# design 1

===== src/rtl/operand_streamer_if.sv =====
// Operand beat channel between the operand streamer and the datapath controller.
// Valid/ready: a beat transfers on out_valid & out_ready; once out_valid is raised,
// the producer holds every out_* field stable until that transfer happens.
interface operand_streamer_if #(
  parameter int DATA_WIDTH = 32
);
  logic                  out_valid;
  logic                  out_ready;
  logic [DATA_WIDTH-1:0] out_data;
  logic                  out_is_weight;
  logic                  out_half;
  logic                  out_last;

  modport master (
    output out_valid, out_data, out_is_weight, out_half, out_last,
    input  out_ready
  );

  modport slave (
    input  out_valid, out_data, out_is_weight, out_half, out_last,
    output out_ready
  );
endinterface


===== src/rtl/operand_streamer.sv =====
// Walks the convolution loop nest, reads weight/activation words from a 1-cycle memory
// and streams them as valid/ready beats through a small decoupling FIFO.
module operand_streamer #(
  parameter int DATA_WIDTH         = 32,
  parameter int ADDR_WIDTH         = 20,
  parameter int FEATURE_MAP_WIDTH  = 4,
  parameter int FEATURE_MAP_HEIGHT = 4,
  parameter int INPUT_NB_CHANNELS  = 2,
  parameter int OUTPUT_NB_CHANNELS = 2,
  parameter int W_BASE             = 0,
  parameter int A_BASE             = 4096,
  parameter int FIFO_DEPTH         = 4
) (
  input  logic                  clk,
  input  logic                  arst_in,
  input  logic                  start,
  output logic                  running,
  output logic                  done,
  output logic                  mem_re,
  output logic [ADDR_WIDTH-1:0] mem_addr,
  input  logic [DATA_WIDTH-1:0] mem_rdata,
  operand_streamer_if.master    beat,
  output logic [1:0]            state_dbg
);

  localparam int XW = (FEATURE_MAP_WIDTH  > 1) ? $clog2(FEATURE_MAP_WIDTH)  : 1;
  localparam int YW = (FEATURE_MAP_HEIGHT > 1) ? $clog2(FEATURE_MAP_HEIGHT) : 1;
  localparam int IW = (INPUT_NB_CHANNELS  > 1) ? $clog2(INPUT_NB_CHANNELS)  : 1;
  localparam int OW = (OUTPUT_NB_CHANNELS > 1) ? $clog2(OUTPUT_NB_CHANNELS) : 1;
  localparam int PW = $clog2(FIFO_DEPTH);
  localparam int CW = PW + 1;
  localparam int EW = DATA_WIDTH + 3;

  localparam logic [XW-1:0] X_MAX  = XW'(FEATURE_MAP_WIDTH - 1);
  localparam logic [YW-1:0] Y_MAX  = YW'(FEATURE_MAP_HEIGHT - 1);
  localparam logic [IW-1:0] CI_MAX = IW'(INPUT_NB_CHANNELS - 1);
  localparam logic [OW-1:0] CO_MAX = OW'(OUTPUT_NB_CHANNELS - 1);

  typedef enum logic [1:0] {S_IDLE, S_ISSUE, S_DRAIN, S_DONE} state_t;

  state_t state_q, state_d;

  logic [XW-1:0] x_q;
  logic [YW-1:0] y_q;
  logic [IW-1:0] ci_q;
  logic [OW-1:0] co_q;
  logic          half_q;
  logic          act_q;

  logic          inflight_q;
  logic          sb_weight_q, sb_half_q, sb_last_q;

  logic [EW-1:0] fifo_mem [FIFO_DEPTH];
  logic [PW-1:0] wr_ptr_q, rd_ptr_q;
  logic [CW-1:0] count_q;

  logic          nonempty, push, pop, room, last_pos;
  logic [CW:0]   occupancy;
  logic [EW-1:0] head;
  logic [ADDR_WIDTH-1:0] w_addr, a_addr;

  assign nonempty  = (count_q != '0);
  assign push      = inflight_q;
  assign pop       = nonempty & beat.out_ready;
  // Entries already held plus the one in flight, less the one leaving this cycle.
  assign occupancy = (CW+1)'(count_q) + (CW+1)'(inflight_q) - (CW+1)'(pop);
  assign room      = (occupancy < (CW+1)'(FIFO_DEPTH));
  assign last_pos  = act_q & half_q & (x_q == X_MAX) & (y_q == Y_MAX) &
                     (ci_q == CI_MAX) & (co_q == CO_MAX);

  assign w_addr = ADDR_WIDTH'(W_BASE) +
                  ((ADDR_WIDTH'(ci_q) * ADDR_WIDTH'(OUTPUT_NB_CHANNELS) + ADDR_WIDTH'(co_q)) << 1) +
                  ADDR_WIDTH'(half_q);
  assign a_addr = ADDR_WIDTH'(A_BASE) +
                  (((ADDR_WIDTH'(ci_q) * ADDR_WIDTH'(FEATURE_MAP_WIDTH) + ADDR_WIDTH'(x_q)) *
                    ADDR_WIDTH'(FEATURE_MAP_HEIGHT) + ADDR_WIDTH'(y_q)) << 1) +
                  ADDR_WIDTH'(half_q);

  always_ff @(posedge clk or posedge arst_in) begin
    if (arst_in) state_q <= S_IDLE;
    else         state_q <= state_d;
  end

  always_comb begin
    state_d = state_q;
    mem_re  = 1'b0;
    running = 1'b0;
    done    = 1'b0;
    case (state_q)
      S_IDLE: begin
        if (start) state_d = S_ISSUE;
      end
      S_ISSUE: begin
        running = 1'b1;
        mem_re  = room;
        if (room && last_pos) state_d = S_DRAIN;
      end
      S_DRAIN: begin
        running = 1'b1;
        if (pop && head[DATA_WIDTH] && (count_q == CW'(1)) && !inflight_q) state_d = S_DONE;
      end
      S_DONE: begin
        done    = 1'b1;
        state_d = S_IDLE;
      end
      default: state_d = S_IDLE;
    endcase
  end

  assign mem_addr  = mem_re ? (act_q ? a_addr : w_addr) : '0;
  assign state_dbg = state_q;

  // Loop-nest counters; innermost is half, then y, x, the weight/activation phase, ch_out, ch_in.
  always_ff @(posedge clk or posedge arst_in) begin
    if (arst_in) begin
      x_q <= '0; y_q <= '0; ci_q <= '0; co_q <= '0; half_q <= 1'b0; act_q <= 1'b0;
    end else if (state_q == S_IDLE && start) begin
      x_q <= '0; y_q <= '0; ci_q <= '0; co_q <= '0; half_q <= 1'b0; act_q <= 1'b0;
    end else if (mem_re) begin
      half_q <= ~half_q;
      if (half_q) begin
        if (!act_q) begin
          act_q <= 1'b1;
        end else if (y_q != Y_MAX) begin
          y_q <= y_q + YW'(1);
        end else begin
          y_q <= '0;
          if (x_q != X_MAX) begin
            x_q <= x_q + XW'(1);
          end else begin
            x_q   <= '0;
            act_q <= 1'b0;
            if (co_q != CO_MAX) begin
              co_q <= co_q + OW'(1);
            end else begin
              co_q <= '0;
              ci_q <= (ci_q == CI_MAX) ? '0 : ci_q + IW'(1);
            end
          end
        end
      end
    end
  end

  always_ff @(posedge clk or posedge arst_in) begin
    if (arst_in) begin
      inflight_q  <= 1'b0;
      sb_weight_q <= 1'b0;
      sb_half_q   <= 1'b0;
      sb_last_q   <= 1'b0;
    end else begin
      inflight_q  <= mem_re;
      sb_weight_q <= ~act_q;
      sb_half_q   <= half_q;
      sb_last_q   <= last_pos;
    end
  end

  always_ff @(posedge clk or posedge arst_in) begin
    if (arst_in) begin
      wr_ptr_q <= '0;
      rd_ptr_q <= '0;
      count_q  <= '0;
    end else begin
      if (push) wr_ptr_q <= wr_ptr_q + PW'(1);
      if (pop)  rd_ptr_q <= rd_ptr_q + PW'(1);
      count_q <= count_q + CW'(push) - CW'(pop);
    end
  end

  // Entry layout: {is_weight, half, last, data}.
  always_ff @(posedge clk) begin
    if (push) fifo_mem[wr_ptr_q] <= {sb_weight_q, sb_half_q, sb_last_q, mem_rdata};
  end

  assign head               = fifo_mem[rd_ptr_q];
  assign beat.out_valid     = nonempty;
  assign beat.out_data      = nonempty ? head[DATA_WIDTH-1:0] : '0;
  assign beat.out_last      = nonempty & head[DATA_WIDTH];
  assign beat.out_half      = nonempty & head[DATA_WIDTH+1];
  assign beat.out_is_weight = nonempty & head[DATA_WIDTH+2];

endmodule


===== src/flat_wrapper.sv =====
// flat-port wrapper written by rule: the top's interface ports become plain ports
module operand_streamer_flat 
#(
  parameter int DATA_WIDTH         = 32,
  parameter int ADDR_WIDTH         = 20,
  parameter int FEATURE_MAP_WIDTH  = 4,
  parameter int FEATURE_MAP_HEIGHT = 4,
  parameter int INPUT_NB_CHANNELS  = 2,
  parameter int OUTPUT_NB_CHANNELS = 2,
  parameter int W_BASE             = 0,
  parameter int A_BASE             = 4096,
  parameter int FIFO_DEPTH         = 4
)
  (clk, arst_in, start, running, done, mem_re, mem_addr, mem_rdata, state_dbg, beat_out_valid, beat_out_data, beat_out_is_weight, beat_out_half, beat_out_last, beat_out_ready);
  operand_streamer_if #(.DATA_WIDTH(DATA_WIDTH)) beat_i ();
  input  logic clk;
  input  logic arst_in;
  input  logic start;
  output logic running;
  output logic done;
  output logic mem_re;
  output logic [ADDR_WIDTH-1:0] mem_addr;
  input  logic [DATA_WIDTH-1:0] mem_rdata;
  output logic [1:0] state_dbg;
  output wire logic [$bits(beat_i.out_valid)-1:0] beat_out_valid;
  output wire logic [$bits(beat_i.out_data)-1:0] beat_out_data;
  output wire logic [$bits(beat_i.out_is_weight)-1:0] beat_out_is_weight;
  output wire logic [$bits(beat_i.out_half)-1:0] beat_out_half;
  output wire logic [$bits(beat_i.out_last)-1:0] beat_out_last;
  input wire logic [$bits(beat_i.out_ready)-1:0] beat_out_ready;
  assign beat_out_valid = beat_i.out_valid;
  assign beat_out_data = beat_i.out_data;
  assign beat_out_is_weight = beat_i.out_is_weight;
  assign beat_out_half = beat_i.out_half;
  assign beat_out_last = beat_i.out_last;
  assign beat_i.out_ready = beat_out_ready;
  operand_streamer #(.DATA_WIDTH(DATA_WIDTH), .ADDR_WIDTH(ADDR_WIDTH), .FEATURE_MAP_WIDTH(FEATURE_MAP_WIDTH), .FEATURE_MAP_HEIGHT(FEATURE_MAP_HEIGHT), .INPUT_NB_CHANNELS(INPUT_NB_CHANNELS), .OUTPUT_NB_CHANNELS(OUTPUT_NB_CHANNELS), .W_BASE(W_BASE), .A_BASE(A_BASE), .FIFO_DEPTH(FIFO_DEPTH)) u_core (.clk(clk), .arst_in(arst_in), .start(start), .running(running), .done(done), .mem_re(mem_re), .mem_addr(mem_addr), .mem_rdata(mem_rdata), .beat(beat_i), .state_dbg(state_dbg));
endmodule

===== config.mk =====
export PLATFORM = sky130hd
export DESIGN_NAME = operand_streamer_flat
export DESIGN_NICKNAME = d
export VERILOG_FILES = /design/src/rtl/operand_streamer_if.sv /design/src/rtl/operand_streamer.sv /design/src/flat_wrapper.sv
export SDC_FILE = /design/constraint.sdc
export NUM_CORES = 1
export LEC_CHECK = 0
export CAP_MARGIN = 20
export CORE_MARGIN = 10
export CORE_UTILIZATION = 40
export CTS_CLUSTER_DIAMETER = 40
export DETAILED_ROUTE_END_ITERATION = 10
export REMOVE_ABC_BUFFERS = 1
export SYNTH_ARGS = -nofsm -noshare
export SYNTH_HDL_FRONTEND = slang
export SYNTH_SLANG_ARGS = --single-unit

===== constraint.sdc =====
create_clock -name clk -period 7.45 [get_ports clk]
set_input_delay 1.1175 -clock clk [delete_from_list [all_inputs] [get_ports clk]]
set_output_delay 1.1175 -clock clk [all_outputs]
set_load 0.01 [all_outputs]

# design 2

### src/rtl/spi_word_packer_if.sv
// spi_word_packer_if: byte-in / word-out bus of the SPI word packer
interface spi_word_packer_if #(parameter int AW = 3);
  logic [7:0]  byte_in;
  logic        byte_vld;
  logic        cs_n;
  logic [15:0] word_out;
  logic        word_vld;
  logic        word_rdy;
  logic [AW:0] count;
  logic        frag_err;
  logic        ovf;
  logic [7:0]  ovf_cnt;
  modport master (output byte_in, byte_vld, cs_n, word_rdy,
                  input  word_out, word_vld, count, frag_err, ovf, ovf_cnt);
  modport slave  (input  byte_in, byte_vld, cs_n, word_rdy,
                  output word_out, word_vld, count, frag_err, ovf, ovf_cnt);
endinterface

### src/rtl/spi_word_packer.sv
// spi_word_packer: packs byte pairs MSB-first into 16-bit words and buffers them in a FWFT FIFO
// Define FIFO_OVF_CNT_EN to get a saturating overflow counter on ovf_cnt.
module spi_word_packer #(
  parameter int DEPTH = 8,
  parameter int AW    = 3
) (
  input logic clk,
  input logic rst,
  spi_word_packer_if.slave bus
);
  logic [15:0]   mem [DEPTH];
  logic [AW-1:0] wr_ptr, rd_ptr;
  logic [AW:0]   cnt;
  logic [7:0]    hi_reg;
  logic          half, cs_n_d, frag_err, ovf;
  logic          vld, push, pop, accept, cs_end, half_nx;
  always_comb begin
    vld     = cnt != '0;
    push    = bus.byte_vld & half;
    pop     = vld & bus.word_rdy;
    accept  = push & ((cnt < (AW+1)'(DEPTH)) | pop);
    half_nx = bus.byte_vld ? ~half : half;
    cs_end  = bus.cs_n & ~cs_n_d;
  end
  assign bus.word_vld = vld;
  assign bus.word_out = vld ? mem[rd_ptr] : 16'h0000;
  assign bus.count    = cnt;
  assign bus.frag_err = frag_err;
  assign bus.ovf      = ovf;
  always_ff @(posedge clk) begin
    if (rst) begin
      wr_ptr   <= '0;
      rd_ptr   <= '0;
      cnt      <= '0;
      hi_reg   <= 8'h00;
      half     <= 1'b0;
      cs_n_d   <= 1'b1;
      frag_err <= 1'b0;
      ovf      <= 1'b0;
    end else begin
      cs_n_d <= bus.cs_n;
      if (bus.byte_vld & ~half) hi_reg <= bus.byte_in;
      // a frame ending on an unpaired byte drops it so it cannot leak into the next frame
      half     <= half_nx & ~cs_end;
      frag_err <= half_nx & cs_end;
      ovf      <= push & ~accept;
      if (accept) wr_ptr <= wr_ptr + 1'b1;
      if (pop) rd_ptr <= rd_ptr + 1'b1;
      cnt <= cnt + (AW+1)'(accept) - (AW+1)'(pop);
    end
  end
  always_ff @(posedge clk)
    if (!rst && accept) mem[wr_ptr] <= {hi_reg, bus.byte_in};
`ifdef FIFO_OVF_CNT_EN
  logic [7:0] ovf_cnt;
  always_ff @(posedge clk) begin
    if (rst) ovf_cnt <= 8'h00;
    else if (ovf && ovf_cnt != 8'hFF) ovf_cnt <= ovf_cnt + 8'h01;
  end
  assign bus.ovf_cnt = ovf_cnt;
`else
  assign bus.ovf_cnt = 8'h00;
`endif
endmodule

### src/flat_wrapper.sv
// flat-port wrapper written by rule: the top's interface ports become plain ports
module spi_word_packer_flat 
#(
  parameter int DEPTH = 8,
  parameter int AW    = 3
)
  (clk, rst, bus_byte_in, bus_byte_vld, bus_cs_n, bus_word_rdy, bus_word_out, bus_word_vld, bus_count, bus_frag_err, bus_ovf, bus_ovf_cnt);
  spi_word_packer_if #(.AW(AW)) bus_i ();
  input logic clk;
  input logic rst;
  input wire logic [$bits(bus_i.byte_in)-1:0] bus_byte_in;
  input wire logic [$bits(bus_i.byte_vld)-1:0] bus_byte_vld;
  input wire logic [$bits(bus_i.cs_n)-1:0] bus_cs_n;
  input wire logic [$bits(bus_i.word_rdy)-1:0] bus_word_rdy;
  output wire logic [$bits(bus_i.word_out)-1:0] bus_word_out;
  output wire logic [$bits(bus_i.word_vld)-1:0] bus_word_vld;
  output wire logic [$bits(bus_i.count)-1:0] bus_count;
  output wire logic [$bits(bus_i.frag_err)-1:0] bus_frag_err;
  output wire logic [$bits(bus_i.ovf)-1:0] bus_ovf;
  output wire logic [$bits(bus_i.ovf_cnt)-1:0] bus_ovf_cnt;
  assign bus_i.byte_in = bus_byte_in;
  assign bus_i.byte_vld = bus_byte_vld;
  assign bus_i.cs_n = bus_cs_n;
  assign bus_i.word_rdy = bus_word_rdy;
  assign bus_word_out = bus_i.word_out;
  assign bus_word_vld = bus_i.word_vld;
  assign bus_count = bus_i.count;
  assign bus_frag_err = bus_i.frag_err;
  assign bus_ovf = bus_i.ovf;
  assign bus_ovf_cnt = bus_i.ovf_cnt;
  spi_word_packer #(.DEPTH(DEPTH), .AW(AW)) u_core (.clk(clk), .rst(rst), .bus(bus_i));
endmodule
### config.mk
export PLATFORM = sky130hd
export DESIGN_NAME = spi_word_packer_flat
export DESIGN_NICKNAME = d
export VERILOG_FILES = /design/src/rtl/spi_word_packer_if.sv /design/src/rtl/spi_word_packer.sv /design/src/flat_wrapper.sv
export SDC_FILE = /design/constraint.sdc
export NUM_CORES = 1
export LEC_CHECK = 0
export CORE_AREA = 2 2 135 137
export CTS_BUF_LIST = sky130_fd_sc_hd__clkbuf_8
export DETAILED_ROUTE_END_ITERATION = 8
export DIE_AREA = 0 0 137 139
export PLACE_DENSITY = 0.57
export SYNTH_ARGS = -nofsm -noshare
export SYNTH_HDL_FRONTEND = slang
export SYNTH_SLANG_ARGS = --single-unit
### constraint.sdc
create_clock -name clk -period 5.3 [get_ports clk]
set_input_delay 0.795 -clock clk [delete_from_list [all_inputs] [get_ports clk]]
set_output_delay 0.795 -clock clk [all_outputs]
set_load 0.01 [all_outputs]
Fig. 1: design 2, clock nets
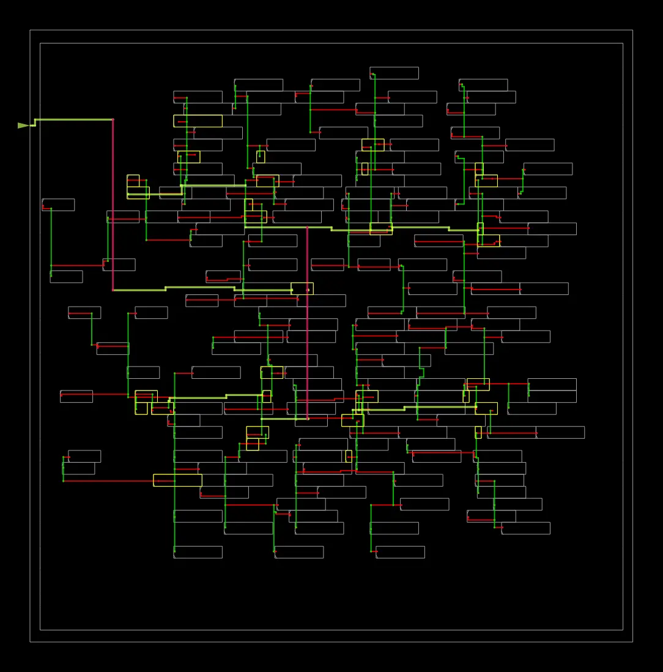
clk latency late pin: 0.43 ns
Clock Buffer Count: 17
worst clock skew: 0.01022 ns
flop count: 153
Sink Count: 153

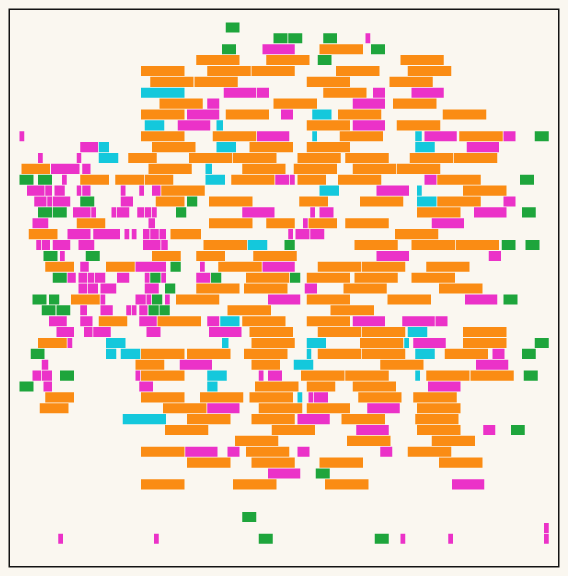
Fig. 2. Placement by cell class (design 2).
(4 px per um)
| class | color | cells |
|---|---|---|
| clock drivers and dummy loads | cyan | 32 |
| other buffers and delay cells | green | 47 |
| combinational and other logic | magenta | 147 |
| flops | orange | 153 |

==> results_slide.txt, design 2 <==
Synthesis and Place & Route Summary

Detailed routing
  – 1st-iter DRT viols: 246
  – Antenna-violating nets left: 0
  – Via-to-Cell Ratio: a little under 5
  – Routed via count: just under 3000

Synthesis
  – Top-area cell share: between 60% and 70%
  – FFs w/ async S/R, synth: 0%
  – Main area contributors: edfxtp_1 64%, mux4_2 12%, dfxtp_1 8.3%

Global routing
  – Overflow after GRT: 0
  – Antenna violations before repair: 0
  – Busiest metal layer after global routing: met2

Placement
  – DP Area: around 6600 um2
  – GPL Wtd Cong: approximately 0.74

Clock tree
  – Clock-pin slew on the worst setup and hold paths: around 0.07 ns

Layout
  – Clk tree area frac: 5.136%

Job
  – Tool Warnings: 27

Outcome
  – Status: finished clean
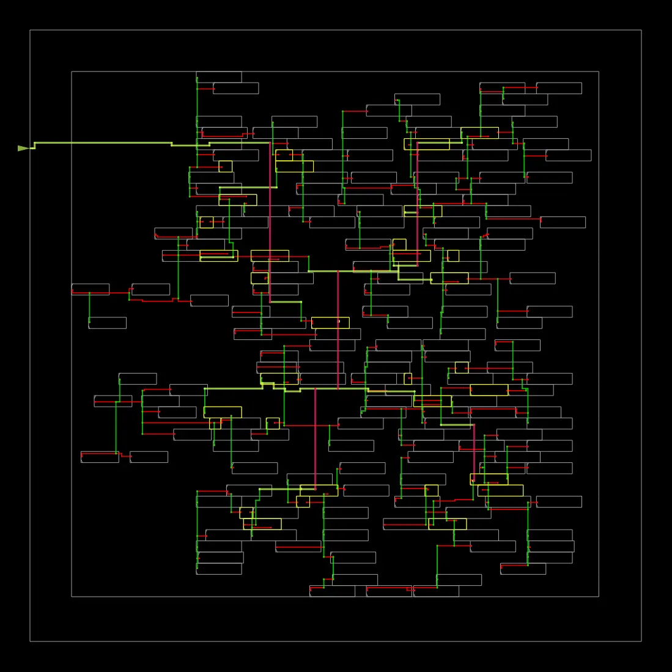
Fig. 3. Clock nets (design 1).
CTS buffer count: 17
flop count: 161

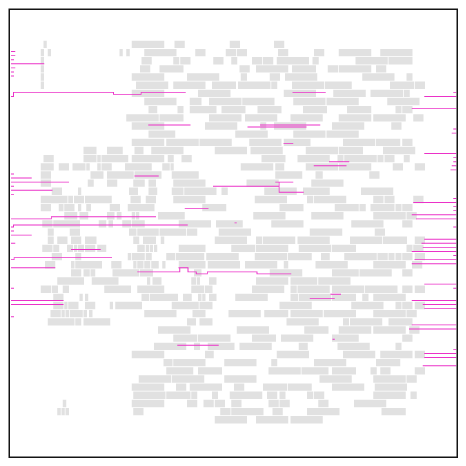
Fig. 4. Metal 3 (design 1).
(3 px per um) Cells faint in the background.
wire length on this layer: 819 um
longest straight run: 58.0 um
share of all routed wire: 6.4%
nets with wire on the layer: 65

==> results_slide.txt, design 1 <==
Synthesis and Place & Route Summary

Layout
  – Clock Buffer Count: 17
  – Final non-filler cell total: approximately 700
  – Final Util: between 50% and 60%
  – Seq area share: a little under three fifths

Detailed routing
  – Via-to-Cell Ratio: between 4 and 5

Timing
  – Fmax: between 150 and 200 MHz

Power and ir drop
  – Sequential Power Share: between 30% and 40%
  – Pwr top: sequential cells

Outcome
  – Status: finished clean

Critical path
  – Worst setup path end: mem_addr[3]
  – Reg2reg end: u_core.state_dbg[1]$_DFFE_PP0P_

Synthesis
  – Yosys top cell by area: edfxtp_1
  – Yosys adder share: between 3 and 4%
  – Register share after synthesis: 71.24%
  – Top-area cell share: around 63%

Job
  – Max Cap Viol: 0

# design 3

Fig. 5: design 3, layout detail
Region (41, 41) to (91, 91) um. Cells in gray, sequential cells in the stronger gray; small squares are vias.
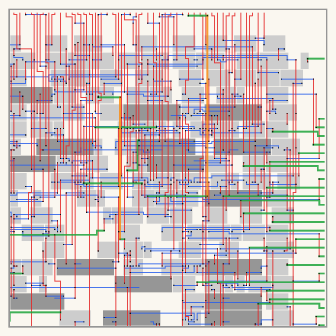

`src/rtl/ipc_pkg.sv`:
```
`default_nettype none
// ============================================================================
// Module   : ipc_pkg
// Purpose  : Shared inter-processor-communication types and constants.
// Revision : 1.0 - initial release
// ============================================================================
package ipc_pkg;

   // Top-level states of the IPI transmit scheduler.
   typedef enum logic [1:0] {
      IDLE    = 2'd0,
      DELIVER = 2'd1,
      DONE    = 2'd2
   } ipi_sched_state_e;

endpackage : ipc_pkg
`default_nettype wire

```
`src/rtl/rr_arbiter.sv`:
```
`default_nettype none
// ============================================================================
// Module   : rr_arbiter
// Purpose  : Combinational round-robin arbiter. The search starts at the
//            position just above the one-hot last_grant and wraps around.
// Revision : 1.0 - initial release
// ============================================================================
module rr_arbiter #(
   parameter int N = 4
) (
   input  logic [N-1:0] req,
   input  logic [N-1:0] last_grant,
   output logic [N-1:0] grant
);

   logic [N-1:0] upper_mask;
   logic [N-1:0] masked_req;
   logic [N-1:0] pick_src;
   logic         seen;

   // Requests above the last winner take priority; otherwise wrap to bit 0.
   always_comb begin
      seen = 1'b0;
      for (int j = 0; j < N; j++) begin
         upper_mask[j] = seen;
         seen          = seen | last_grant[j];
      end
      masked_req = req & upper_mask;
      pick_src   = (|masked_req) ? masked_req : req;
      grant      = pick_src & (-pick_src);
   end

endmodule : rr_arbiter
`default_nettype wire

```
`src/rtl/ipi_tx_scheduler.sv`:
```
`default_nettype none
// ============================================================================
// Module   : ipi_tx_scheduler
// Purpose  : Picks one sender core round-robin and delivers its word to each
//            target RX FIFO in its mask, lowest target first, then pulses
//            done_valid back to the sender.
// Options  : IPI_SCHED_TIMEOUT_EN - skip a target that stalls for
//            TIMEOUT_CYCLES cycles and report it in done_drop.
// Revision : 1.0 - initial release
// ============================================================================
module ipi_tx_scheduler
   import ipc_pkg::*;
#(
   parameter int CORES          = 4,
   parameter int DATA_W         = 32,
   parameter int TIMEOUT_CYCLES = 64
) (
   input  logic                      clk,
   input  logic                      rst_n,
   input  logic [CORES-1:0]          tx_valid,
   output logic [CORES-1:0]          tx_ready,
   input  logic [CORES*CORES-1:0]    tx_mask,
   input  logic [CORES*DATA_W-1:0]   tx_data,
   output logic [CORES-1:0]          push_valid,
   input  logic [CORES-1:0]          push_ready,
   output logic [DATA_W-1:0]         push_data,
   output logic [CORES-1:0]          done_valid,
   output logic [CORES-1:0]          done_drop,
   output logic                      busy
);

   localparam logic [CORES-1:0] LAST_GRANT_RST = {1'b1, {(CORES-1){1'b0}}};

   ipi_sched_state_e   state_q,      state_d;
   logic [CORES-1:0]   last_grant_q, last_grant_d;
   logic [CORES-1:0]   pending_q,    pending_d;
   logic [CORES-1:0]   sender_q,     sender_d;
   logic [DATA_W-1:0]  data_q,       data_d;

   logic [CORES-1:0]   rr_grant;
   logic [CORES-1:0]   req_mask;
   logic [DATA_W-1:0]  req_data;
   logic [CORES-1:0]   target;

`ifdef IPI_SCHED_TIMEOUT_EN
   localparam int TMO_W = $clog2(TIMEOUT_CYCLES + 1);

   logic [CORES-1:0]   drop_q,    drop_d;
   logic [TMO_W-1:0]   tmo_cnt_q, tmo_cnt_d;
   logic               timeout_hit;
`else
   logic               unused_timeout_cfg;
   assign unused_timeout_cfg = (TIMEOUT_CYCLES != 0);
`endif

   rr_arbiter #(
      .N (CORES)
   ) u_rr_arbiter (
      .req        (tx_valid),
      .last_grant (last_grant_q),
      .grant      (rr_grant)
   );

   // Mux the winning sender's mask and word out of the flattened buses.
   always_comb begin
      req_mask = '0;
      req_data = '0;
      for (int s = 0; s < CORES; s++) begin
         if (rr_grant[s]) begin
            req_mask = req_mask | tx_mask[s*CORES +: CORES];
            req_data = req_data | tx_data[s*DATA_W +: DATA_W];
         end
      end
   end

   // Next-state and output logic of the scheduler FSM.
   always_comb begin
      state_d      = state_q;
      last_grant_d = last_grant_q;
      pending_d    = pending_q;
      sender_d     = sender_q;
      data_d       = data_q;
      tx_ready     = '0;
      push_valid   = '0;
      done_valid   = '0;
      done_drop    = '0;
      push_data    = data_q;
      busy         = (state_q != IDLE);
      target       = pending_q & (-pending_q);
`ifdef IPI_SCHED_TIMEOUT_EN
      drop_d       = drop_q;
      tmo_cnt_d    = tmo_cnt_q;
      timeout_hit  = (tmo_cnt_q == TMO_W'(TIMEOUT_CYCLES));
`endif

      case (state_q)
         IDLE: begin
            if (|tx_valid) begin
               // Grant is masked while reset is held so tx_ready reads 0.
               tx_ready     = rr_grant & {CORES{rst_n}};
               last_grant_d = rr_grant;
               sender_d     = rr_grant;
               pending_d    = req_mask;
               data_d       = req_data;
`ifdef IPI_SCHED_TIMEOUT_EN
               drop_d       = '0;
               tmo_cnt_d    = '0;
`endif
               state_d      = (req_mask == '0) ? DONE : DELIVER;
            end
         end

         DELIVER: begin
`ifdef IPI_SCHED_TIMEOUT_EN
            if (timeout_hit) begin
               // Give up on the stalled target; no push this cycle.
               pending_d = pending_q & ~target;
               drop_d    = drop_q | target;
               tmo_cnt_d = '0;
            end else begin
               push_valid = target;
               if (|(target & push_ready)) begin
                  pending_d = pending_q & ~target;
                  tmo_cnt_d = '0;
               end else begin
                  tmo_cnt_d = tmo_cnt_q + TMO_W'(1);
               end
            end
`else
            push_valid = target;
            if (|(target & push_ready)) begin
               pending_d = pending_q & ~target;
            end
`endif
            if (pending_d == '0) begin
               state_d = DONE;
            end
         end

         DONE: begin
            done_valid = sender_q;
`ifdef IPI_SCHED_TIMEOUT_EN
            done_drop  = drop_q;
`endif
            state_d    = IDLE;
         end

         default: begin
            state_d = IDLE;
         end
      endcase
   end

   // Scheduler state; reset discards any in-flight message.
   always_ff @(posedge clk or negedge rst_n) begin
      if (!rst_n) begin
         state_q      <= IDLE;
         last_grant_q <= LAST_GRANT_RST;
         pending_q    <= '0;
         sender_q     <= '0;
         data_q       <= '0;
      end else begin
         state_q      <= state_d;
         last_grant_q <= last_grant_d;
         pending_q    <= pending_d;
         sender_q     <= sender_d;
         data_q       <= data_d;
      end
   end

`ifdef IPI_SCHED_TIMEOUT_EN
   // Stall counter and accumulated drop mask for the timeout option.
   always_ff @(posedge clk or negedge rst_n) begin
      if (!rst_n) begin
         drop_q    <= '0;
         tmo_cnt_q <= '0;
      end else begin
         drop_q    <= drop_d;
         tmo_cnt_q <= tmo_cnt_d;
      end
   end
`endif

endmodule : ipi_tx_scheduler
`default_nettype wire

```
`config.mk`:
```
export PLATFORM = sky130hd
export DESIGN_NAME = ipi_tx_scheduler
export DESIGN_NICKNAME = d
export VERILOG_FILES = /design/src/rtl/ipc_pkg.sv /design/src/rtl/rr_arbiter.sv /design/src/rtl/ipi_tx_scheduler.sv
export SDC_FILE = /design/constraint.sdc
export NUM_CORES = 1
export LEC_CHECK = 0
export CAP_MARGIN = 15
export CORE_MARGIN = 2
export CORE_UTILIZATION = 39
export DETAILED_ROUTE_END_ITERATION = 7
export GPL_ROUTABILITY_DRIVEN = 0
export PLACE_DENSITY_LB_ADDON = 0.25
export SLEW_MARGIN = 20
export SYNTH_ARGS = -nofsm -noshare
export SYNTH_HDL_FRONTEND = slang
export SYNTH_SLANG_ARGS = --single-unit
```
`constraint.sdc`:
```
create_clock -name clk -period 6.2 [get_ports clk]
set_input_delay 1.24 -clock clk [delete_from_list [all_inputs] [get_ports clk]]
set_output_delay 1.24 -clock clk [all_outputs]
set_load 0.02 [all_outputs]
```
# design 4

==> src/rtl/bus_seq_pkg.sv <==
// Shared definitions for the bus transfer sequencer: FSM state encoding
// and the request legality rule.
package bus_seq_pkg;

   typedef enum logic [2:0] {
      IDLE  = 3'd0,
      DRIVE = 3'd1,
      XFER  = 3'd2,
      TURN  = 3'd3,
      ERR   = 3'd4
   } state_e;

   localparam int unsigned CNT_W = 8;

   // A transfer needs two distinct, existing registers.
   function automatic logic req_legal(input int unsigned src,
                                      input int unsigned dst,
                                      input int unsigned nreg);
      return (src != dst) && (src < nreg) && (dst < nreg);
   endfunction

endpackage

==> src/rtl/onehot_decoder.sv <==
// Index-plus-enable to one-hot decoder; output is all-zero when disabled.
module onehot_decoder #(
   parameter int unsigned NREG = 8,
   parameter int unsigned IDXW = 3
) (
   input  logic            en,
   input  logic [IDXW-1:0] idx,
   output logic [NREG-1:0] onehot
);

   always_comb begin
      onehot = '0;
      for (int unsigned i = 0; i < NREG; i++) begin
         if (en && (32'(idx) == i)) begin
            onehot[i] = 1'b1;
         end
      end
   end

endmodule

==> src/rtl/bus_transfer_sequencer.sv <==
// Sequences register-to-register bus transfers: drive source, load
// destination, then a turnaround cycle so two drivers never overlap.
module bus_transfer_sequencer
   import bus_seq_pkg::*;
#(
   parameter int unsigned NREG = 8,
   parameter int unsigned IDXW = $clog2(NREG)
) (
   input  logic             clk,
   input  logic             rst_n,
   input  logic             req_valid,
   output logic             req_ready,
   input  logic [IDXW-1:0]  req_src,
   input  logic [IDXW-1:0]  req_dst,
   input  logic             abort,
   output logic [NREG-1:0]  oe,
   output logic [NREG-1:0]  load,
   output logic             done,
   output logic             err,
   output logic [CNT_W-1:0] xfer_count
);

   state_e           state_q, state_d;
   logic [IDXW-1:0]  src_q, src_d;
   logic [IDXW-1:0]  dst_q, dst_d;
   logic             ready_q, ready_d;
   logic             done_q, done_d;
   logic             err_q, err_d;
   logic [CNT_W-1:0] cnt_q, cnt_d;
   logic [NREG-1:0]  oe_q, oe_d;
   logic [NREG-1:0]  load_q, load_d;
   logic             oe_en_d;
   logic             load_en_d;
   logic             accept;

   assign accept = req_valid && ready_q && !abort;

   always_comb begin
      state_d   = state_q;
      src_d     = src_q;
      dst_d     = dst_q;
      ready_d   = ready_q;
      done_d    = 1'b0;
      err_d     = 1'b0;
      cnt_d     = cnt_q;
      oe_en_d   = 1'b0;
      load_en_d = 1'b0;
      unique case (state_q)
         IDLE: begin
            // An abort while idle holds the handshake exactly where it was.
            ready_d = abort ? ready_q : 1'b1;
            if (accept) begin
               src_d   = req_src;
               dst_d   = req_dst;
               ready_d = 1'b0;
               if (req_legal(32'(req_src), 32'(req_dst), NREG)) begin
                  state_d = DRIVE;
                  oe_en_d = 1'b1;
               end else begin
                  state_d = ERR;
                  err_d   = 1'b1;
               end
            end
         end
         DRIVE: begin
            if (abort) begin
               state_d = IDLE;
               ready_d = 1'b1;
            end else begin
               state_d   = XFER;
               oe_en_d   = 1'b1;
               load_en_d = 1'b1;
            end
         end
         XFER: begin
            state_d = abort ? IDLE : TURN;
            ready_d = abort;
            if (!abort) begin
               done_d = 1'b1;
               cnt_d  = cnt_q + 8'd1;
            end
         end
         TURN: begin
            state_d = IDLE;
            ready_d = 1'b1;
         end
         ERR: begin
            state_d = IDLE;
            ready_d = 1'b1;
         end
         default: begin
            state_d = IDLE;
            ready_d = 1'b0;
         end
      endcase
   end

   // Strobes are decoded from next-state indices so they come straight off flops.
   onehot_decoder #(.NREG(NREG), .IDXW(IDXW)) u_oe_dec (
      .en     (oe_en_d),
      .idx    (src_d),
      .onehot (oe_d)
   );

   onehot_decoder #(.NREG(NREG), .IDXW(IDXW)) u_load_dec (
      .en     (load_en_d),
      .idx    (dst_d),
      .onehot (load_d)
   );

   always_ff @(posedge clk or negedge rst_n) begin
      if (!rst_n) begin
         state_q <= IDLE;
         src_q   <= '0;
         dst_q   <= '0;
         ready_q <= 1'b0;
         done_q  <= 1'b0;
         err_q   <= 1'b0;
         cnt_q   <= '0;
         oe_q    <= '0;
         load_q  <= '0;
      end else begin
         state_q <= state_d;
         src_q   <= src_d;
         dst_q   <= dst_d;
         ready_q <= ready_d;
         done_q  <= done_d;
         err_q   <= err_d;
         cnt_q   <= cnt_d;
         oe_q    <= oe_d;
         load_q  <= load_d;
      end
   end

   assign req_ready  = ready_q;
   assign oe         = oe_q;
   assign load       = load_q;
   assign done       = done_q;
   assign err        = err_q;
   assign xfer_count = cnt_q;

endmodule

==> config.mk <==
export PLATFORM = sky130hd
export DESIGN_NAME = bus_transfer_sequencer
export DESIGN_NICKNAME = d
export VERILOG_FILES = /design/src/rtl/bus_seq_pkg.sv /design/src/rtl/onehot_decoder.sv /design/src/rtl/bus_transfer_sequencer.sv
export SDC_FILE = /design/constraint.sdc
export NUM_CORES = 1
export LEC_CHECK = 0
export ABC_AREA = 1
export CAP_MARGIN = 30
export CORE_ASPECT_RATIO = 0.5
export CORE_MARGIN = 2
export CORE_UTILIZATION = 43
export CTS_BUF_LIST = sky130_fd_sc_hd__clkbuf_16
export DETAILED_ROUTE_END_ITERATION = 12
export GPL_TIMING_DRIVEN = 0
export PLACE_DENSITY = 0.73
export SETUP_SLACK_MARGIN = 0.02
export SLEW_MARGIN = 20
export SYNTH_ARGS = -nofsm -noshare
export SYNTH_HDL_FRONTEND = slang
export SYNTH_HIERARCHICAL = 1
export SYNTH_SLANG_ARGS = --single-unit
==> constraint.sdc <==
create_clock -name clk -period 1.23 [get_ports clk]
set_input_delay 0.246 -clock clk [delete_from_list [all_inputs] [get_ports clk]]
set_output_delay 0.246 -clock clk [all_outputs]
set_load 0.03 [all_outputs]
# design 5

[src/rtl/layout_engine.sv]
// layout_engine: lays out parsed HTML events and dispatches draw jobs.
// Define LAYOUT_WRAP_EN to wrap overflowing glyphs onto the next line.
module layout_engine #(
  parameter int X_W         = 8,
  parameter int Y_W         = 7,
  parameter int COLOR_W     = 3,
  parameter int STACK_DEPTH = 4,
  parameter int SCREEN_W    = 160,
  parameter int SCREEN_H    = 120,
  parameter int FONT_W      = 5,
  parameter int FONT_H      = 7,
  parameter int KERN        = 1
) (
  input  logic               clock,
  input  logic               reset,
  input  logic               ev_valid,
  output logic               ev_ready,
  input  logic [2:0]         ev_kind,
  input  logic [1:0]         ev_tag,
  input  logic [3:0]         ev_attr,
  input  logic [7:0]         ev_value,
  output logic               txt_start,
  output logic [X_W-1:0]     txt_x,
  output logic [Y_W-1:0]     txt_y,
  output logic [7:0]         txt_size,
  output logic [COLOR_W-1:0] txt_color,
  output logic [7:0]         txt_char,
  input  logic               txt_done,
  output logic               rect_start,
  output logic [X_W-1:0]     rect_x,
  output logic [Y_W-1:0]     rect_y,
  output logic [X_W-1:0]     rect_w,
  output logic [Y_W-1:0]     rect_h,
  output logic [COLOR_W-1:0] rect_bg,
  output logic               rect_border_en,
  output logic [COLOR_W-1:0] rect_border_color,
  input  logic               rect_done,
  output logic               err_overflow,
  output logic               err_underflow
);

  localparam logic [2:0] K_CHAR  = 3'd0;
  localparam logic [2:0] K_OPEN  = 3'd1;
  localparam logic [2:0] K_ATTR  = 3'd2;
  localparam logic [2:0] K_OEND  = 3'd3;
  localparam logic [2:0] K_CLOSE = 3'd4;

  localparam logic [1:0] TAG_DIV = 2'd1;

  localparam logic [3:0] ATT_COLOR   = 4'd0;
  localparam logic [3:0] ATT_SIZE    = 4'd1;
  localparam logic [3:0] ATT_WIDTH   = 4'd2;
  localparam logic [3:0] ATT_HEIGHT  = 4'd3;
  localparam logic [3:0] ATT_MARGIN  = 4'd4;
  localparam logic [3:0] ATT_PADDING = 4'd5;
  localparam logic [3:0] ATT_BG      = 4'd6;
  localparam logic [3:0] ATT_BORDER  = 4'd7;

  localparam int IW    = 16;
  localparam int SP_W  = $clog2(STACK_DEPTH + 1);
  localparam int IDX_W = (STACK_DEPTH > 1) ? $clog2(STACK_DEPTH) : 1;
  localparam int GH_W  = $clog2(256);

  localparam logic [SP_W-1:0] SP_ONE  = SP_W'(1);
  localparam logic [SP_W-1:0] SP_FULL = SP_W'(STACK_DEPTH);

  typedef enum logic [1:0] {
    S_IDLE,
    S_COLLECT,
    S_DRAW_RECT,
    S_DRAW_TEXT
  } state_t;

  typedef struct packed {
    logic [X_W-1:0]     left;
    logic [X_W-1:0]     right;
    logic [COLOR_W-1:0] color;
    logic [7:0]         size;
    logic [Y_W-1:0]     bottom;
  } frame_t;

  function automatic logic [X_W-1:0] clamp_x(
    input logic [IW-1:0] v
  );
    if (v > IW'(SCREEN_W)) return X_W'(SCREEN_W);
    return v[X_W-1:0];
  endfunction

  function automatic logic [Y_W-1:0] clamp_y(
    input logic [IW-1:0] v
  );
    if (v > IW'(SCREEN_H)) return Y_W'(SCREEN_H);
    return v[Y_W-1:0];
  endfunction

  state_t state, state_next;

  logic [X_W-1:0]     left, right, cur_x;
  logic [Y_W-1:0]     cur_y;
  logic [COLOR_W-1:0] color;
  logic [7:0]         size;

  logic [1:0]         tag_q;
  logic [7:0]         pend_width, pend_height;
  logic [7:0]         pend_margin, pend_padding;
  logic [COLOR_W-1:0] pend_bg, pend_bcol;
  logic               pend_ben;
  logic [COLOR_W-1:0] pend_color;
  logic [7:0]         pend_size;

  frame_t             stack [STACK_DEPTH];
  logic [SP_W-1:0]    sp;
  logic [GH_W-1:0]    ghost;
  frame_t             top, push_frame;
  logic               stack_full, stack_empty;

  logic fire;
  logic do_char, do_open, do_attr;
  logic do_oend, do_close, text_done;

  logic [IW-1:0]  gw, adv, lh;
  logic           is_space, fits_x, fits_y;
  logic           can_x, char_draw;
  logic [X_W-1:0] wrap_x;
  logic [Y_W-1:0] wrap_y;

  logic [IW-1:0]  lim, auto_w, edge_r;
  logic [X_W-1:0] box_x, box_w, in_left, in_right;
  logic [Y_W-1:0] box_y, box_h, box_bot, in_y;

  assign ev_ready = (state == S_IDLE) ||
                    (state == S_COLLECT);
  assign fire     = ev_valid && ev_ready;

  assign stack_full  = (sp == SP_FULL);
  assign stack_empty = (sp == '0);
  assign top         = stack[IDX_W'(sp - SP_ONE)];

  assign gw  = IW'(size) * IW'(FONT_W);
  assign adv = IW'(size) * IW'(FONT_W + KERN);
  assign lh  = IW'(size) * IW'(FONT_H);

  assign is_space = (ev_value == 8'h20);
  assign fits_x   = (IW'(cur_x) + gw) <= IW'(right);

`ifdef LAYOUT_WRAP_EN
  assign can_x  = 1'b1;
  assign wrap_x = fits_x ? cur_x : left;
  assign wrap_y = fits_x ? cur_y
                         : clamp_y(IW'(cur_y) + lh);
`else
  assign can_x  = fits_x;
  assign wrap_x = cur_x;
  assign wrap_y = cur_y;
`endif

  assign fits_y    = (IW'(wrap_y) + lh) <= IW'(SCREEN_H);
  assign char_draw = !is_space && can_x && fits_y;

  assign box_x  = clamp_x(IW'(left) + IW'(pend_margin));
  assign box_y  = clamp_y(IW'(cur_y) + IW'(pend_margin));
  assign lim    = IW'(left) + (IW'(pend_margin) << 1);
  assign auto_w = (IW'(right) > lim) ? IW'(right) - lim
                                     : '0;
  assign box_w  = clamp_x((pend_width != '0)
                          ? IW'(pend_width) : auto_w);
  assign box_h  = clamp_y(IW'(pend_height));
  assign box_bot = clamp_y(IW'(box_y) + IW'(box_h)
                           + IW'(pend_margin));

  assign in_left  = clamp_x(IW'(box_x) + IW'(pend_padding));
  assign edge_r   = IW'(box_x) + IW'(box_w);
  assign in_right = (edge_r > IW'(pend_padding))
                    ? clamp_x(edge_r - IW'(pend_padding))
                    : '0;
  assign in_y     = clamp_y(IW'(box_y) + IW'(pend_padding));

  assign push_frame = {left, right, color, size, box_bot};

  // State register.
  always_ff @(posedge clock) begin
    if (reset) state <= S_IDLE;
    else       state <= state_next;
  end

  // Next-state and event decode strobes.
  always_comb begin
    state_next = state;
    do_char    = 1'b0;
    do_open    = 1'b0;
    do_attr    = 1'b0;
    do_oend    = 1'b0;
    do_close   = 1'b0;
    text_done  = 1'b0;
    unique case (state)
      S_IDLE: begin
        if (fire) begin
          unique case (1'b1)
            ev_kind == K_CHAR: begin
              do_char = 1'b1;
              if (char_draw) state_next = S_DRAW_TEXT;
            end
            ev_kind == K_OPEN: begin
              do_open    = 1'b1;
              state_next = S_COLLECT;
            end
            ev_kind == K_CLOSE: do_close = 1'b1;
            default: ;
          endcase
        end
      end
      S_COLLECT: begin
        if (fire) begin
          unique case (1'b1)
            ev_kind == K_OPEN: do_open = 1'b1;
            ev_kind == K_ATTR: do_attr = 1'b1;
            ev_kind == K_OEND: begin
              do_oend    = 1'b1;
              state_next = (tag_q == TAG_DIV)
                           ? S_DRAW_RECT : S_IDLE;
            end
            default: ;
          endcase
        end
      end
      S_DRAW_RECT: begin
        if (rect_done) state_next = S_IDLE;
      end
      S_DRAW_TEXT: begin
        if (txt_done) begin
          text_done  = 1'b1;
          state_next = S_IDLE;
        end
      end
      default: state_next = S_IDLE;
    endcase
  end

  // Box stack storage; only the pointer needs a reset.
  always_ff @(posedge clock) begin
    if (!reset && do_oend && tag_q == TAG_DIV
        && !stack_full)
      stack[IDX_W'(sp)] <= push_frame;
  end

  // Frame, cursor, pending attributes and job outputs.
  always_ff @(posedge clock) begin
    if (reset) begin
      left              <= '0;
      right             <= X_W'(SCREEN_W);
      color             <= '0;
      size              <= 8'd1;
      cur_x             <= '0;
      cur_y             <= '0;
      tag_q             <= '0;
      pend_width        <= '0;
      pend_height       <= '0;
      pend_margin       <= '0;
      pend_padding      <= '0;
      pend_bg           <= '0;
      pend_bcol         <= '0;
      pend_ben          <= 1'b0;
      pend_color        <= '0;
      pend_size         <= 8'd1;
      sp                <= '0;
      ghost             <= '0;
      err_overflow      <= 1'b0;
      err_underflow     <= 1'b0;
      txt_start         <= 1'b0;
      txt_x             <= '0;
      txt_y             <= '0;
      txt_size          <= 8'd1;
      txt_color         <= '0;
      txt_char          <= '0;
      rect_start        <= 1'b0;
      rect_x            <= '0;
      rect_y            <= '0;
      rect_w            <= '0;
      rect_h            <= '0;
      rect_bg           <= '0;
      rect_border_en    <= 1'b0;
      rect_border_color <= '0;
    end else begin
      txt_start  <= 1'b0;
      rect_start <= 1'b0;

      if (do_open) begin
        tag_q        <= ev_tag;
        pend_width   <= '0;
        pend_height  <= '0;
        pend_margin  <= '0;
        pend_padding <= '0;
        pend_bg      <= '0;
        pend_bcol    <= '0;
        pend_ben     <= 1'b0;
        pend_color   <= color;
        pend_size    <= size;
      end

      if (do_attr) begin
        unique case (1'b1)
          ev_attr == ATT_COLOR:
            pend_color <= ev_value[COLOR_W-1:0];
          ev_attr == ATT_SIZE:    pend_size    <= ev_value;
          ev_attr == ATT_WIDTH:   pend_width   <= ev_value;
          ev_attr == ATT_HEIGHT:  pend_height  <= ev_value;
          ev_attr == ATT_MARGIN:  pend_margin  <= ev_value;
          ev_attr == ATT_PADDING: pend_padding <= ev_value;
          ev_attr == ATT_BG:
            pend_bg <= ev_value[COLOR_W-1:0];
          ev_attr == ATT_BORDER: begin
            pend_bcol <= ev_value[COLOR_W-1:0];
            pend_ben  <= 1'b1;
          end
          default: ;
        endcase
      end

      if (do_oend) begin
        if (tag_q == TAG_DIV) begin
          rect_start        <= 1'b1;
          rect_x            <= box_x;
          rect_y            <= box_y;
          rect_w            <= box_w;
          rect_h            <= box_h;
          rect_bg           <= pend_bg;
          rect_border_en    <= pend_ben;
          rect_border_color <= pend_bcol;
          left              <= in_left;
          right             <= in_right;
          cur_x             <= in_left;
          cur_y             <= in_y;
          if (stack_full) begin
            err_overflow <= 1'b1;
            if (ghost != '1) ghost <= ghost + 1'b1;
          end else begin
            sp <= sp + SP_ONE;
          end
        end else begin
          color <= pend_color;
          size  <= pend_size;
        end
      end

      if (do_close) begin
        if (ev_tag == TAG_DIV) begin
          if (ghost != '0) begin
            ghost <= ghost - 1'b1;
          end else if (stack_empty) begin
            err_underflow <= 1'b1;
          end else begin
            sp    <= sp - SP_ONE;
            left  <= top.left;
            right <= top.right;
            color <= top.color;
            size  <= top.size;
            cur_x <= top.left;
            cur_y <= top.bottom;
          end
        end else begin
          cur_x <= left;
          cur_y <= clamp_y(IW'(cur_y) + lh + IW'(1));
          if (stack_empty) begin
            color <= '0;
            size  <= 8'd1;
          end else begin
            color <= top.color;
            size  <= top.size;
          end
        end
      end

      if (do_char) begin
        if (is_space) begin
          cur_x <= clamp_x(IW'(cur_x) + adv);
        end else begin
          cur_x <= wrap_x;
          cur_y <= wrap_y;
          if (char_draw) begin
            txt_start <= 1'b1;
            txt_x     <= wrap_x;
            txt_y     <= wrap_y;
            txt_size  <= size;
            txt_color <= color;
            txt_char  <= ev_value;
          end
        end
      end

      if (text_done)
        cur_x <= clamp_x(IW'(txt_x) + adv);
    end
  end

endmodule
[config.mk]
export PLATFORM = sky130hd
export DESIGN_NAME = layout_engine
export DESIGN_NICKNAME = d
export VERILOG_FILES = /design/src/rtl/layout_engine.sv
export SDC_FILE = /design/constraint.sdc
export NUM_CORES = 1
export LEC_CHECK = 0
export ABC_AREA = 1
export CAP_MARGIN = 15
export CORE_AREA = 4 4 203 205
export DETAILED_ROUTE_END_ITERATION = 10
export DIE_AREA = 0 0 207 209
export PLACE_DENSITY_LB_ADDON = 0.12
export SLEW_MARGIN = 15
export SYNTH_ARGS = -nofsm -noshare
export SYNTH_HDL_FRONTEND = slang
export SYNTH_SLANG_ARGS = --single-unit
[constraint.sdc]
create_clock -name clock -period 8.85 [get_ports clock]
set_input_delay 1.77 -clock clock [delete_from_list [all_inputs] [get_ports clock]]
set_output_delay 1.77 -clock clock [all_outputs]
set_load 0.01 [all_outputs]
Fig. 6: design 4, pin placement
(6 px per um) Pins as bars across the die edge, other pins in gray.
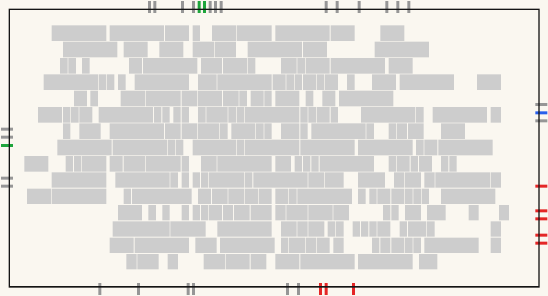
| port | color | pins | direction | edge |
|---|---|---|---|---|
| done | blue | 1 | output | right |
| req_src | green | 3 | input | 2 top, 1 left |
| xfer_count | red | 8 | output | 5 right, 3 bottom |

==> results_slide.txt, design 4 <==
Synthesis and Place & Route Summary

Timing
  – Rel. slew slack: between 70% and 80%
  – Fmax: 680.9 MHz
  – Setup violations, final: 22
  – Fin Setup TNS: -3.707 ns
  – Worst setup margin: -0.2386 ns

Outcome
  – Status: finished, violations left
  – Failing checks: negative setup slack

Placement
  – Port bufs: 36
  – GPL Wtd Cong: around 0.73

Job
  – Tool Warnings: 29

Die
  – Die y size: 46.03 um

Clock tree
  – CTS tree: built

Critical path
  – Critical-path cell list: nor2_2 > nand2_2 > nor2_4 > inv_2 > buf_12 > o21ai_4 > inv_2 > nand2_4 > nor2_1
  – Crit start category: flop
  – Crit-path max cell delay: between 0.3 and 0.4 ns
  – Crit Path Category: flop to flop

Detailed routing
  – DR pass1 iterations: 4

Synthesis
  – Top-area cell share: approximately 60%
  – Post-Syn Area per Cell: about 9 um2

Power and ir drop
  – Total chip power: about 0.005 W

Layout
  – Clock Buffer Count: 5

Global routing
  – First-pass GRT wire length: around 5200 um
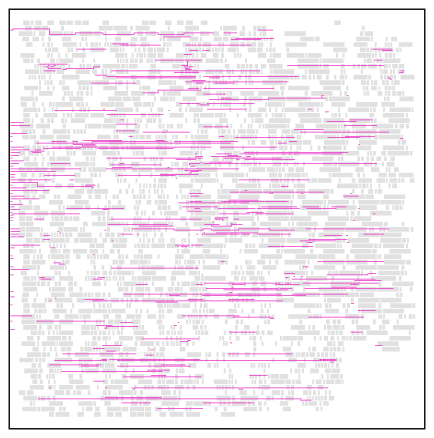
Fig. 7. Metal 3 (design 5).
(2 px per um) Cells faint in the background.
longest straight run: 132 um
share of all routed wire: 8.3%
main direction: horizontal
nets with wire on the layer: 230

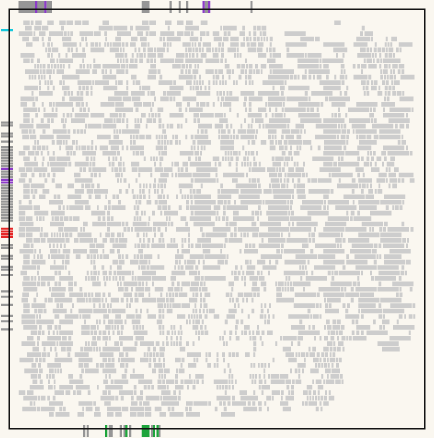
Fig. 8. Pin placement (design 5).
(2 px per um) Pins as bars across the die edge, other pins in gray.
| port | color | pins | direction | edge |
|---|---|---|---|---|
| txt_y | purple | 7 | output | 4 top, 3 left |
| rect_x | green | 8 | output | bottom |
| ev_attr | red | 4 | input | left |
| clock | cyan | 1 | input | left |
all pins by edge: 51 left, 30 top, 17 bottom

==> results_slide.txt, design 5 <==
Synthesis and Place & Route Summary

Outcome
  – Status: finished clean

Synthesis
  – Yosys top cell by area: edfxtp_1
  – Yosys warnings: 0
  – Yosys adder share: between 10% and 20%
  – Top-area cell share: 20.91%
  – Prevailing post-synth register cell: dfxtp_1

Power and ir drop
  – Pwr Density: about 160 nW/um2
  – Sw power: roughly 0.0009 W
  – Combinational group share of total power: under 10%
  – Clk power: 0.00164 W

Placement
  – Final HPWL DP: ~45000 um

Die
  – Die y size: approximately 210 um
  – Core Footprint: 39460 um2

Layout
  – P&R area growth vs syn: 13.91%
  – Flop count: approximately 320
  – Share of cells above drive strength 1: between 5 and 6%
  – Clk tree area frac: about 6%
  – Final non-filler cell total: 3029
  – Clock Buffer Count: ~48
  – Comb gates: approximately 1700
  – Non-clock buffers, area share: 4.948%
  – Reg area: roughly 7700 um2

Timing
  – Max-slew violations: 0
  – Worst setup margin: around 2.0 ns
  – Fin. Hold Viols: 0
  – Rel. slew slack: a little over a third

Global routing
  – Grt met3 use: about 6%

Critical path
  – Reg2reg setup slack: between 1.5 and 2 ns
  – Crit-path max cell delay: about 0.6 ns
  – Crit path buf inv count: 5

Detailed routing
  – 1st-iter DRT viols: between 1000 and 1500
  – Met1 Wirelength: ~28000 um

Job
  – Tool Warnings: 37

Clock tree
  – CTS resizes: 0
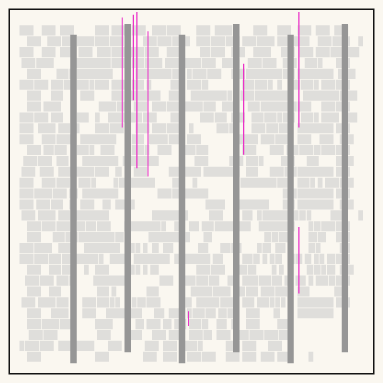
Fig. 9. M4 wires (design 3).
(4 px per um) Supply wires on this layer in gray. Cells faint in the background.
longest straight run: 38.8 um
wire length on this layer: 194 um
nets with wire on the layer: 8
share of all routed wire: 1.8%

## Picture notes: Fig. 5
| layer | color |
|---|---|
| metal 1 | blue |
| metal 2 | red |
| metal 4 | orange |
| metal 3 | green |
netlist names of flops here include: push_data (15), state_q (1)
sequential cells in the window: 16
most frequent: clkdlybuf4s50_1 (66), a221oi_1 (16), dfrtp_1 (16)
cells with their middle in the window: 144

==> results_slide.txt, design 3 <==
Synthesis and Place & Route Summary

Outcome
  – Status: finished clean

Layout
  – Top cell excl fill/tap: clkdlybuf4s50_1
  – Nets: ~640
  – Final non-filler cell total: between 500 and 600
  – Largest register FFs: 32

Critical path
  – Largest delay contributor family on the critical path: buffers and inverters
  – Critical-path cell list: clkdlybuf4s50_1 > nor4_2 > nor2_4 > and3_1 > clkdlybuf4s50_1
  – Crit-path max cell delay: about 0.76 ns

Global routing
  – Met2 usage: 46.77%
  – M1 GR Usage: between 20 and 30%

Timing
  – Fmax: ~200 MHz
  – Fin crit period: ~5.0 ns

Clock tree
  – Root Driver: clkbuf_8
  – Sink Count: around 42

Detailed routing
  – Antenna-violating nets left: 0

==> screenshots <==
Clock nets.
(a)
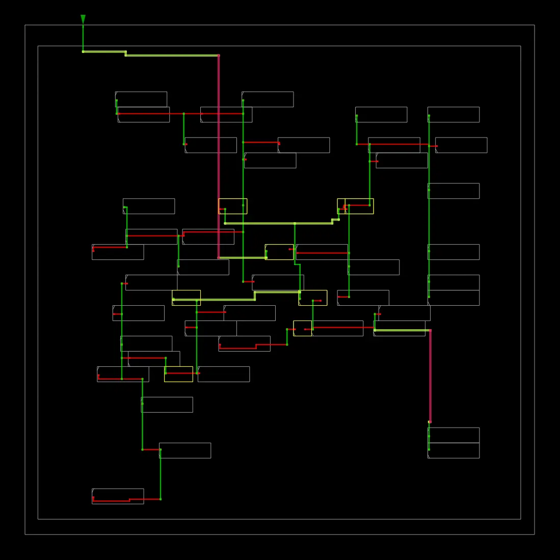
(b)
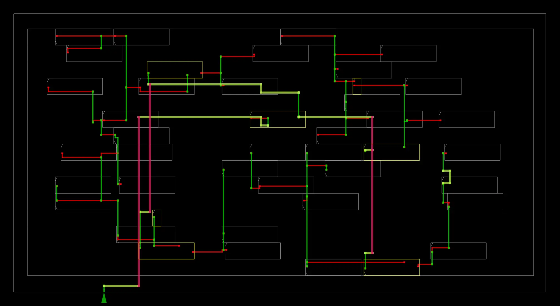
(c)
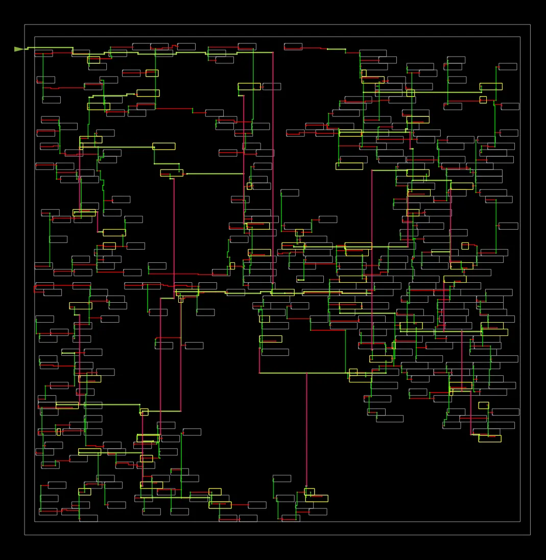
Design 4 is (b).
Design 5 is (c).
Design 3 is (a).


# design 6

Fig. 10: design 6, pin placement
(3 px per um) Pins as bars across the die edge, other pins in gray.
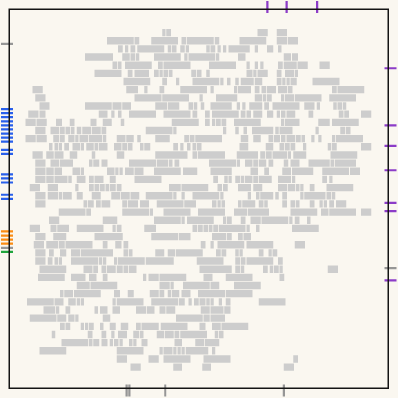

==> config.mk <==
export PLATFORM = sky130hd
export DESIGN_NAME = paddle_sensor_ctrl
export DESIGN_NICKNAME = d
export VERILOG_FILES = /design/src/rtl/pong_pkg.sv /design/src/rtl/paddle_filter.sv /design/src/rtl/paddle_sensor_ctrl.sv
export SDC_FILE = /design/constraint.sdc
export NUM_CORES = 1
export LEC_CHECK = 0
export CORE_MARGIN = 5
export CORE_UTILIZATION = 40
export CTS_BUF_LIST = sky130_fd_sc_hd__clkbuf_8
export CTS_CLUSTER_DIAMETER = 120
export DETAILED_ROUTE_END_ITERATION = 8
export HOLD_SLACK_MARGIN = 0.02
export SETUP_SLACK_MARGIN = 0.2
export SYNTH_ARGS = -nofsm -noshare
export SYNTH_HDL_FRONTEND = slang
export SYNTH_SLANG_ARGS = --single-unit
==> constraint.sdc <==
create_clock -name clk -period 3.35 [get_ports clk]
set_clock_uncertainty 0.2 [all_clocks]
set_input_delay 0.335 -clock clk [delete_from_list [all_inputs] [get_ports clk]]
set_output_delay 0.335 -clock clk [all_outputs]
set_load 0.02 [all_outputs]
==> src/rtl/pong_pkg.sv <==
// Shared types, widths and defaults for the paddle sensor sequencer.
package pong_pkg;

   typedef enum logic [1:0] {
      IDLE    = 2'd0,
      RUN     = 2'd1,
      BACKOFF = 2'd2
   } paddle_state_t;

   localparam int PADDLE_POS_W     = 10;
   localparam int RANGE_W          = 16;

   localparam int DEF_RANGE_MIN    = 45;
   localparam int DEF_POS_MAX      = 420;
   localparam int DEF_RETRY_CYCLES = 1_000_000;

   // Range in mm to paddle position: offset, halve, clamp, truncate.
   function automatic logic [PADDLE_POS_W-1:0] range_to_pos(
      input logic [RANGE_W-1:0] range,
      input logic [RANGE_W-1:0] range_min,
      input logic [14:0]        pos_max
   );
      logic [RANGE_W-1:0] diff;
      logic [14:0]        scaled;
      diff   = range - range_min;
      scaled = diff[RANGE_W-1:1];
      if (range <= range_min) begin
         scaled = '0;
      end else if (scaled > pos_max) begin
         scaled = pos_max;
      end
      return scaled[PADDLE_POS_W-1:0];
   endfunction

endpackage

==> src/rtl/paddle_filter.sv <==
// Range conversion register followed by a power-of-two moving average.
module paddle_filter
   import pong_pkg::*;
#(
   parameter int RANGE_MIN = DEF_RANGE_MIN,
   parameter int POS_MAX   = DEF_POS_MAX,
   parameter int AVG_LOG2  = 2
) (
   input  logic                    clk,
   input  logic                    reset,
   input  logic                    sample_en,
   input  logic [RANGE_W-1:0]      range,
   input  logic                    clear_valid,
   output logic [PADDLE_POS_W-1:0] position,
   output logic                    position_valid
);

   localparam int DEPTH = 1 << AVG_LOG2;
   localparam int SUM_W = PADDLE_POS_W + AVG_LOG2;
   localparam logic [RANGE_W-1:0] RMIN = RANGE_W'(RANGE_MIN);
   localparam logic [14:0]        PMAX = 15'(POS_MAX);

   logic [PADDLE_POS_W-1:0] conv;
   logic                    pend;
   logic [PADDLE_POS_W-1:0] win [DEPTH];
   logic [SUM_W-1:0]        sum;
   logic [SUM_W-1:0]        sum_next;

   // Stage 1: capture the converted sample on an accepted frame edge.
   always_ff @(posedge clk or posedge reset) begin
      if (reset) begin
         conv <= '0;
         pend <= 1'b0;
      end else begin
         pend <= sample_en;
         if (sample_en) begin
            conv <= range_to_pos(range, RMIN, PMAX);
         end
      end
   end

   // New running sum: preload with the first sample, else add newest minus oldest.
   always_comb begin
      sum_next = sum;
      if (!position_valid) begin
         sum_next = SUM_W'(conv) << AVG_LOG2;
      end else begin
         sum_next = sum + SUM_W'(conv) - SUM_W'(win[DEPTH-1]);
      end
   end

   // Stage 2: shift the window, update sum/position; IDLE entry drops validity.
   always_ff @(posedge clk or posedge reset) begin
      if (reset) begin
         for (int unsigned i = 0; i < DEPTH; i++) begin
            win[i] <= '0;
         end
         sum            <= '0;
         position       <= '0;
         position_valid <= 1'b0;
      end else begin
         if (pend) begin
            win[0] <= conv;
            for (int unsigned i = 1; i < DEPTH; i++) begin
               win[i] <= position_valid ? win[i-1] : conv;
            end
            sum      <= sum_next;
            position <= PADDLE_POS_W'(sum_next >> AVG_LOG2);
         end
         if (clear_valid) begin
            position_valid <= 1'b0;
         end else if (pend) begin
            position_valid <= 1'b1;
         end
      end
   end

endmodule

==> src/rtl/paddle_sensor_ctrl.sv <==
// Driver start/retry sequencer with frame-synchronous filtered paddle position.
module paddle_sensor_ctrl
   import pong_pkg::*;
#(
   parameter int RANGE_MIN    = DEF_RANGE_MIN,
   parameter int POS_MAX      = DEF_POS_MAX,
   parameter int AVG_LOG2     = 2,
   parameter int RETRY_CYCLES = DEF_RETRY_CYCLES
) (
   input  logic                    clk,
   input  logic                    reset,
   input  logic                    run,
   input  logic                    vsync,
   output logic                    drv_setup_and_run,
   input  logic                    drv_error,
   input  logic [RANGE_W-1:0]      drv_range,
   output logic [PADDLE_POS_W-1:0] position,
   output logic                    position_valid,
   output logic                    sensor_ok,
   output logic [3:0]              retry_count
);

   localparam int CNT_W = $clog2(RETRY_CYCLES);
   localparam logic [CNT_W-1:0] CNT_LOAD = CNT_W'(RETRY_CYCLES - 1);

   paddle_state_t   state;
   paddle_state_t   state_next;
   logic [CNT_W-1:0] cnt;
   logic            vs_q;
   logic            frame_edge;
   logic            sample_en;
   logic            clear_valid;
   logic            err_hit;

   assign frame_edge  = vs_q & ~vsync;
   assign err_hit     = (state == RUN) && drv_error;
   assign sample_en   = frame_edge && (state == RUN) && !drv_error;
   assign clear_valid = (state_next == IDLE);
   assign sensor_ok   = (state == RUN) && position_valid;

   // State register.
   always_ff @(posedge clk or posedge reset) begin
      if (reset) begin
         state <= IDLE;
      end else begin
         state <= state_next;
      end
   end

   // Next state and driver enable; dropping run overrides every transition.
   always_comb begin
      state_next        = state;
      drv_setup_and_run = 1'b0;
      case (state)
         IDLE: begin
            if (run) state_next = RUN;
         end
         RUN: begin
            drv_setup_and_run = 1'b1;
            if (drv_error) state_next = BACKOFF;
         end
         BACKOFF: begin
            if (cnt == '0) state_next = RUN;
         end
         default: state_next = IDLE;
      endcase
      if (!run) state_next = IDLE;
   end

   // Back-off counter: loaded on error, counts down in BACKOFF, cleared into IDLE.
   always_ff @(posedge clk or posedge reset) begin
      if (reset) begin
         cnt <= '0;
      end else if (state_next == IDLE) begin
         cnt <= '0;
      end else if (err_hit) begin
         cnt <= CNT_LOAD;
      end else if (state == BACKOFF && cnt != '0) begin
         cnt <= cnt - 1'b1;
      end
   end

   // Saturating driver error count; counts even when run drops in the same cycle.
   always_ff @(posedge clk or posedge reset) begin
      if (reset) begin
         retry_count <= '0;
      end else if (err_hit && retry_count != 4'hF) begin
         retry_count <= retry_count + 4'd1;
      end
   end

   // vsync delay for falling-edge detection; idles high like the inactive sync.
   always_ff @(posedge clk or posedge reset) begin
      if (reset) begin
         vs_q <= 1'b1;
      end else begin
         vs_q <= vsync;
      end
   end

   paddle_filter #(
      .RANGE_MIN (RANGE_MIN),
      .POS_MAX   (POS_MAX),
      .AVG_LOG2  (AVG_LOG2)
   ) u_filter (
      .clk            (clk),
      .reset          (reset),
      .sample_en      (sample_en),
      .range          (drv_range),
      .clear_valid    (clear_valid),
      .position       (position),
      .position_valid (position_valid)
   );

endmodule
# design 7

`src/rtl/armleocpu_store_queue.sv`:
```
// rtl/armleocpu_store_queue.sv - store buffer between the store generator and the data bus write port
module armleocpu_store_queue #(
    parameter int DEPTH = 2,
    parameter int CNT_W = $clog2(DEPTH + 1)
) (
    input  logic             clk,
    input  logic             rst,

    input  logic             s_valid,
    output logic             s_ready,
    input  logic [31:0]      s_addr,
    input  logic [31:0]      s_data,
    input  logic [3:0]       s_mask,
    input  logic             s_missaligned,

    output logic             m_transaction,
    output logic [31:0]      m_address,
    output logic [31:0]      m_wdata,
    output logic [3:0]       m_wmask,
    input  logic             m_transaction_done,
    input  logic [1:0]       m_transaction_response,

    output logic             err_valid,
    output logic             err_misaligned,
    output logic [31:0]      err_addr,

    input  logic [31:0]      hazard_addr,
    output logic             hazard_hit,

    output logic             empty,
    output logic [CNT_W-1:0] count
);

    localparam int PTR_W = (DEPTH > 1) ? $clog2(DEPTH) : 1;
    localparam logic [CNT_W-1:0] FULL_CNT = CNT_W'(DEPTH);

    logic [31:0]      addr_q [DEPTH];
    logic [31:0]      data_q [DEPTH];
    logic [3:0]       mask_q [DEPTH];

    logic [PTR_W-1:0] wptr_q;
    logic [PTR_W-1:0] rptr_q;
    logic [CNT_W-1:0] count_q;
    logic [CNT_W-1:0] count_d;

    logic             err_valid_q;
    logic             err_misaligned_q;
    logic [31:0]      err_addr_q;
    logic             pend_valid_q;
    logic [31:0]      pend_addr_q;

    logic             accept;
    logic             push;
    logic             mis_reject;
    logic             pop;
    logic             bus_err;
    logic [PTR_W-1:0] slot_off [DEPTH];
    logic             unused_hazard_lsb;

    assign empty         = (count_q == '0);
    assign count         = count_q;
    assign m_transaction = !empty;
    assign s_ready       = (count_q < FULL_CNT) && !pend_valid_q;

    assign m_address = {addr_q[rptr_q][31:2], 2'b00};
    assign m_wdata   = data_q[rptr_q];
    assign m_wmask   = mask_q[rptr_q];

    assign accept     = s_valid && s_ready;
    assign mis_reject = accept && s_missaligned;
    assign push       = accept && !s_missaligned && (s_mask != 4'b0000);
    assign pop        = m_transaction && m_transaction_done;
    assign bus_err    = pop && (m_transaction_response != 2'b00);

    assign count_d = count_q + CNT_W'(push) - CNT_W'(pop);

    assign err_valid      = err_valid_q;
    assign err_misaligned = err_misaligned_q;
    assign err_addr       = err_addr_q;

    assign unused_hazard_lsb = ^hazard_addr[1:0];

    // An entry is live when its distance from the head is below the occupancy count.
    always_comb begin
        hazard_hit = 1'b0;
        for (int i = 0; i < DEPTH; i++) begin
            slot_off[i] = PTR_W'(i) - rptr_q;
            if ((CNT_W'(slot_off[i]) < count_q) && (addr_q[i][31:2] == hazard_addr[31:2])) begin
                hazard_hit = 1'b1;
            end
        end
    end

    always_ff @(posedge clk) begin
        if (rst) begin
            wptr_q           <= '0;
            rptr_q           <= '0;
            count_q          <= '0;
            err_valid_q      <= 1'b0;
            err_misaligned_q <= 1'b0;
            err_addr_q       <= '0;
            pend_valid_q     <= 1'b0;
            pend_addr_q      <= '0;
        end else begin
            count_q <= count_d;

            if (push) begin
                addr_q[wptr_q] <= s_addr;
                data_q[wptr_q] <= s_data;
                mask_q[wptr_q] <= s_mask;
                wptr_q         <= wptr_q + PTR_W'(1);
            end

            if (pop) begin
                rptr_q <= rptr_q + PTR_W'(1);
            end

            // Bus errors win; a colliding misaligned reject waits one cycle in the pending slot.
            if (bus_err) begin
                err_valid_q      <= 1'b1;
                err_misaligned_q <= 1'b0;
                err_addr_q       <= addr_q[rptr_q];
                if (mis_reject) begin
                    pend_valid_q <= 1'b1;
                    pend_addr_q  <= s_addr;
                end
            end else if (pend_valid_q) begin
                err_valid_q      <= 1'b1;
                err_misaligned_q <= 1'b1;
                err_addr_q       <= pend_addr_q;
                pend_valid_q     <= 1'b0;
            end else if (mis_reject) begin
                err_valid_q      <= 1'b1;
                err_misaligned_q <= 1'b1;
                err_addr_q       <= s_addr;
            end else begin
                err_valid_q <= 1'b0;
            end
        end
    end

endmodule

```
`config.mk`:
```
export PLATFORM = sky130hd
export DESIGN_NAME = armleocpu_store_queue
export DESIGN_NICKNAME = d
export VERILOG_FILES = /design/src/rtl/armleocpu_store_queue.sv
export SDC_FILE = /design/constraint.sdc
export NUM_CORES = 1
export LEC_CHECK = 0
export CAP_MARGIN = 20
export CORE_ASPECT_RATIO = 0.9
export CORE_MARGIN = 1.5
export CORE_UTILIZATION = 45
export CTS_BUF_LIST = sky130_fd_sc_hd__clkbuf_16
export DETAILED_ROUTE_END_ITERATION = 10
export HOLD_SLACK_MARGIN = 0.1
export PLACE_DENSITY_LB_ADDON = 0.05
export RECOVER_POWER = 50
export SLEW_MARGIN = 20
export SYNTH_ARGS = -nofsm -noshare
export SYNTH_HDL_FRONTEND = slang
export SYNTH_SLANG_ARGS = --single-unit
```
`constraint.sdc`:
```
create_clock -name clk -period 10.8 [get_ports clk]
set_input_delay 1.08 -clock clk [delete_from_list [all_inputs] [get_ports clk]]
set_output_delay 1.08 -clock clk [all_outputs]
set_load 0.005 [all_outputs]
```
# design 8

File: config.mk
export PLATFORM = sky130hd
export DESIGN_NAME = irq_ctrl
export DESIGN_NICKNAME = d
export VERILOG_FILES = /design/src/rtl/irq_pkg.sv /design/src/rtl/irq_sync.sv /design/src/rtl/irq_ctrl.sv
export SDC_FILE = /design/constraint.sdc
export NUM_CORES = 1
export LEC_CHECK = 0
export CAP_MARGIN = 20
export CORE_MARGIN = 8
export CORE_UTILIZATION = 35
export DETAILED_ROUTE_END_ITERATION = 16
export GPL_TIMING_DRIVEN = 0
export HOLD_SLACK_MARGIN = 0.1
export PLACE_DENSITY = 0.62
export SYNTH_ARGS = -nofsm -noshare
export SYNTH_HDL_FRONTEND = slang
export SYNTH_SLANG_ARGS = --single-unit
File: constraint.sdc
create_clock -name clk -period 3.63 [get_ports clk]
set_input_delay 0.5445 -clock clk [delete_from_list [all_inputs] [get_ports clk]]
set_output_delay 0.5445 -clock clk [all_outputs]
set_load 0.1 [all_outputs]
File: src/rtl/irq_pkg.sv
// Shared types for the interrupt controller: FSM state encoding and default source count.
package irq_pkg;

    typedef enum logic [1:0] {IDLE, REQ, SERVICE} irq_state_t;

    localparam int NUM_IRQ_DEF = 4;

endpackage

File: src/rtl/irq_sync.sv
// Per-source synchronizer plus previous-value flop; rise marks a synchronized 0->1 transition.
module irq_sync #(
    parameter int SYNC_STAGES = 2
) (
    input  logic clk,
    input  logic rst,
    input  logic src,
    output logic s,
    output logic rise
);

    logic [SYNC_STAGES-1:0] sff;
    logic                   s_q;

    always_ff @(posedge clk or negedge rst) begin
        if (!rst) begin
            sff <= '0;
            s_q <= 1'b0;
        end else begin
            sff <= {sff[SYNC_STAGES-2:0], src};
            s_q <= sff[SYNC_STAGES-1];
        end
    end

    assign s    = sff[SYNC_STAGES-1];
    assign rise = s & ~s_q;

endmodule

File: src/rtl/irq_ctrl.sv
// Interrupt controller: pending latch, fixed-priority pick (lowest index wins) and
// IDLE/REQ/SERVICE handshake with the CSR unit. Nested interrupts are not supported.
module irq_ctrl
    import irq_pkg::*;
#(
    parameter int NUM_IRQ     = NUM_IRQ_DEF,
    parameter int SYNC_STAGES = 2
) (
    input  logic                       clk,
    input  logic                       rst,
    input  logic [NUM_IRQ-1:0]         irq_src,
    input  logic [NUM_IRQ-1:0]         edge_mode,
    input  logic [NUM_IRQ-1:0]         irq_en,
    input  logic                       global_en,
    input  logic [NUM_IRQ-1:0]         clr,
    input  logic                       trap_taken,
    input  logic                       is_mret,
    output logic [NUM_IRQ-1:0]         irq_out,
    output logic [$clog2(NUM_IRQ)-1:0] irq_id,
    output logic [NUM_IRQ-1:0]         pending,
    output logic                       in_service
);

    localparam int IDW = $clog2(NUM_IRQ);

    logic [NUM_IRQ-1:0] s, rise;
    logic [NUM_IRQ-1:0] pend_edge, pend_edge_n;
    logic [NUM_IRQ-1:0] eligible, out_n;
    logic [IDW-1:0]     winner, id_n;
    logic               tt_req, clr_hit;
    irq_state_t         state, state_n;

    irq_sync #(.SYNC_STAGES(SYNC_STAGES)) u_sync [NUM_IRQ-1:0] (
        .clk  (clk),
        .rst  (rst),
        .src  (irq_src),
        .s    (s),
        .rise (rise)
    );

    assign tt_req = (state == REQ) && trap_taken;

    // Edge bits only; a rise in the same cycle as a clear keeps the bit set.
    always_comb begin
        pend_edge_n = '0;
        for (int i = 0; i < NUM_IRQ; i++) begin
            pend_edge_n[i] = edge_mode[i] &
                             (rise[i] | (pend_edge[i] & ~(clr[i] | (tt_req && irq_id == IDW'(i)))));
        end
    end

    // Level sources read the synchronizer flop directly so they are not delayed a cycle.
    assign pending  = pend_edge | (s & ~edge_mode);
    assign eligible = global_en ? (pending & irq_en) : '0;

    always_comb begin
        winner = '0;
        for (int i = NUM_IRQ - 1; i >= 0; i--) begin
            if (eligible[i]) winner = IDW'(i);
        end
    end

    // clr lands on the pending flop at this edge, so treat it as an immediate withdraw.
    assign clr_hit = clr[irq_id] & edge_mode[irq_id] & ~rise[irq_id];

    always_comb begin
        state_n = state;
        id_n    = irq_id;
        case (state)
            IDLE: begin
                if (|eligible) begin
                    state_n = REQ;
                    id_n    = winner;
                end
            end
            REQ: begin
                if (trap_taken)                         state_n = SERVICE;
                else if (!eligible[irq_id] || clr_hit)  state_n = IDLE;
            end
            SERVICE: begin
                if (is_mret) state_n = IDLE;
            end
            default: state_n = IDLE;
        endcase
        out_n = (state_n == REQ) ? ({{(NUM_IRQ-1){1'b0}}, 1'b1} << id_n) : '0;
    end

    always_ff @(posedge clk or negedge rst) begin
        if (!rst) begin
            state      <= IDLE;
            irq_id     <= '0;
            irq_out    <= '0;
            in_service <= 1'b0;
            pend_edge  <= '0;
        end else begin
            state      <= state_n;
            irq_id     <= id_n;
            irq_out    <= out_n;
            in_service <= (state_n == SERVICE);
            pend_edge  <= pend_edge_n;
        end
    end

endmodule

# design 9

$ cat src/rtl/elastic_pipe_reg.sv
`default_nettype none
// =============================================================================
// Module      : elastic_pipe_reg
// Description : STAGES-deep valid/ready pipeline register with bubble
//               compression, synchronous flush and zeroed control on bubbles.
// Revision    : 1.0 - initial release
// =============================================================================
module elastic_pipe_reg #(
   parameter int CTRL_W = 4,
   parameter int DATA_W = 32,
   parameter int STAGES = 1,
   parameter int OCC_W  = 4
) (
   input  logic              clk,
   input  logic              reset,
   input  logic              in_valid,
   output logic              in_ready,
   input  logic [CTRL_W-1:0] in_ctrl,
   input  logic [DATA_W-1:0] in_data,
   input  logic              flush,
   output logic              out_valid,
   input  logic              out_ready,
   output logic [CTRL_W-1:0] out_ctrl,
   output logic [DATA_W-1:0] out_data,
   output logic [OCC_W-1:0]  occupancy
);

   logic [STAGES-1:0] r_slotValid;
   logic [CTRL_W-1:0] r_slotCtrl [STAGES];
   logic [DATA_W-1:0] r_slotData [STAGES];

   logic [STAGES:0]   w_rdy;
   logic [STAGES-1:0] w_srcValid;
   logic [CTRL_W-1:0] w_srcCtrl [STAGES];
   logic [DATA_W-1:0] w_srcData [STAGES];
   logic              w_push;

   // A slot can take a new entry if it is empty or its occupant moves on,
   // which lets holes close up even while the output is stalled.
   assign w_rdy[STAGES] = out_ready;
   assign in_ready      = w_rdy[0] & ~flush & ~reset;
   assign w_push        = in_valid & in_ready;

   genvar gi;
   generate
      for (gi = 0; gi < STAGES; gi++) begin : g_slot
         assign w_rdy[gi] = ~r_slotValid[gi] | w_rdy[gi+1];
         if (gi == 0) begin : g_head
            assign w_srcValid[gi] = w_push;
            assign w_srcCtrl[gi]  = in_ctrl;
            assign w_srcData[gi]  = in_data;
         end else begin : g_body
            assign w_srcValid[gi] = r_slotValid[gi-1];
            assign w_srcCtrl[gi]  = r_slotCtrl[gi-1];
            assign w_srcData[gi]  = r_slotData[gi-1];
         end
      end
   endgenerate

   always_ff @(posedge clk or posedge reset) begin
      if (reset) begin
         r_slotValid <= '0;
         for (int i = 0; i < STAGES; i++) begin
            r_slotCtrl[i] <= '0;
            r_slotData[i] <= '0;
         end
      end else begin
         for (int i = 0; i < STAGES; i++) begin
            if (flush) begin
               r_slotValid[i] <= 1'b0;
               r_slotCtrl[i]  <= '0;
            end else if (w_rdy[i]) begin
               r_slotValid[i] <= w_srcValid[i];
               if (w_srcValid[i]) begin
                  r_slotCtrl[i] <= w_srcCtrl[i];
                  r_slotData[i] <= w_srcData[i];
               end else begin
                  r_slotCtrl[i] <= '0;
               end
            end
         end
      end
   end

   always_comb begin
      occupancy = '0;
      for (int i = 0; i < STAGES; i++) begin
         occupancy = occupancy + OCC_W'(r_slotValid[i]);
      end
   end

   assign out_valid = r_slotValid[STAGES-1];
   assign out_ctrl  = r_slotCtrl[STAGES-1];
   assign out_data  = r_slotData[STAGES-1];

endmodule
`default_nettype wire

$ cat config.mk
export PLATFORM = sky130hd
export DESIGN_NAME = elastic_pipe_reg
export DESIGN_NICKNAME = d
export VERILOG_FILES = /design/src/rtl/elastic_pipe_reg.sv
export SDC_FILE = /design/constraint.sdc
export NUM_CORES = 1
export LEC_CHECK = 0
export ABC_CLOCK_PERIOD_IN_PS = 3350
export CAP_MARGIN = 25
export CORE_ASPECT_RATIO = 1.5
export CORE_UTILIZATION = 40
export CTS_CLUSTER_SIZE = 24
export DETAILED_ROUTE_END_ITERATION = 10
export PLACE_DENSITY = 0.8
export SLEW_MARGIN = 20
export SYNTH_ARGS = -nofsm -noshare
export SYNTH_HDL_FRONTEND = slang
export SYNTH_SLANG_ARGS = --single-unit
$ cat constraint.sdc
create_clock -name clk -period 3.35 [get_ports clk]
set_input_delay 0.335 -clock clk [delete_from_list [all_inputs] [get_ports clk]]
set_output_delay 0.335 -clock clk [all_outputs]
set_load 0.05 [all_outputs]
Fig. 11: design 6, clock nets
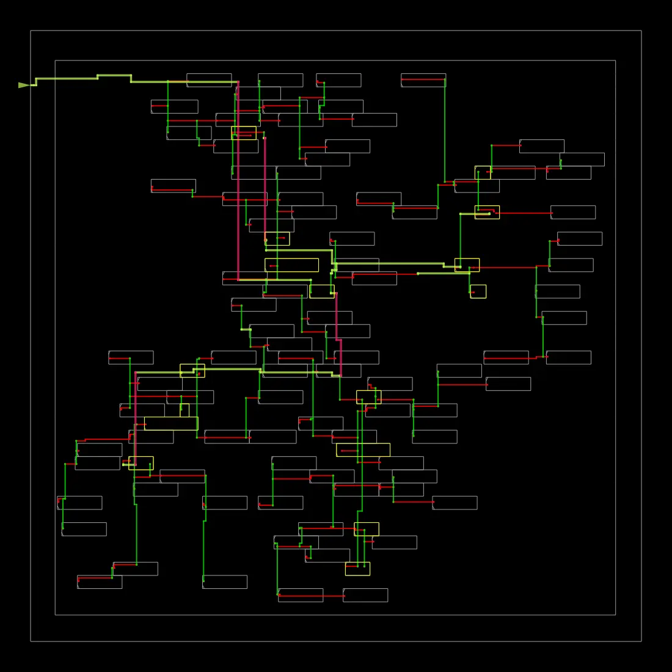
Clock Buffer Count: 10
clk latency late pin: 0.37 ns
Sink Count: 91
CTS buffer count: 9

## Picture notes: Fig. 10
| port | color | pins | direction | edge |
|---|---|---|---|---|
| position | purple | 10 | output | 7 right, 3 top |
| retry_count | orange | 4 | output | left |
| drv_range | blue | 16 | input | left |
| drv_error | green | 1 | input | left |

==> results_slide.txt, design 6 <==
Synthesis and Place & Route Summary

Outcome
  – Status: finished clean

Synthesis
  – Yosys top cell by area: dfrtp_1
  – # Cells Yosys: between 600 and 700
  – Prevailing post-synth register cell: dfrtp_1
  – Synth unique cells: around 63
  – FFs w/ async S/R, synth: 100.0%

Timing
  – Fmax: 343.2 MHz
  – Slew @ Worst Pin: 0.8653 ns

Placement
  – DP Worst Slack: 0.3302 ns
  – Port bufs: 37
  – Placed insts: approximately 790

Detailed routing
  – Overall routed net length: about 12000 um
  – WL/cell: around 15 um

Die
  – # IOs: 38
  – Core Footprint: 13190 um2
  – Core Rows: roughly 42
  – Fp util: 40.69%

Layout
  – Gate Area: around 2700 um2
  – Share of cells above drive strength 1: under 10%
  – Reg area: around 2300 um2
  – Invs w/o clock: roughly 55

Power and ir drop
  – Sw power: approximately 0.0025 W

Critical path
  – Crit Path Category: flop to flop
  – Reg2reg setup slack: 0.44 ns

Global routing
  – Antenna violations before repair: 0
  – GRT Util Overall: 15.33%

Clock tree
  – Setup Fix Bufs, Post-CTS: 0
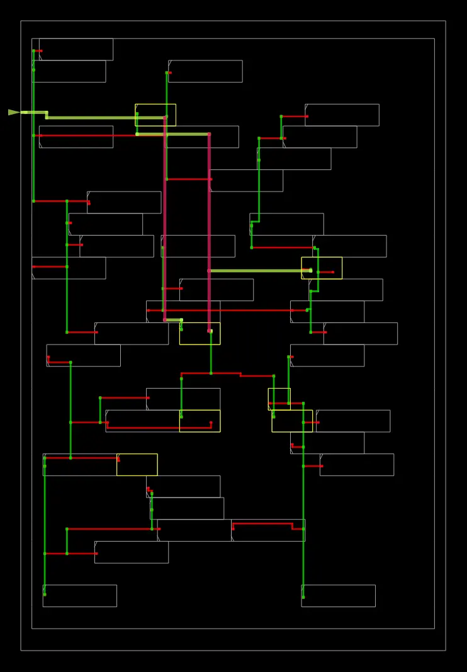
Fig. 12. Clock nets (design 9).
Clk power: 0.000312 W
CTS buffer count: 5
clk latency late pin: 0.29 ns
Clock Buffer Count: 6
worst clock skew: 0.009878 ns

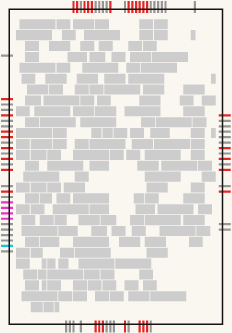
Fig. 13. Pin placement (design 9).
(4 px per um) Pins as bars across the die edge, other pins in gray.
| port | color | pins | direction | edge |
|---|---|---|---|---|
| in_data | red | 32 | input | 12 top, 8 left, 7 bottom, 5 right |
| out_ctrl | magenta | 4 | output | left |
| out_ready | cyan | 1 | input | left |
all pins by edge: 28 left, 24 top, 16 bottom, 15 right

==> results_slide.txt, design 9 <==
Synthesis and Place & Route Summary

Die
  – Core Footprint: around 3700 um2
  – # IOs: about 83
  – Die y size: slightly below 80 um

Outcome
  – Status: finished clean

Detailed routing
  – Via-to-Cell Ratio: ~4.8
  – Antenna-violating nets left: 0

Clock tree
  – CTS resizes: 0
  – Sink Count: 37
  – Clock-pin slew on the worst setup and hold paths: about 0.070 ns

Layout
  – Invs w/o clock: 1
  – Ant. Diodes: 0
  – Top cell excl fill/tap: clkdlybuf4s50_1
  – Flop count: 37
  – Final non-filler cell total: about 220

Job
  – Tool Warnings: 26
  – Max Cap Viol: 0

Critical path
  – Critical path startpoint: reset
  – Worst setup path end: in_ready
  – Crit Path Category: input pin to primary output
  – Largest delay contributor family on the critical path: buffers and inverters
  – Critical-path cell list: clkdlybuf4s50_1 > nor2_1 > and2_1 > clkdlybuf4s50_1
  – Type of destination of the critical path: primary output
  – Worst EP required: ~3 ns

Timing
  – Fin crit share: about two thirds
  – Slew @ Worst Pin: 0.5265 ns
  – Fmax: 461.0 MHz
  – Fin Setup TNS: 0 ns

Power and ir drop
  – Worst IR Drop VDD: 0.4411 mV
  – P_leak: about 1.1 nW
  – Combinational group share of total power: a little over two fifths
  – Switch share: 37.78%
  – Pwr top: combinational cells

Global routing
  – Busiest metal layer after global routing: met2
  – First-pass GRT wire length: ~5500 um

Placement
  – Port bufs: ~80

Synthesis
  – Yosys chip area: ~1600 um2
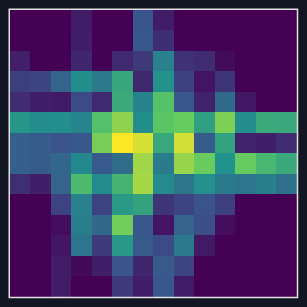
Fig. 14. Wiring heat map (design 8).
(4 px per um) The die is cut into 14 by 14 equal tiles; dark purple is low, yellow is high, scaled to the fullest tile. Values are wire area over tile area, all layers added.
nearly empty tiles: 33%
tiles over half the peak: 17%
fullest tile: 0.30
emptiest ninth of the die: lower right
densest ninth of the die: center
mean over tiles: 0.071

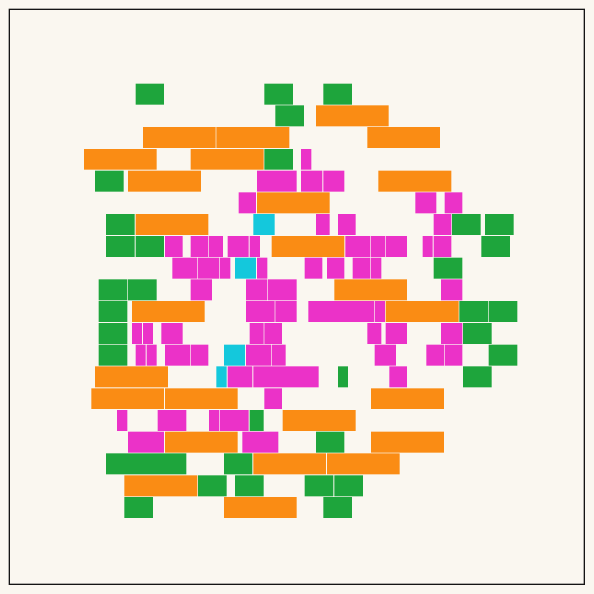
Fig. 15. Placement by cell class (design 8).
(8 px per um)
| class | color | cells |
|---|---|---|
| flops | orange | 25 |
| combinational and other logic | magenta | 63 |
| other buffers and delay cells | green | 34 |
| clock drivers and dummy loads | cyan | 4 |

==> results_slide.txt, design 8 <==
Synthesis and Place & Route Summary

Outcome
  – Status: finished clean

Layout
  – Top cell excl fill/tap: clkdlybuf4s50_1
  – Clk tree area frac: under 10%
  – Invs w/o clock: 2
  – Largest register by flop count: u_sync.sff
  – Top Layout Cells: 31 x clkdlybuf4s50_1, 25 x dfrtp_1, 8 x nand2_1

Detailed routing
  – DR pass1 iterations: 4

Critical path
  – Crit-path max cell delay: approximately 1.1 ns
  – Worst EP required: roughly 3 ns
  – Reg2reg setup slack: between 1 and 1.5 ns
  – Crit path buf inv count: 2
  – CP max-delay cell: clkdlybuf4s50_1

Synthesis
  – Register share after synthesis: roughly 58%
  – Main area contributors: dfrtp_1 58%, mux4_2 4.1%, nor2b_1 3.5%
  – Top-area cell share: 57.60%
  – Logic family by area: simple AND/OR/NAND/NOR gates
  – FFs w/ async S/R, synth: 100.0%
  – # Cells Yosys: 90

Placement
  – Placed insts: 154
  – GPL Wtd Cong: approximately 0.79

Timing
  – Fin. Hold Viols: 0
  – Fmax: 337.1 MHz
  – Worst setup margin: around 0.66 ns
  – Hold WS: between 0.3 and 0.4 ns

Clock tree
  – CTS tree: built
  – Sink Count: 25

Global routing
  – M1 GR Usage: between 10 and 15%
  – Overflow after GRT: 0
  – First-pass GRT wire length: between 3000 and 4000 um

Worst hold path
  – WHS Path Cells: 0

Power and ir drop
  – Worst IR Drop VDD: between 0.2 and 0.3 mV
  – Pwr top: combinational cells
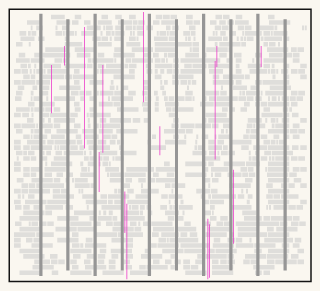
Fig. 16. M4 wires (design 7).
(2 px per um) Supply wires on this layer in gray. Cells faint in the background.
share of all routed wire: 2.0%
wire length on this layer: 437 um
longest straight run: 60.5 um

==> results_slide.txt, design 7 <==
Synthesis and Place & Route Summary

Synthesis
  – Mux share: between 10% and 20%
  – Yosys adder share: less than 1%

Outcome
  – Status: finished, violations left
  – Failing checks: max-capacitance violations, max-slew violations

Die
  – Die y size: approximately 140 um
  – Die Wd: about 150 um

Detailed routing
  – Overall routed net length: roughly 22000 um
  – Met3 wire length: 1582 um

Clock tree
  – CTS resizes: 0
  – Post-CTS Hold Buffers: 0
  – CTS tree: built

Power and ir drop
  – Combinational power: between 0.0005 and 0.0006 W
  – Switch share: 26.50%

Worst hold path
  – Tightest Hold Check Type: flop to flop
  – Hold Startpoint: pend_addr_q[18]$_SDFFE_PP0P_

Timing
  – Max-slew violations: around 100
  – Fin crit period: around 4.7 ns

Job
  – Max Cap Viol: 2

Critical path
  – Critical-path cell list: buf_2 > clkbuf_1 > nor3_1 > clkbuf_1
  – Reg2reg setup slack: roughly 7.5 ns

==> notes/layouts.md <==
Pictures saved along the way, in no particular order.

Metal 3.
shot_01.png
(3 px per um) Cells faint in the background.
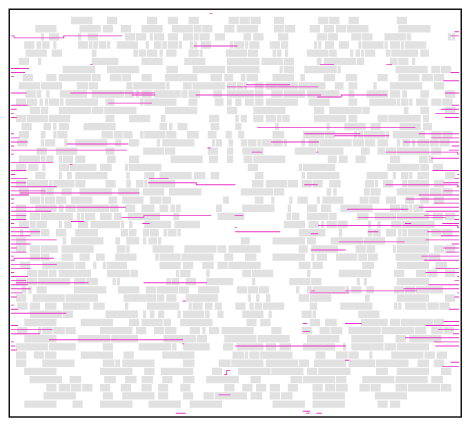
shot_02.png
(6 px per um) Cells faint in the background.
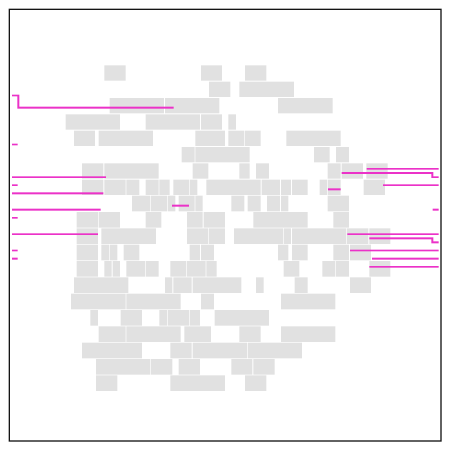
shot_03.png
(4 px per um) Cells faint in the background.
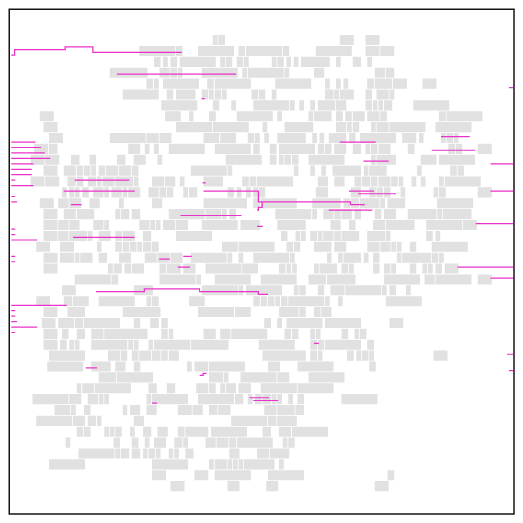
shot_04.png
(6 px per um) Cells faint in the background.
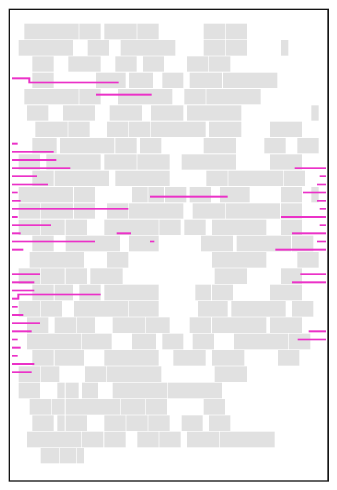
- smallest die: shot_04.png
- largest die: shot_01.png
For design 7, see shot_01.png.
For design 8, see shot_02.png.
For design 9, see shot_04.png.
For design 6, see shot_03.png.


# design 10

Fig. 17: design 10, metal 3
(12 px per um) Cells faint in the background.
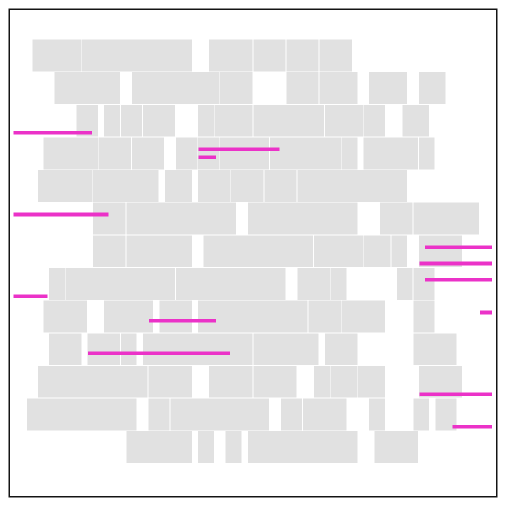

$ cat src/rtl/shift_serializer_pkg.sv
// Shared types for the shift-register serial interface: the downstream
// command encoding and the serializer's frame state.
package shift_pkg;

  // Command understood by the downstream shift_register on funct_i
  typedef enum logic [1:0] {
    NA    = 2'd0,
    LOAD  = 2'd1,
    LEFT  = 2'd2,
    RIGHT = 2'd3
  } funct_t;

  // Frame state of the serializer
  typedef enum logic [1:0] {
    IDLE  = 2'd0,
    SHIFT = 2'd1,
    DONE  = 2'd2
  } ser_state_t;

endpackage

$ cat src/rtl/shift_serializer.sv
// Parallel-to-serial transmitter feeding a downstream shift_register.
// A word is taken on a valid/ready handshake, then one bit leaves per
// enabled cycle while funct_o tells the receiver which way to shift, so the
// receiver holds the original word during the single DONE cycle.
module shift_serializer
  import shift_pkg::*;
#(
  parameter int WIDTH = 4,
  parameter int CNT_W = (WIDTH > 1) ? $clog2(WIDTH) : 1
) (
  input  logic             clk,
  input  logic             rst_n,
  input  logic             valid_i,
  output logic             ready_o,
  input  logic [WIDTH-1:0] word_i,
  input  logic             msb_first_i,
  input  logic             en_i,
  output logic             serial_o,
  output funct_t           funct_o,
  output logic             busy_o,
  output logic             done_o
);

  localparam logic [CNT_W-1:0] LAST_IDX = CNT_W'(WIDTH - 1);

  ser_state_t       r_state;
  logic [WIDTH-1:0] r_shadow;
  logic             r_dir;
  logic [CNT_W-1:0] r_cnt;
  logic             w_lastBit;

  assign w_lastBit = (r_cnt == LAST_IDX);

  // Frame sequencing: capture in IDLE, shift on enabled cycles, one DONE cycle
  always_ff @(posedge clk or negedge rst_n) begin
    if (!rst_n) begin
      r_state  <= IDLE;
      r_shadow <= '0;
      r_dir    <= 1'b0;
      r_cnt    <= '0;
    end else begin
      case (r_state)
        IDLE: begin
          if (valid_i) begin
            r_shadow <= word_i;
            r_dir    <= msb_first_i;
            r_cnt    <= '0;
            r_state  <= SHIFT;
          end
        end
        SHIFT: begin
          if (en_i) begin
            if (r_dir) begin
              r_shadow <= r_shadow << 1;
            end else begin
              r_shadow <= r_shadow >> 1;
            end
            r_cnt <= r_cnt + CNT_W'(1);
            if (w_lastBit) begin
              r_state <= DONE;
            end
          end
        end
        DONE: begin
          r_state <= IDLE;
        end
        default: begin
          r_state <= IDLE;
        end
      endcase
    end
  end

  // Outputs are decoded from state and en_i only, never from valid_i
  always_comb begin
    ready_o  = 1'b0;
    busy_o   = 1'b0;
    done_o   = 1'b0;
    funct_o  = NA;
    serial_o = 1'b0;
    case (r_state)
      IDLE: begin
        ready_o = 1'b1;
      end
      SHIFT: begin
        busy_o   = 1'b1;
        serial_o = r_dir ? r_shadow[WIDTH-1] : r_shadow[0];
        if (en_i) begin
          funct_o = r_dir ? LEFT : RIGHT;
        end
      end
      DONE: begin
        busy_o = 1'b1;
        done_o = 1'b1;
      end
      default: begin
        ready_o = 1'b1;
      end
    endcase
  end

endmodule
$ cat config.mk
export PLATFORM = sky130hd
export DESIGN_NAME = shift_serializer
export DESIGN_NICKNAME = d
export VERILOG_FILES = /design/src/rtl/shift_serializer_pkg.sv /design/src/rtl/shift_serializer.sv
export SDC_FILE = /design/constraint.sdc
export NUM_CORES = 1
export LEC_CHECK = 0
export CAP_MARGIN = 20
export CORE_UTILIZATION = 40
export DETAILED_ROUTE_END_ITERATION = 6
export PLACE_DENSITY_LB_ADDON = 0.1
export SYNTH_ARGS = -nofsm -noshare
export SYNTH_HDL_FRONTEND = slang
export SYNTH_SLANG_ARGS = --single-unit
$ cat constraint.sdc
create_clock -name clk -period 1.6 [get_ports clk]
set_input_delay 0.32 -clock clk [delete_from_list [all_inputs] [get_ports clk]]
set_output_delay 0.32 -clock clk [all_outputs]
set_load 0.005 [all_outputs]
# design 11

**config.mk**
```make
export PLATFORM = sky130hd
export DESIGN_NAME = ntm_matrix_adder
export DESIGN_NICKNAME = d
export VERILOG_FILES = /design/src/rtl/ntm_matrix_adder.sv
export SDC_FILE = /design/constraint.sdc
export NUM_CORES = 1
export LEC_CHECK = 0
export ABC_AREA = 1
export CORE_ASPECT_RATIO = 1.75
export CORE_MARGIN = 2
export CORE_UTILIZATION = 44
export CTS_CLUSTER_SIZE = 24
export DETAILED_ROUTE_END_ITERATION = 12
export PLACE_DENSITY = 0.85
export SYNTH_ARGS = -nofsm -noshare
export SYNTH_HDL_FRONTEND = slang
export SYNTH_SLANG_ARGS = --single-unit
```
**constraint.sdc**
```tcl
create_clock -name clk -period 2.3 [get_ports clk]
set_input_delay 0.345 -clock clk [delete_from_list [all_inputs] [get_ports clk]]
set_output_delay 0.345 -clock clk [all_outputs]
set_load 0.01 [all_outputs]
```
**src/rtl/ntm_matrix_adder.sv**
```systemverilog
// ntm_matrix_adder
// ----------------
// Streaming element-wise adder/subtractor for SIZE_I x SIZE_J matrices of
// signed DATA_WIDTH elements. A and B arrive as row-major operand pairs.
// Each result is registered one cycle after its operands are accepted, and
// is tagged with its row/column index.
//
// Ports:
//   clk, rst              clock; synchronous active-high reset
//   start, mode           begin an operation (IDLE only); 0 = A+B, 1 = A-B
//   in_valid, in_ready    operand handshake
//   data_a_in, data_b_in  operand elements (signed)
//   out_valid, out_ready  result handshake (single-stage output register)
//   data_out              result element (wrapped or saturated on overflow)
//   index_i, index_j      row/column of data_out
//   out_last              data_out is the final element of the matrix
//   busy                  operation in progress (RUN or DRAIN)
//   done                  one-cycle pulse after the last result is taken
//   overflow              sticky overflow flag for the current/last operation
module ntm_matrix_adder #(
    parameter int DATA_WIDTH = 8,
    parameter int SIZE_I     = 4,
    parameter int SIZE_J     = 4,
    parameter bit SATURATE   = 1'b0
) (
    input  logic                                        clk,
    input  logic                                        rst,
    input  logic                                        start,
    input  logic                                        mode,
    input  logic                                        in_valid,
    output logic                                        in_ready,
    input  logic [DATA_WIDTH-1:0]                       data_a_in,
    input  logic [DATA_WIDTH-1:0]                       data_b_in,
    output logic                                        out_valid,
    input  logic                                        out_ready,
    output logic [DATA_WIDTH-1:0]                       data_out,
    output logic [((SIZE_I > 1) ? $clog2(SIZE_I) : 1)-1:0] index_i,
    output logic [((SIZE_J > 1) ? $clog2(SIZE_J) : 1)-1:0] index_j,
    output logic                                        out_last,
    output logic                                        busy,
    output logic                                        done,
    output logic                                        overflow
);

    localparam int IW = (SIZE_I > 1) ? $clog2(SIZE_I) : 1;
    localparam int JW = (SIZE_J > 1) ? $clog2(SIZE_J) : 1;
    localparam logic [IW-1:0] I_LAST = IW'(SIZE_I - 1);
    localparam logic [JW-1:0] J_LAST = JW'(SIZE_J - 1);

    typedef enum logic [1:0] {
        IDLE  = 2'd0,
        RUN   = 2'd1,
        DRAIN = 2'd2
    } state_t;

    state_t state, state_next;

    logic [IW-1:0]         cnt_i;
    logic [JW-1:0]         cnt_j;
    logic                  mode_q;
    logic                  in_xfer;
    logic                  out_xfer;
    logic                  last_elem;
    logic signed [DATA_WIDTH:0] a_ext, b_ext, sum_ext;
    logic                  elem_ovf;
    logic [DATA_WIDTH-1:0] result;

    // The output register is a single stage, so new operands can only be
    // taken when it is empty or being emptied on this same edge.
    assign in_ready  = (state == RUN) && (!out_valid || out_ready);
    assign in_xfer   = in_valid && in_ready;
    assign out_xfer  = out_valid && out_ready;
    assign last_elem = (cnt_i == I_LAST) && (cnt_j == J_LAST);
    assign busy      = (state != IDLE);

    // One extra bit of headroom makes the exact sum representable; overflow
    // is then simply the top two bits disagreeing.
    always_comb begin
        a_ext    = {data_a_in[DATA_WIDTH-1], data_a_in};
        b_ext    = {data_b_in[DATA_WIDTH-1], data_b_in};
        sum_ext  = mode_q ? (a_ext - b_ext) : (a_ext + b_ext);
        elem_ovf = sum_ext[DATA_WIDTH] ^ sum_ext[DATA_WIDTH-1];
        result   = sum_ext[DATA_WIDTH-1:0];
        if (SATURATE && elem_ovf) begin
            result = sum_ext[DATA_WIDTH] ? {1'b1, {(DATA_WIDTH-1){1'b0}}}
                                         : {1'b0, {(DATA_WIDTH-1){1'b1}}};
        end
    end

    always_ff @(posedge clk) begin
        if (rst) begin
            state <= IDLE;
        end else begin
            state <= state_next;
        end
    end

    // DRAIN waits for the last result to leave the output register, so done
    // always follows the final handshake rather than the final input.
    always_comb begin
        state_next = state;
        case (state)
            IDLE:    if (start) state_next = RUN;
            RUN:     if (in_xfer && last_elem) state_next = DRAIN;
            DRAIN:   if (out_xfer && out_last) state_next = IDLE;
            default: state_next = IDLE;
        endcase
    end

    always_ff @(posedge clk) begin
        if (rst) begin
            cnt_i     <= '0;
            cnt_j     <= '0;
            mode_q    <= 1'b0;
            out_valid <= 1'b0;
            data_out  <= '0;
            index_i   <= '0;
            index_j   <= '0;
            out_last  <= 1'b0;
            done      <= 1'b0;
            overflow  <= 1'b0;
        end else begin
            done <= (state == DRAIN) && out_xfer && out_last;

            if ((state == IDLE) && start) begin
                mode_q   <= mode;
                cnt_i    <= '0;
                cnt_j    <= '0;
                overflow <= 1'b0;
            end

            // A new result replaces the one being taken on the same edge,
            // giving back-to-back throughput without a bubble.
            if (in_xfer) begin
                out_valid <= 1'b1;
                data_out  <= result;
                index_i   <= cnt_i;
                index_j   <= cnt_j;
                out_last  <= last_elem;
                overflow  <= overflow | elem_ovf;
                if (cnt_j == J_LAST) begin
                    cnt_j <= '0;
                    cnt_i <= (cnt_i == I_LAST) ? '0 : cnt_i + 1'b1;
                end else begin
                    cnt_j <= cnt_j + 1'b1;
                end
            end else if (out_xfer) begin
                out_valid <= 1'b0;
                out_last  <= 1'b0;
            end
        end
    end

endmodule

```
Fig. 18: design 11, placement by cell class
(10 px per um)
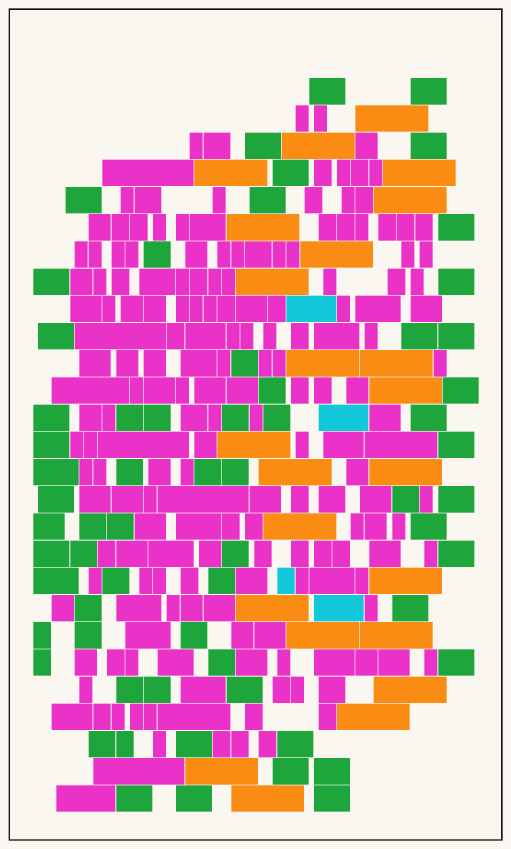
| class | color | cells |
|---|---|---|
| combinational and other logic | magenta | 180 |
| flops | orange | 23 |
| other buffers and delay cells | green | 63 |
| clock drivers and dummy loads | cyan | 4 |

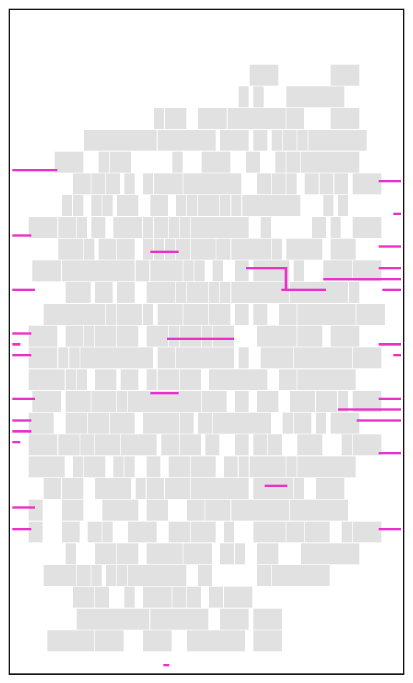
Fig. 19. Metal 3 (design 11).
(8 px per um) Cells faint in the background.
wire length on this layer: 99.1 um
nets with wire on the layer: 29

==> results_slide.txt, design 11 <==
Synthesis and Place & Route Summary

Global routing
  – Busiest metal layer after global routing: met2
  – Overflow after GRT: 0

Critical path
  – Worst reg2reg startpoint: mode_q$_SDFFE_PP0P_
  – Reg2reg setup slack: approximately 0.22 ns

Die
  – Fp util: a little under half
  – DIE AREA: about 4000 um2

Layout
  – Flop count: 23
  – Nets: approximately 300
  – Largest register FFs: 8
  – Signal buffers: ~63
  – Non-clock buffers, area share: between 20% and 30%

Placement
  – DP Area: between 2000 and 2500 um2
  – Port bufs: 39
  – DP Worst Slack: -0.5626 ns

Worst hold path
  – Tightest Hold Check Type: input pin to flop
  – WHS Path Cells: 3
  – Hold Startpoint: data_b_in[0]

Power and ir drop
  – Sw power: 0.0004011 W
  – Combinational power: between 0.0004 and 0.0005 W
  – Worst IR Drop VDD: approximately 0.29 mV
  – Total chip power: 0.001184 W

Detailed routing
  – Met1 Wirelength: ~1400 um
  – 1st-iter DRT viols: 29

Clock tree
  – Max Buffers Root-to-Sink: 2
  – Setup Fix Bufs, Post-CTS: 2
  – Root Driver: clkbuf_8
  – Clock-pin slew on the worst setup and hold paths: 0.08 ns
  – H-Tree Level Count: 1

Synthesis
  – FFs w/ async S/R, synth: 0%
  – Mapped cell area: ~1600 um2
  – Yosys top cell by instances: nand2_1
  – Register share after synthesis: between 20% and 30%

Outcome
  – Status: finished clean
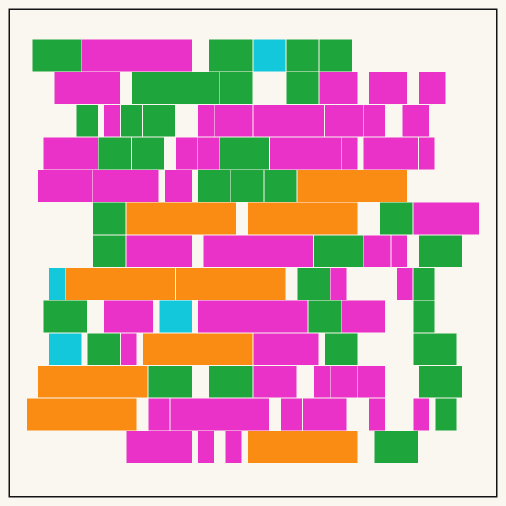
Fig. 20. Placement by cell class (design 10).
(12 px per um)
| class | color | cells |
|---|---|---|
| flops | orange | 9 |
| clock drivers and dummy loads | cyan | 4 |
| other buffers and delay cells | green | 34 |
| combinational and other logic | magenta | 47 |

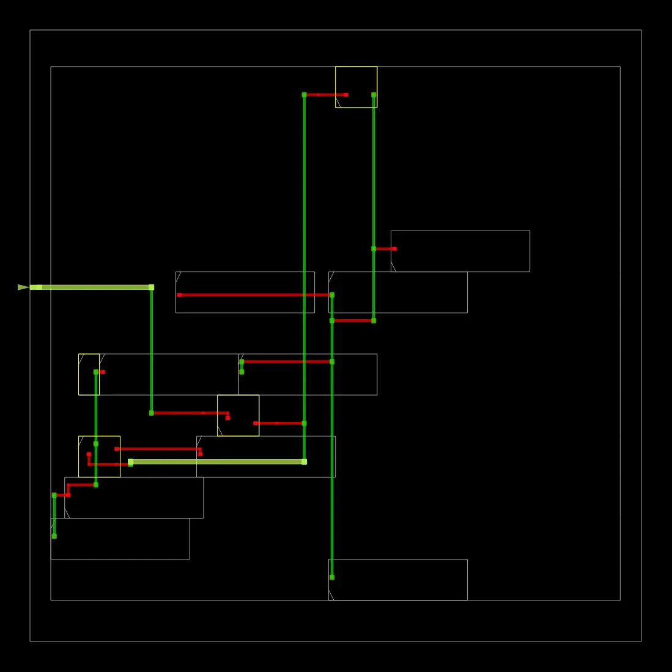
Fig. 21. Clock nets (design 10).
flop count: 9
CTS buffer count: 3
Clk power: 0.000181 W

## Picture notes: Fig. 17
share of all routed wire: 3.8%
main direction: horizontal
longest straight run: 11.5 um

==> results_slide.txt, design 10 <==
Synthesis and Place & Route Summary

Synthesis
  – EDFF count, synth: 0
  – FFs w/ async S/R, synth: 100.0%
  – Register share after synthesis: 37.97%
  – Yosys adder share: around 13%
  – Yosys chip area: a little under 600 um2

Timing
  – Slew @ Worst Pin: between 0.4 and 0.5 ns
  – Worst setup margin: -0.06378 ns
  – Fin Setup TNS: -0.1732 ns
  – Hold WS: around 0.35 ns
  – Setup violations, final: 5

Global routing
  – Grt met3 use: under 10%
  – Busiest metal layer after global routing: met2
  – Met2 usage: a little under a third
  – M1 GR Usage: between 20% and 30%

Outcome
  – Status: finished, violations left
  – Failing checks: negative setup slack

Layout
  – Top cell excl fill/tap: buf_4
  – Largest register FFs: 4
  – Signal buffers: 34
  – Top Registers: r_shadow (4), r_cnt (2), r_state (2)
  – Comb gates: 41

Critical path
  – CP Depth: 7
  – Worst Reg-to-Reg Cells: 7

Clock tree
  – CTS tree: built

Placement
  – GPL Wtd Cong: approximately 0.77

Power and ir drop
  – Total chip power: 0.002131 W

==> notes/layouts.md <==
Pictures saved along the way, in no particular order.

Wiring heat map.
panel A
(4 px per um) The die is cut into 10 by 17 equal tiles; dark purple is low, yellow is high, scaled to the fullest tile. Values are wire area over tile area, all layers added.
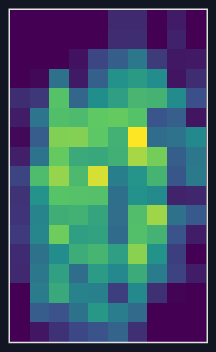
panel B
(6 px per um) The die is cut into 8 by 8 equal tiles; dark purple is low, yellow is high, scaled to the fullest tile. Values are wire area over tile area, all layers added.
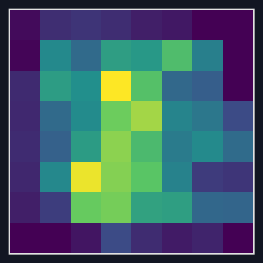
- largest die: panel A
| picture | from |
|---|---|
| panel A | design 11 |
| panel B | design 10 |



==> layout pictures side by side <==
Clock nets.
picture 1
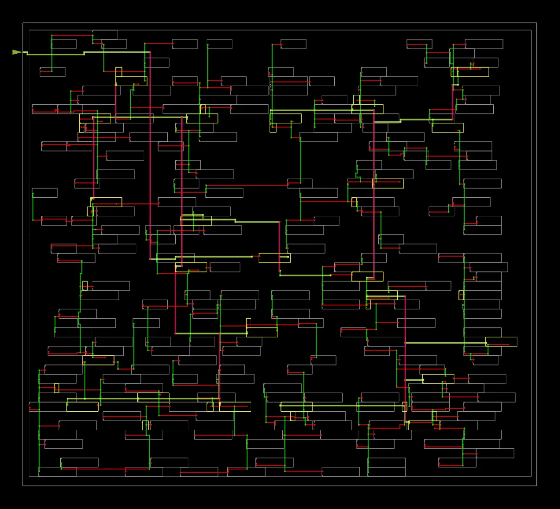
picture 2
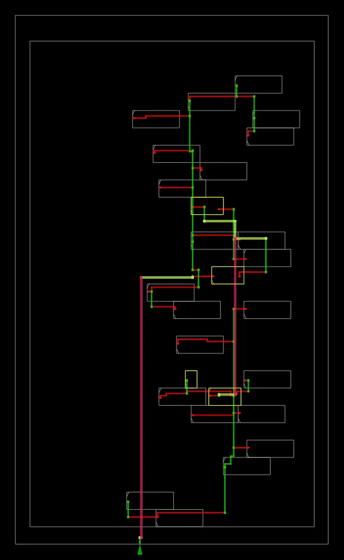
picture 3
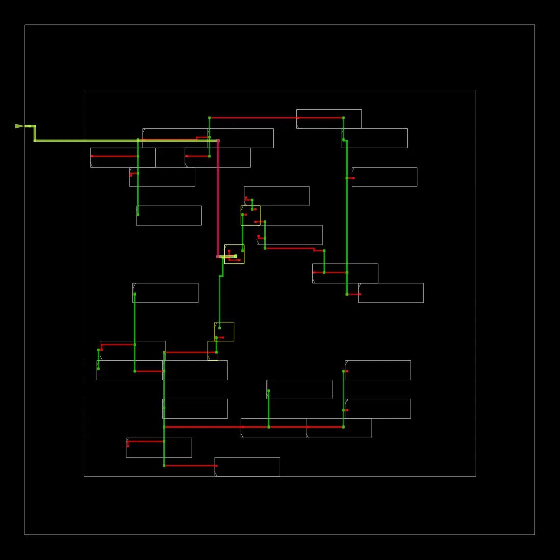
picture 1: design 7
picture 3: design 8
picture 2: design 11


==> gallery <==
Metal 3.
image #1
(8 px per um) Cells faint in the background.
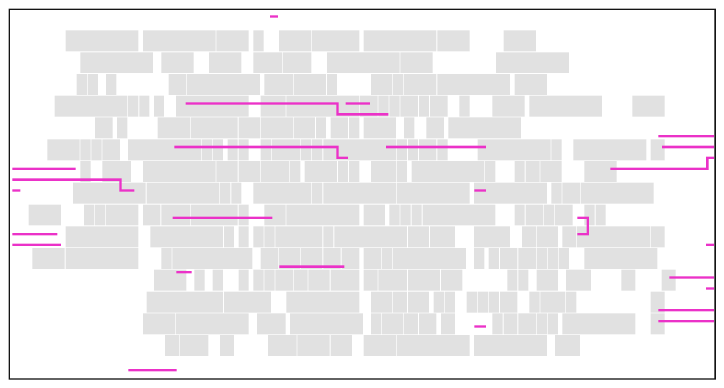
image #2
(3 px per um) Cells faint in the background.
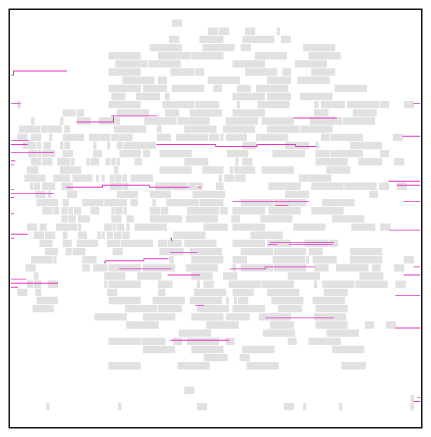
image #3
(4 px per um) Cells faint in the background.
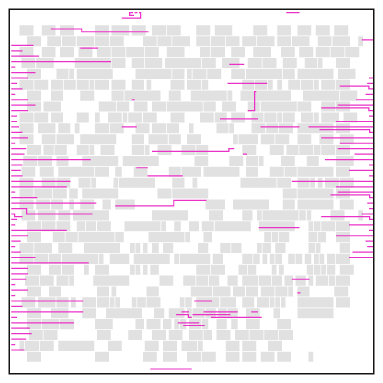
image #3: design 3
image #2: design 2
image #1: design 4

Key to image #2:
share of all routed wire: 4.3%
longest straight run: 25.3 um
wire length on this layer: 503 um
nets with wire on the layer: 37
main direction: horizontal

Power and IR drop assume default switching activity.
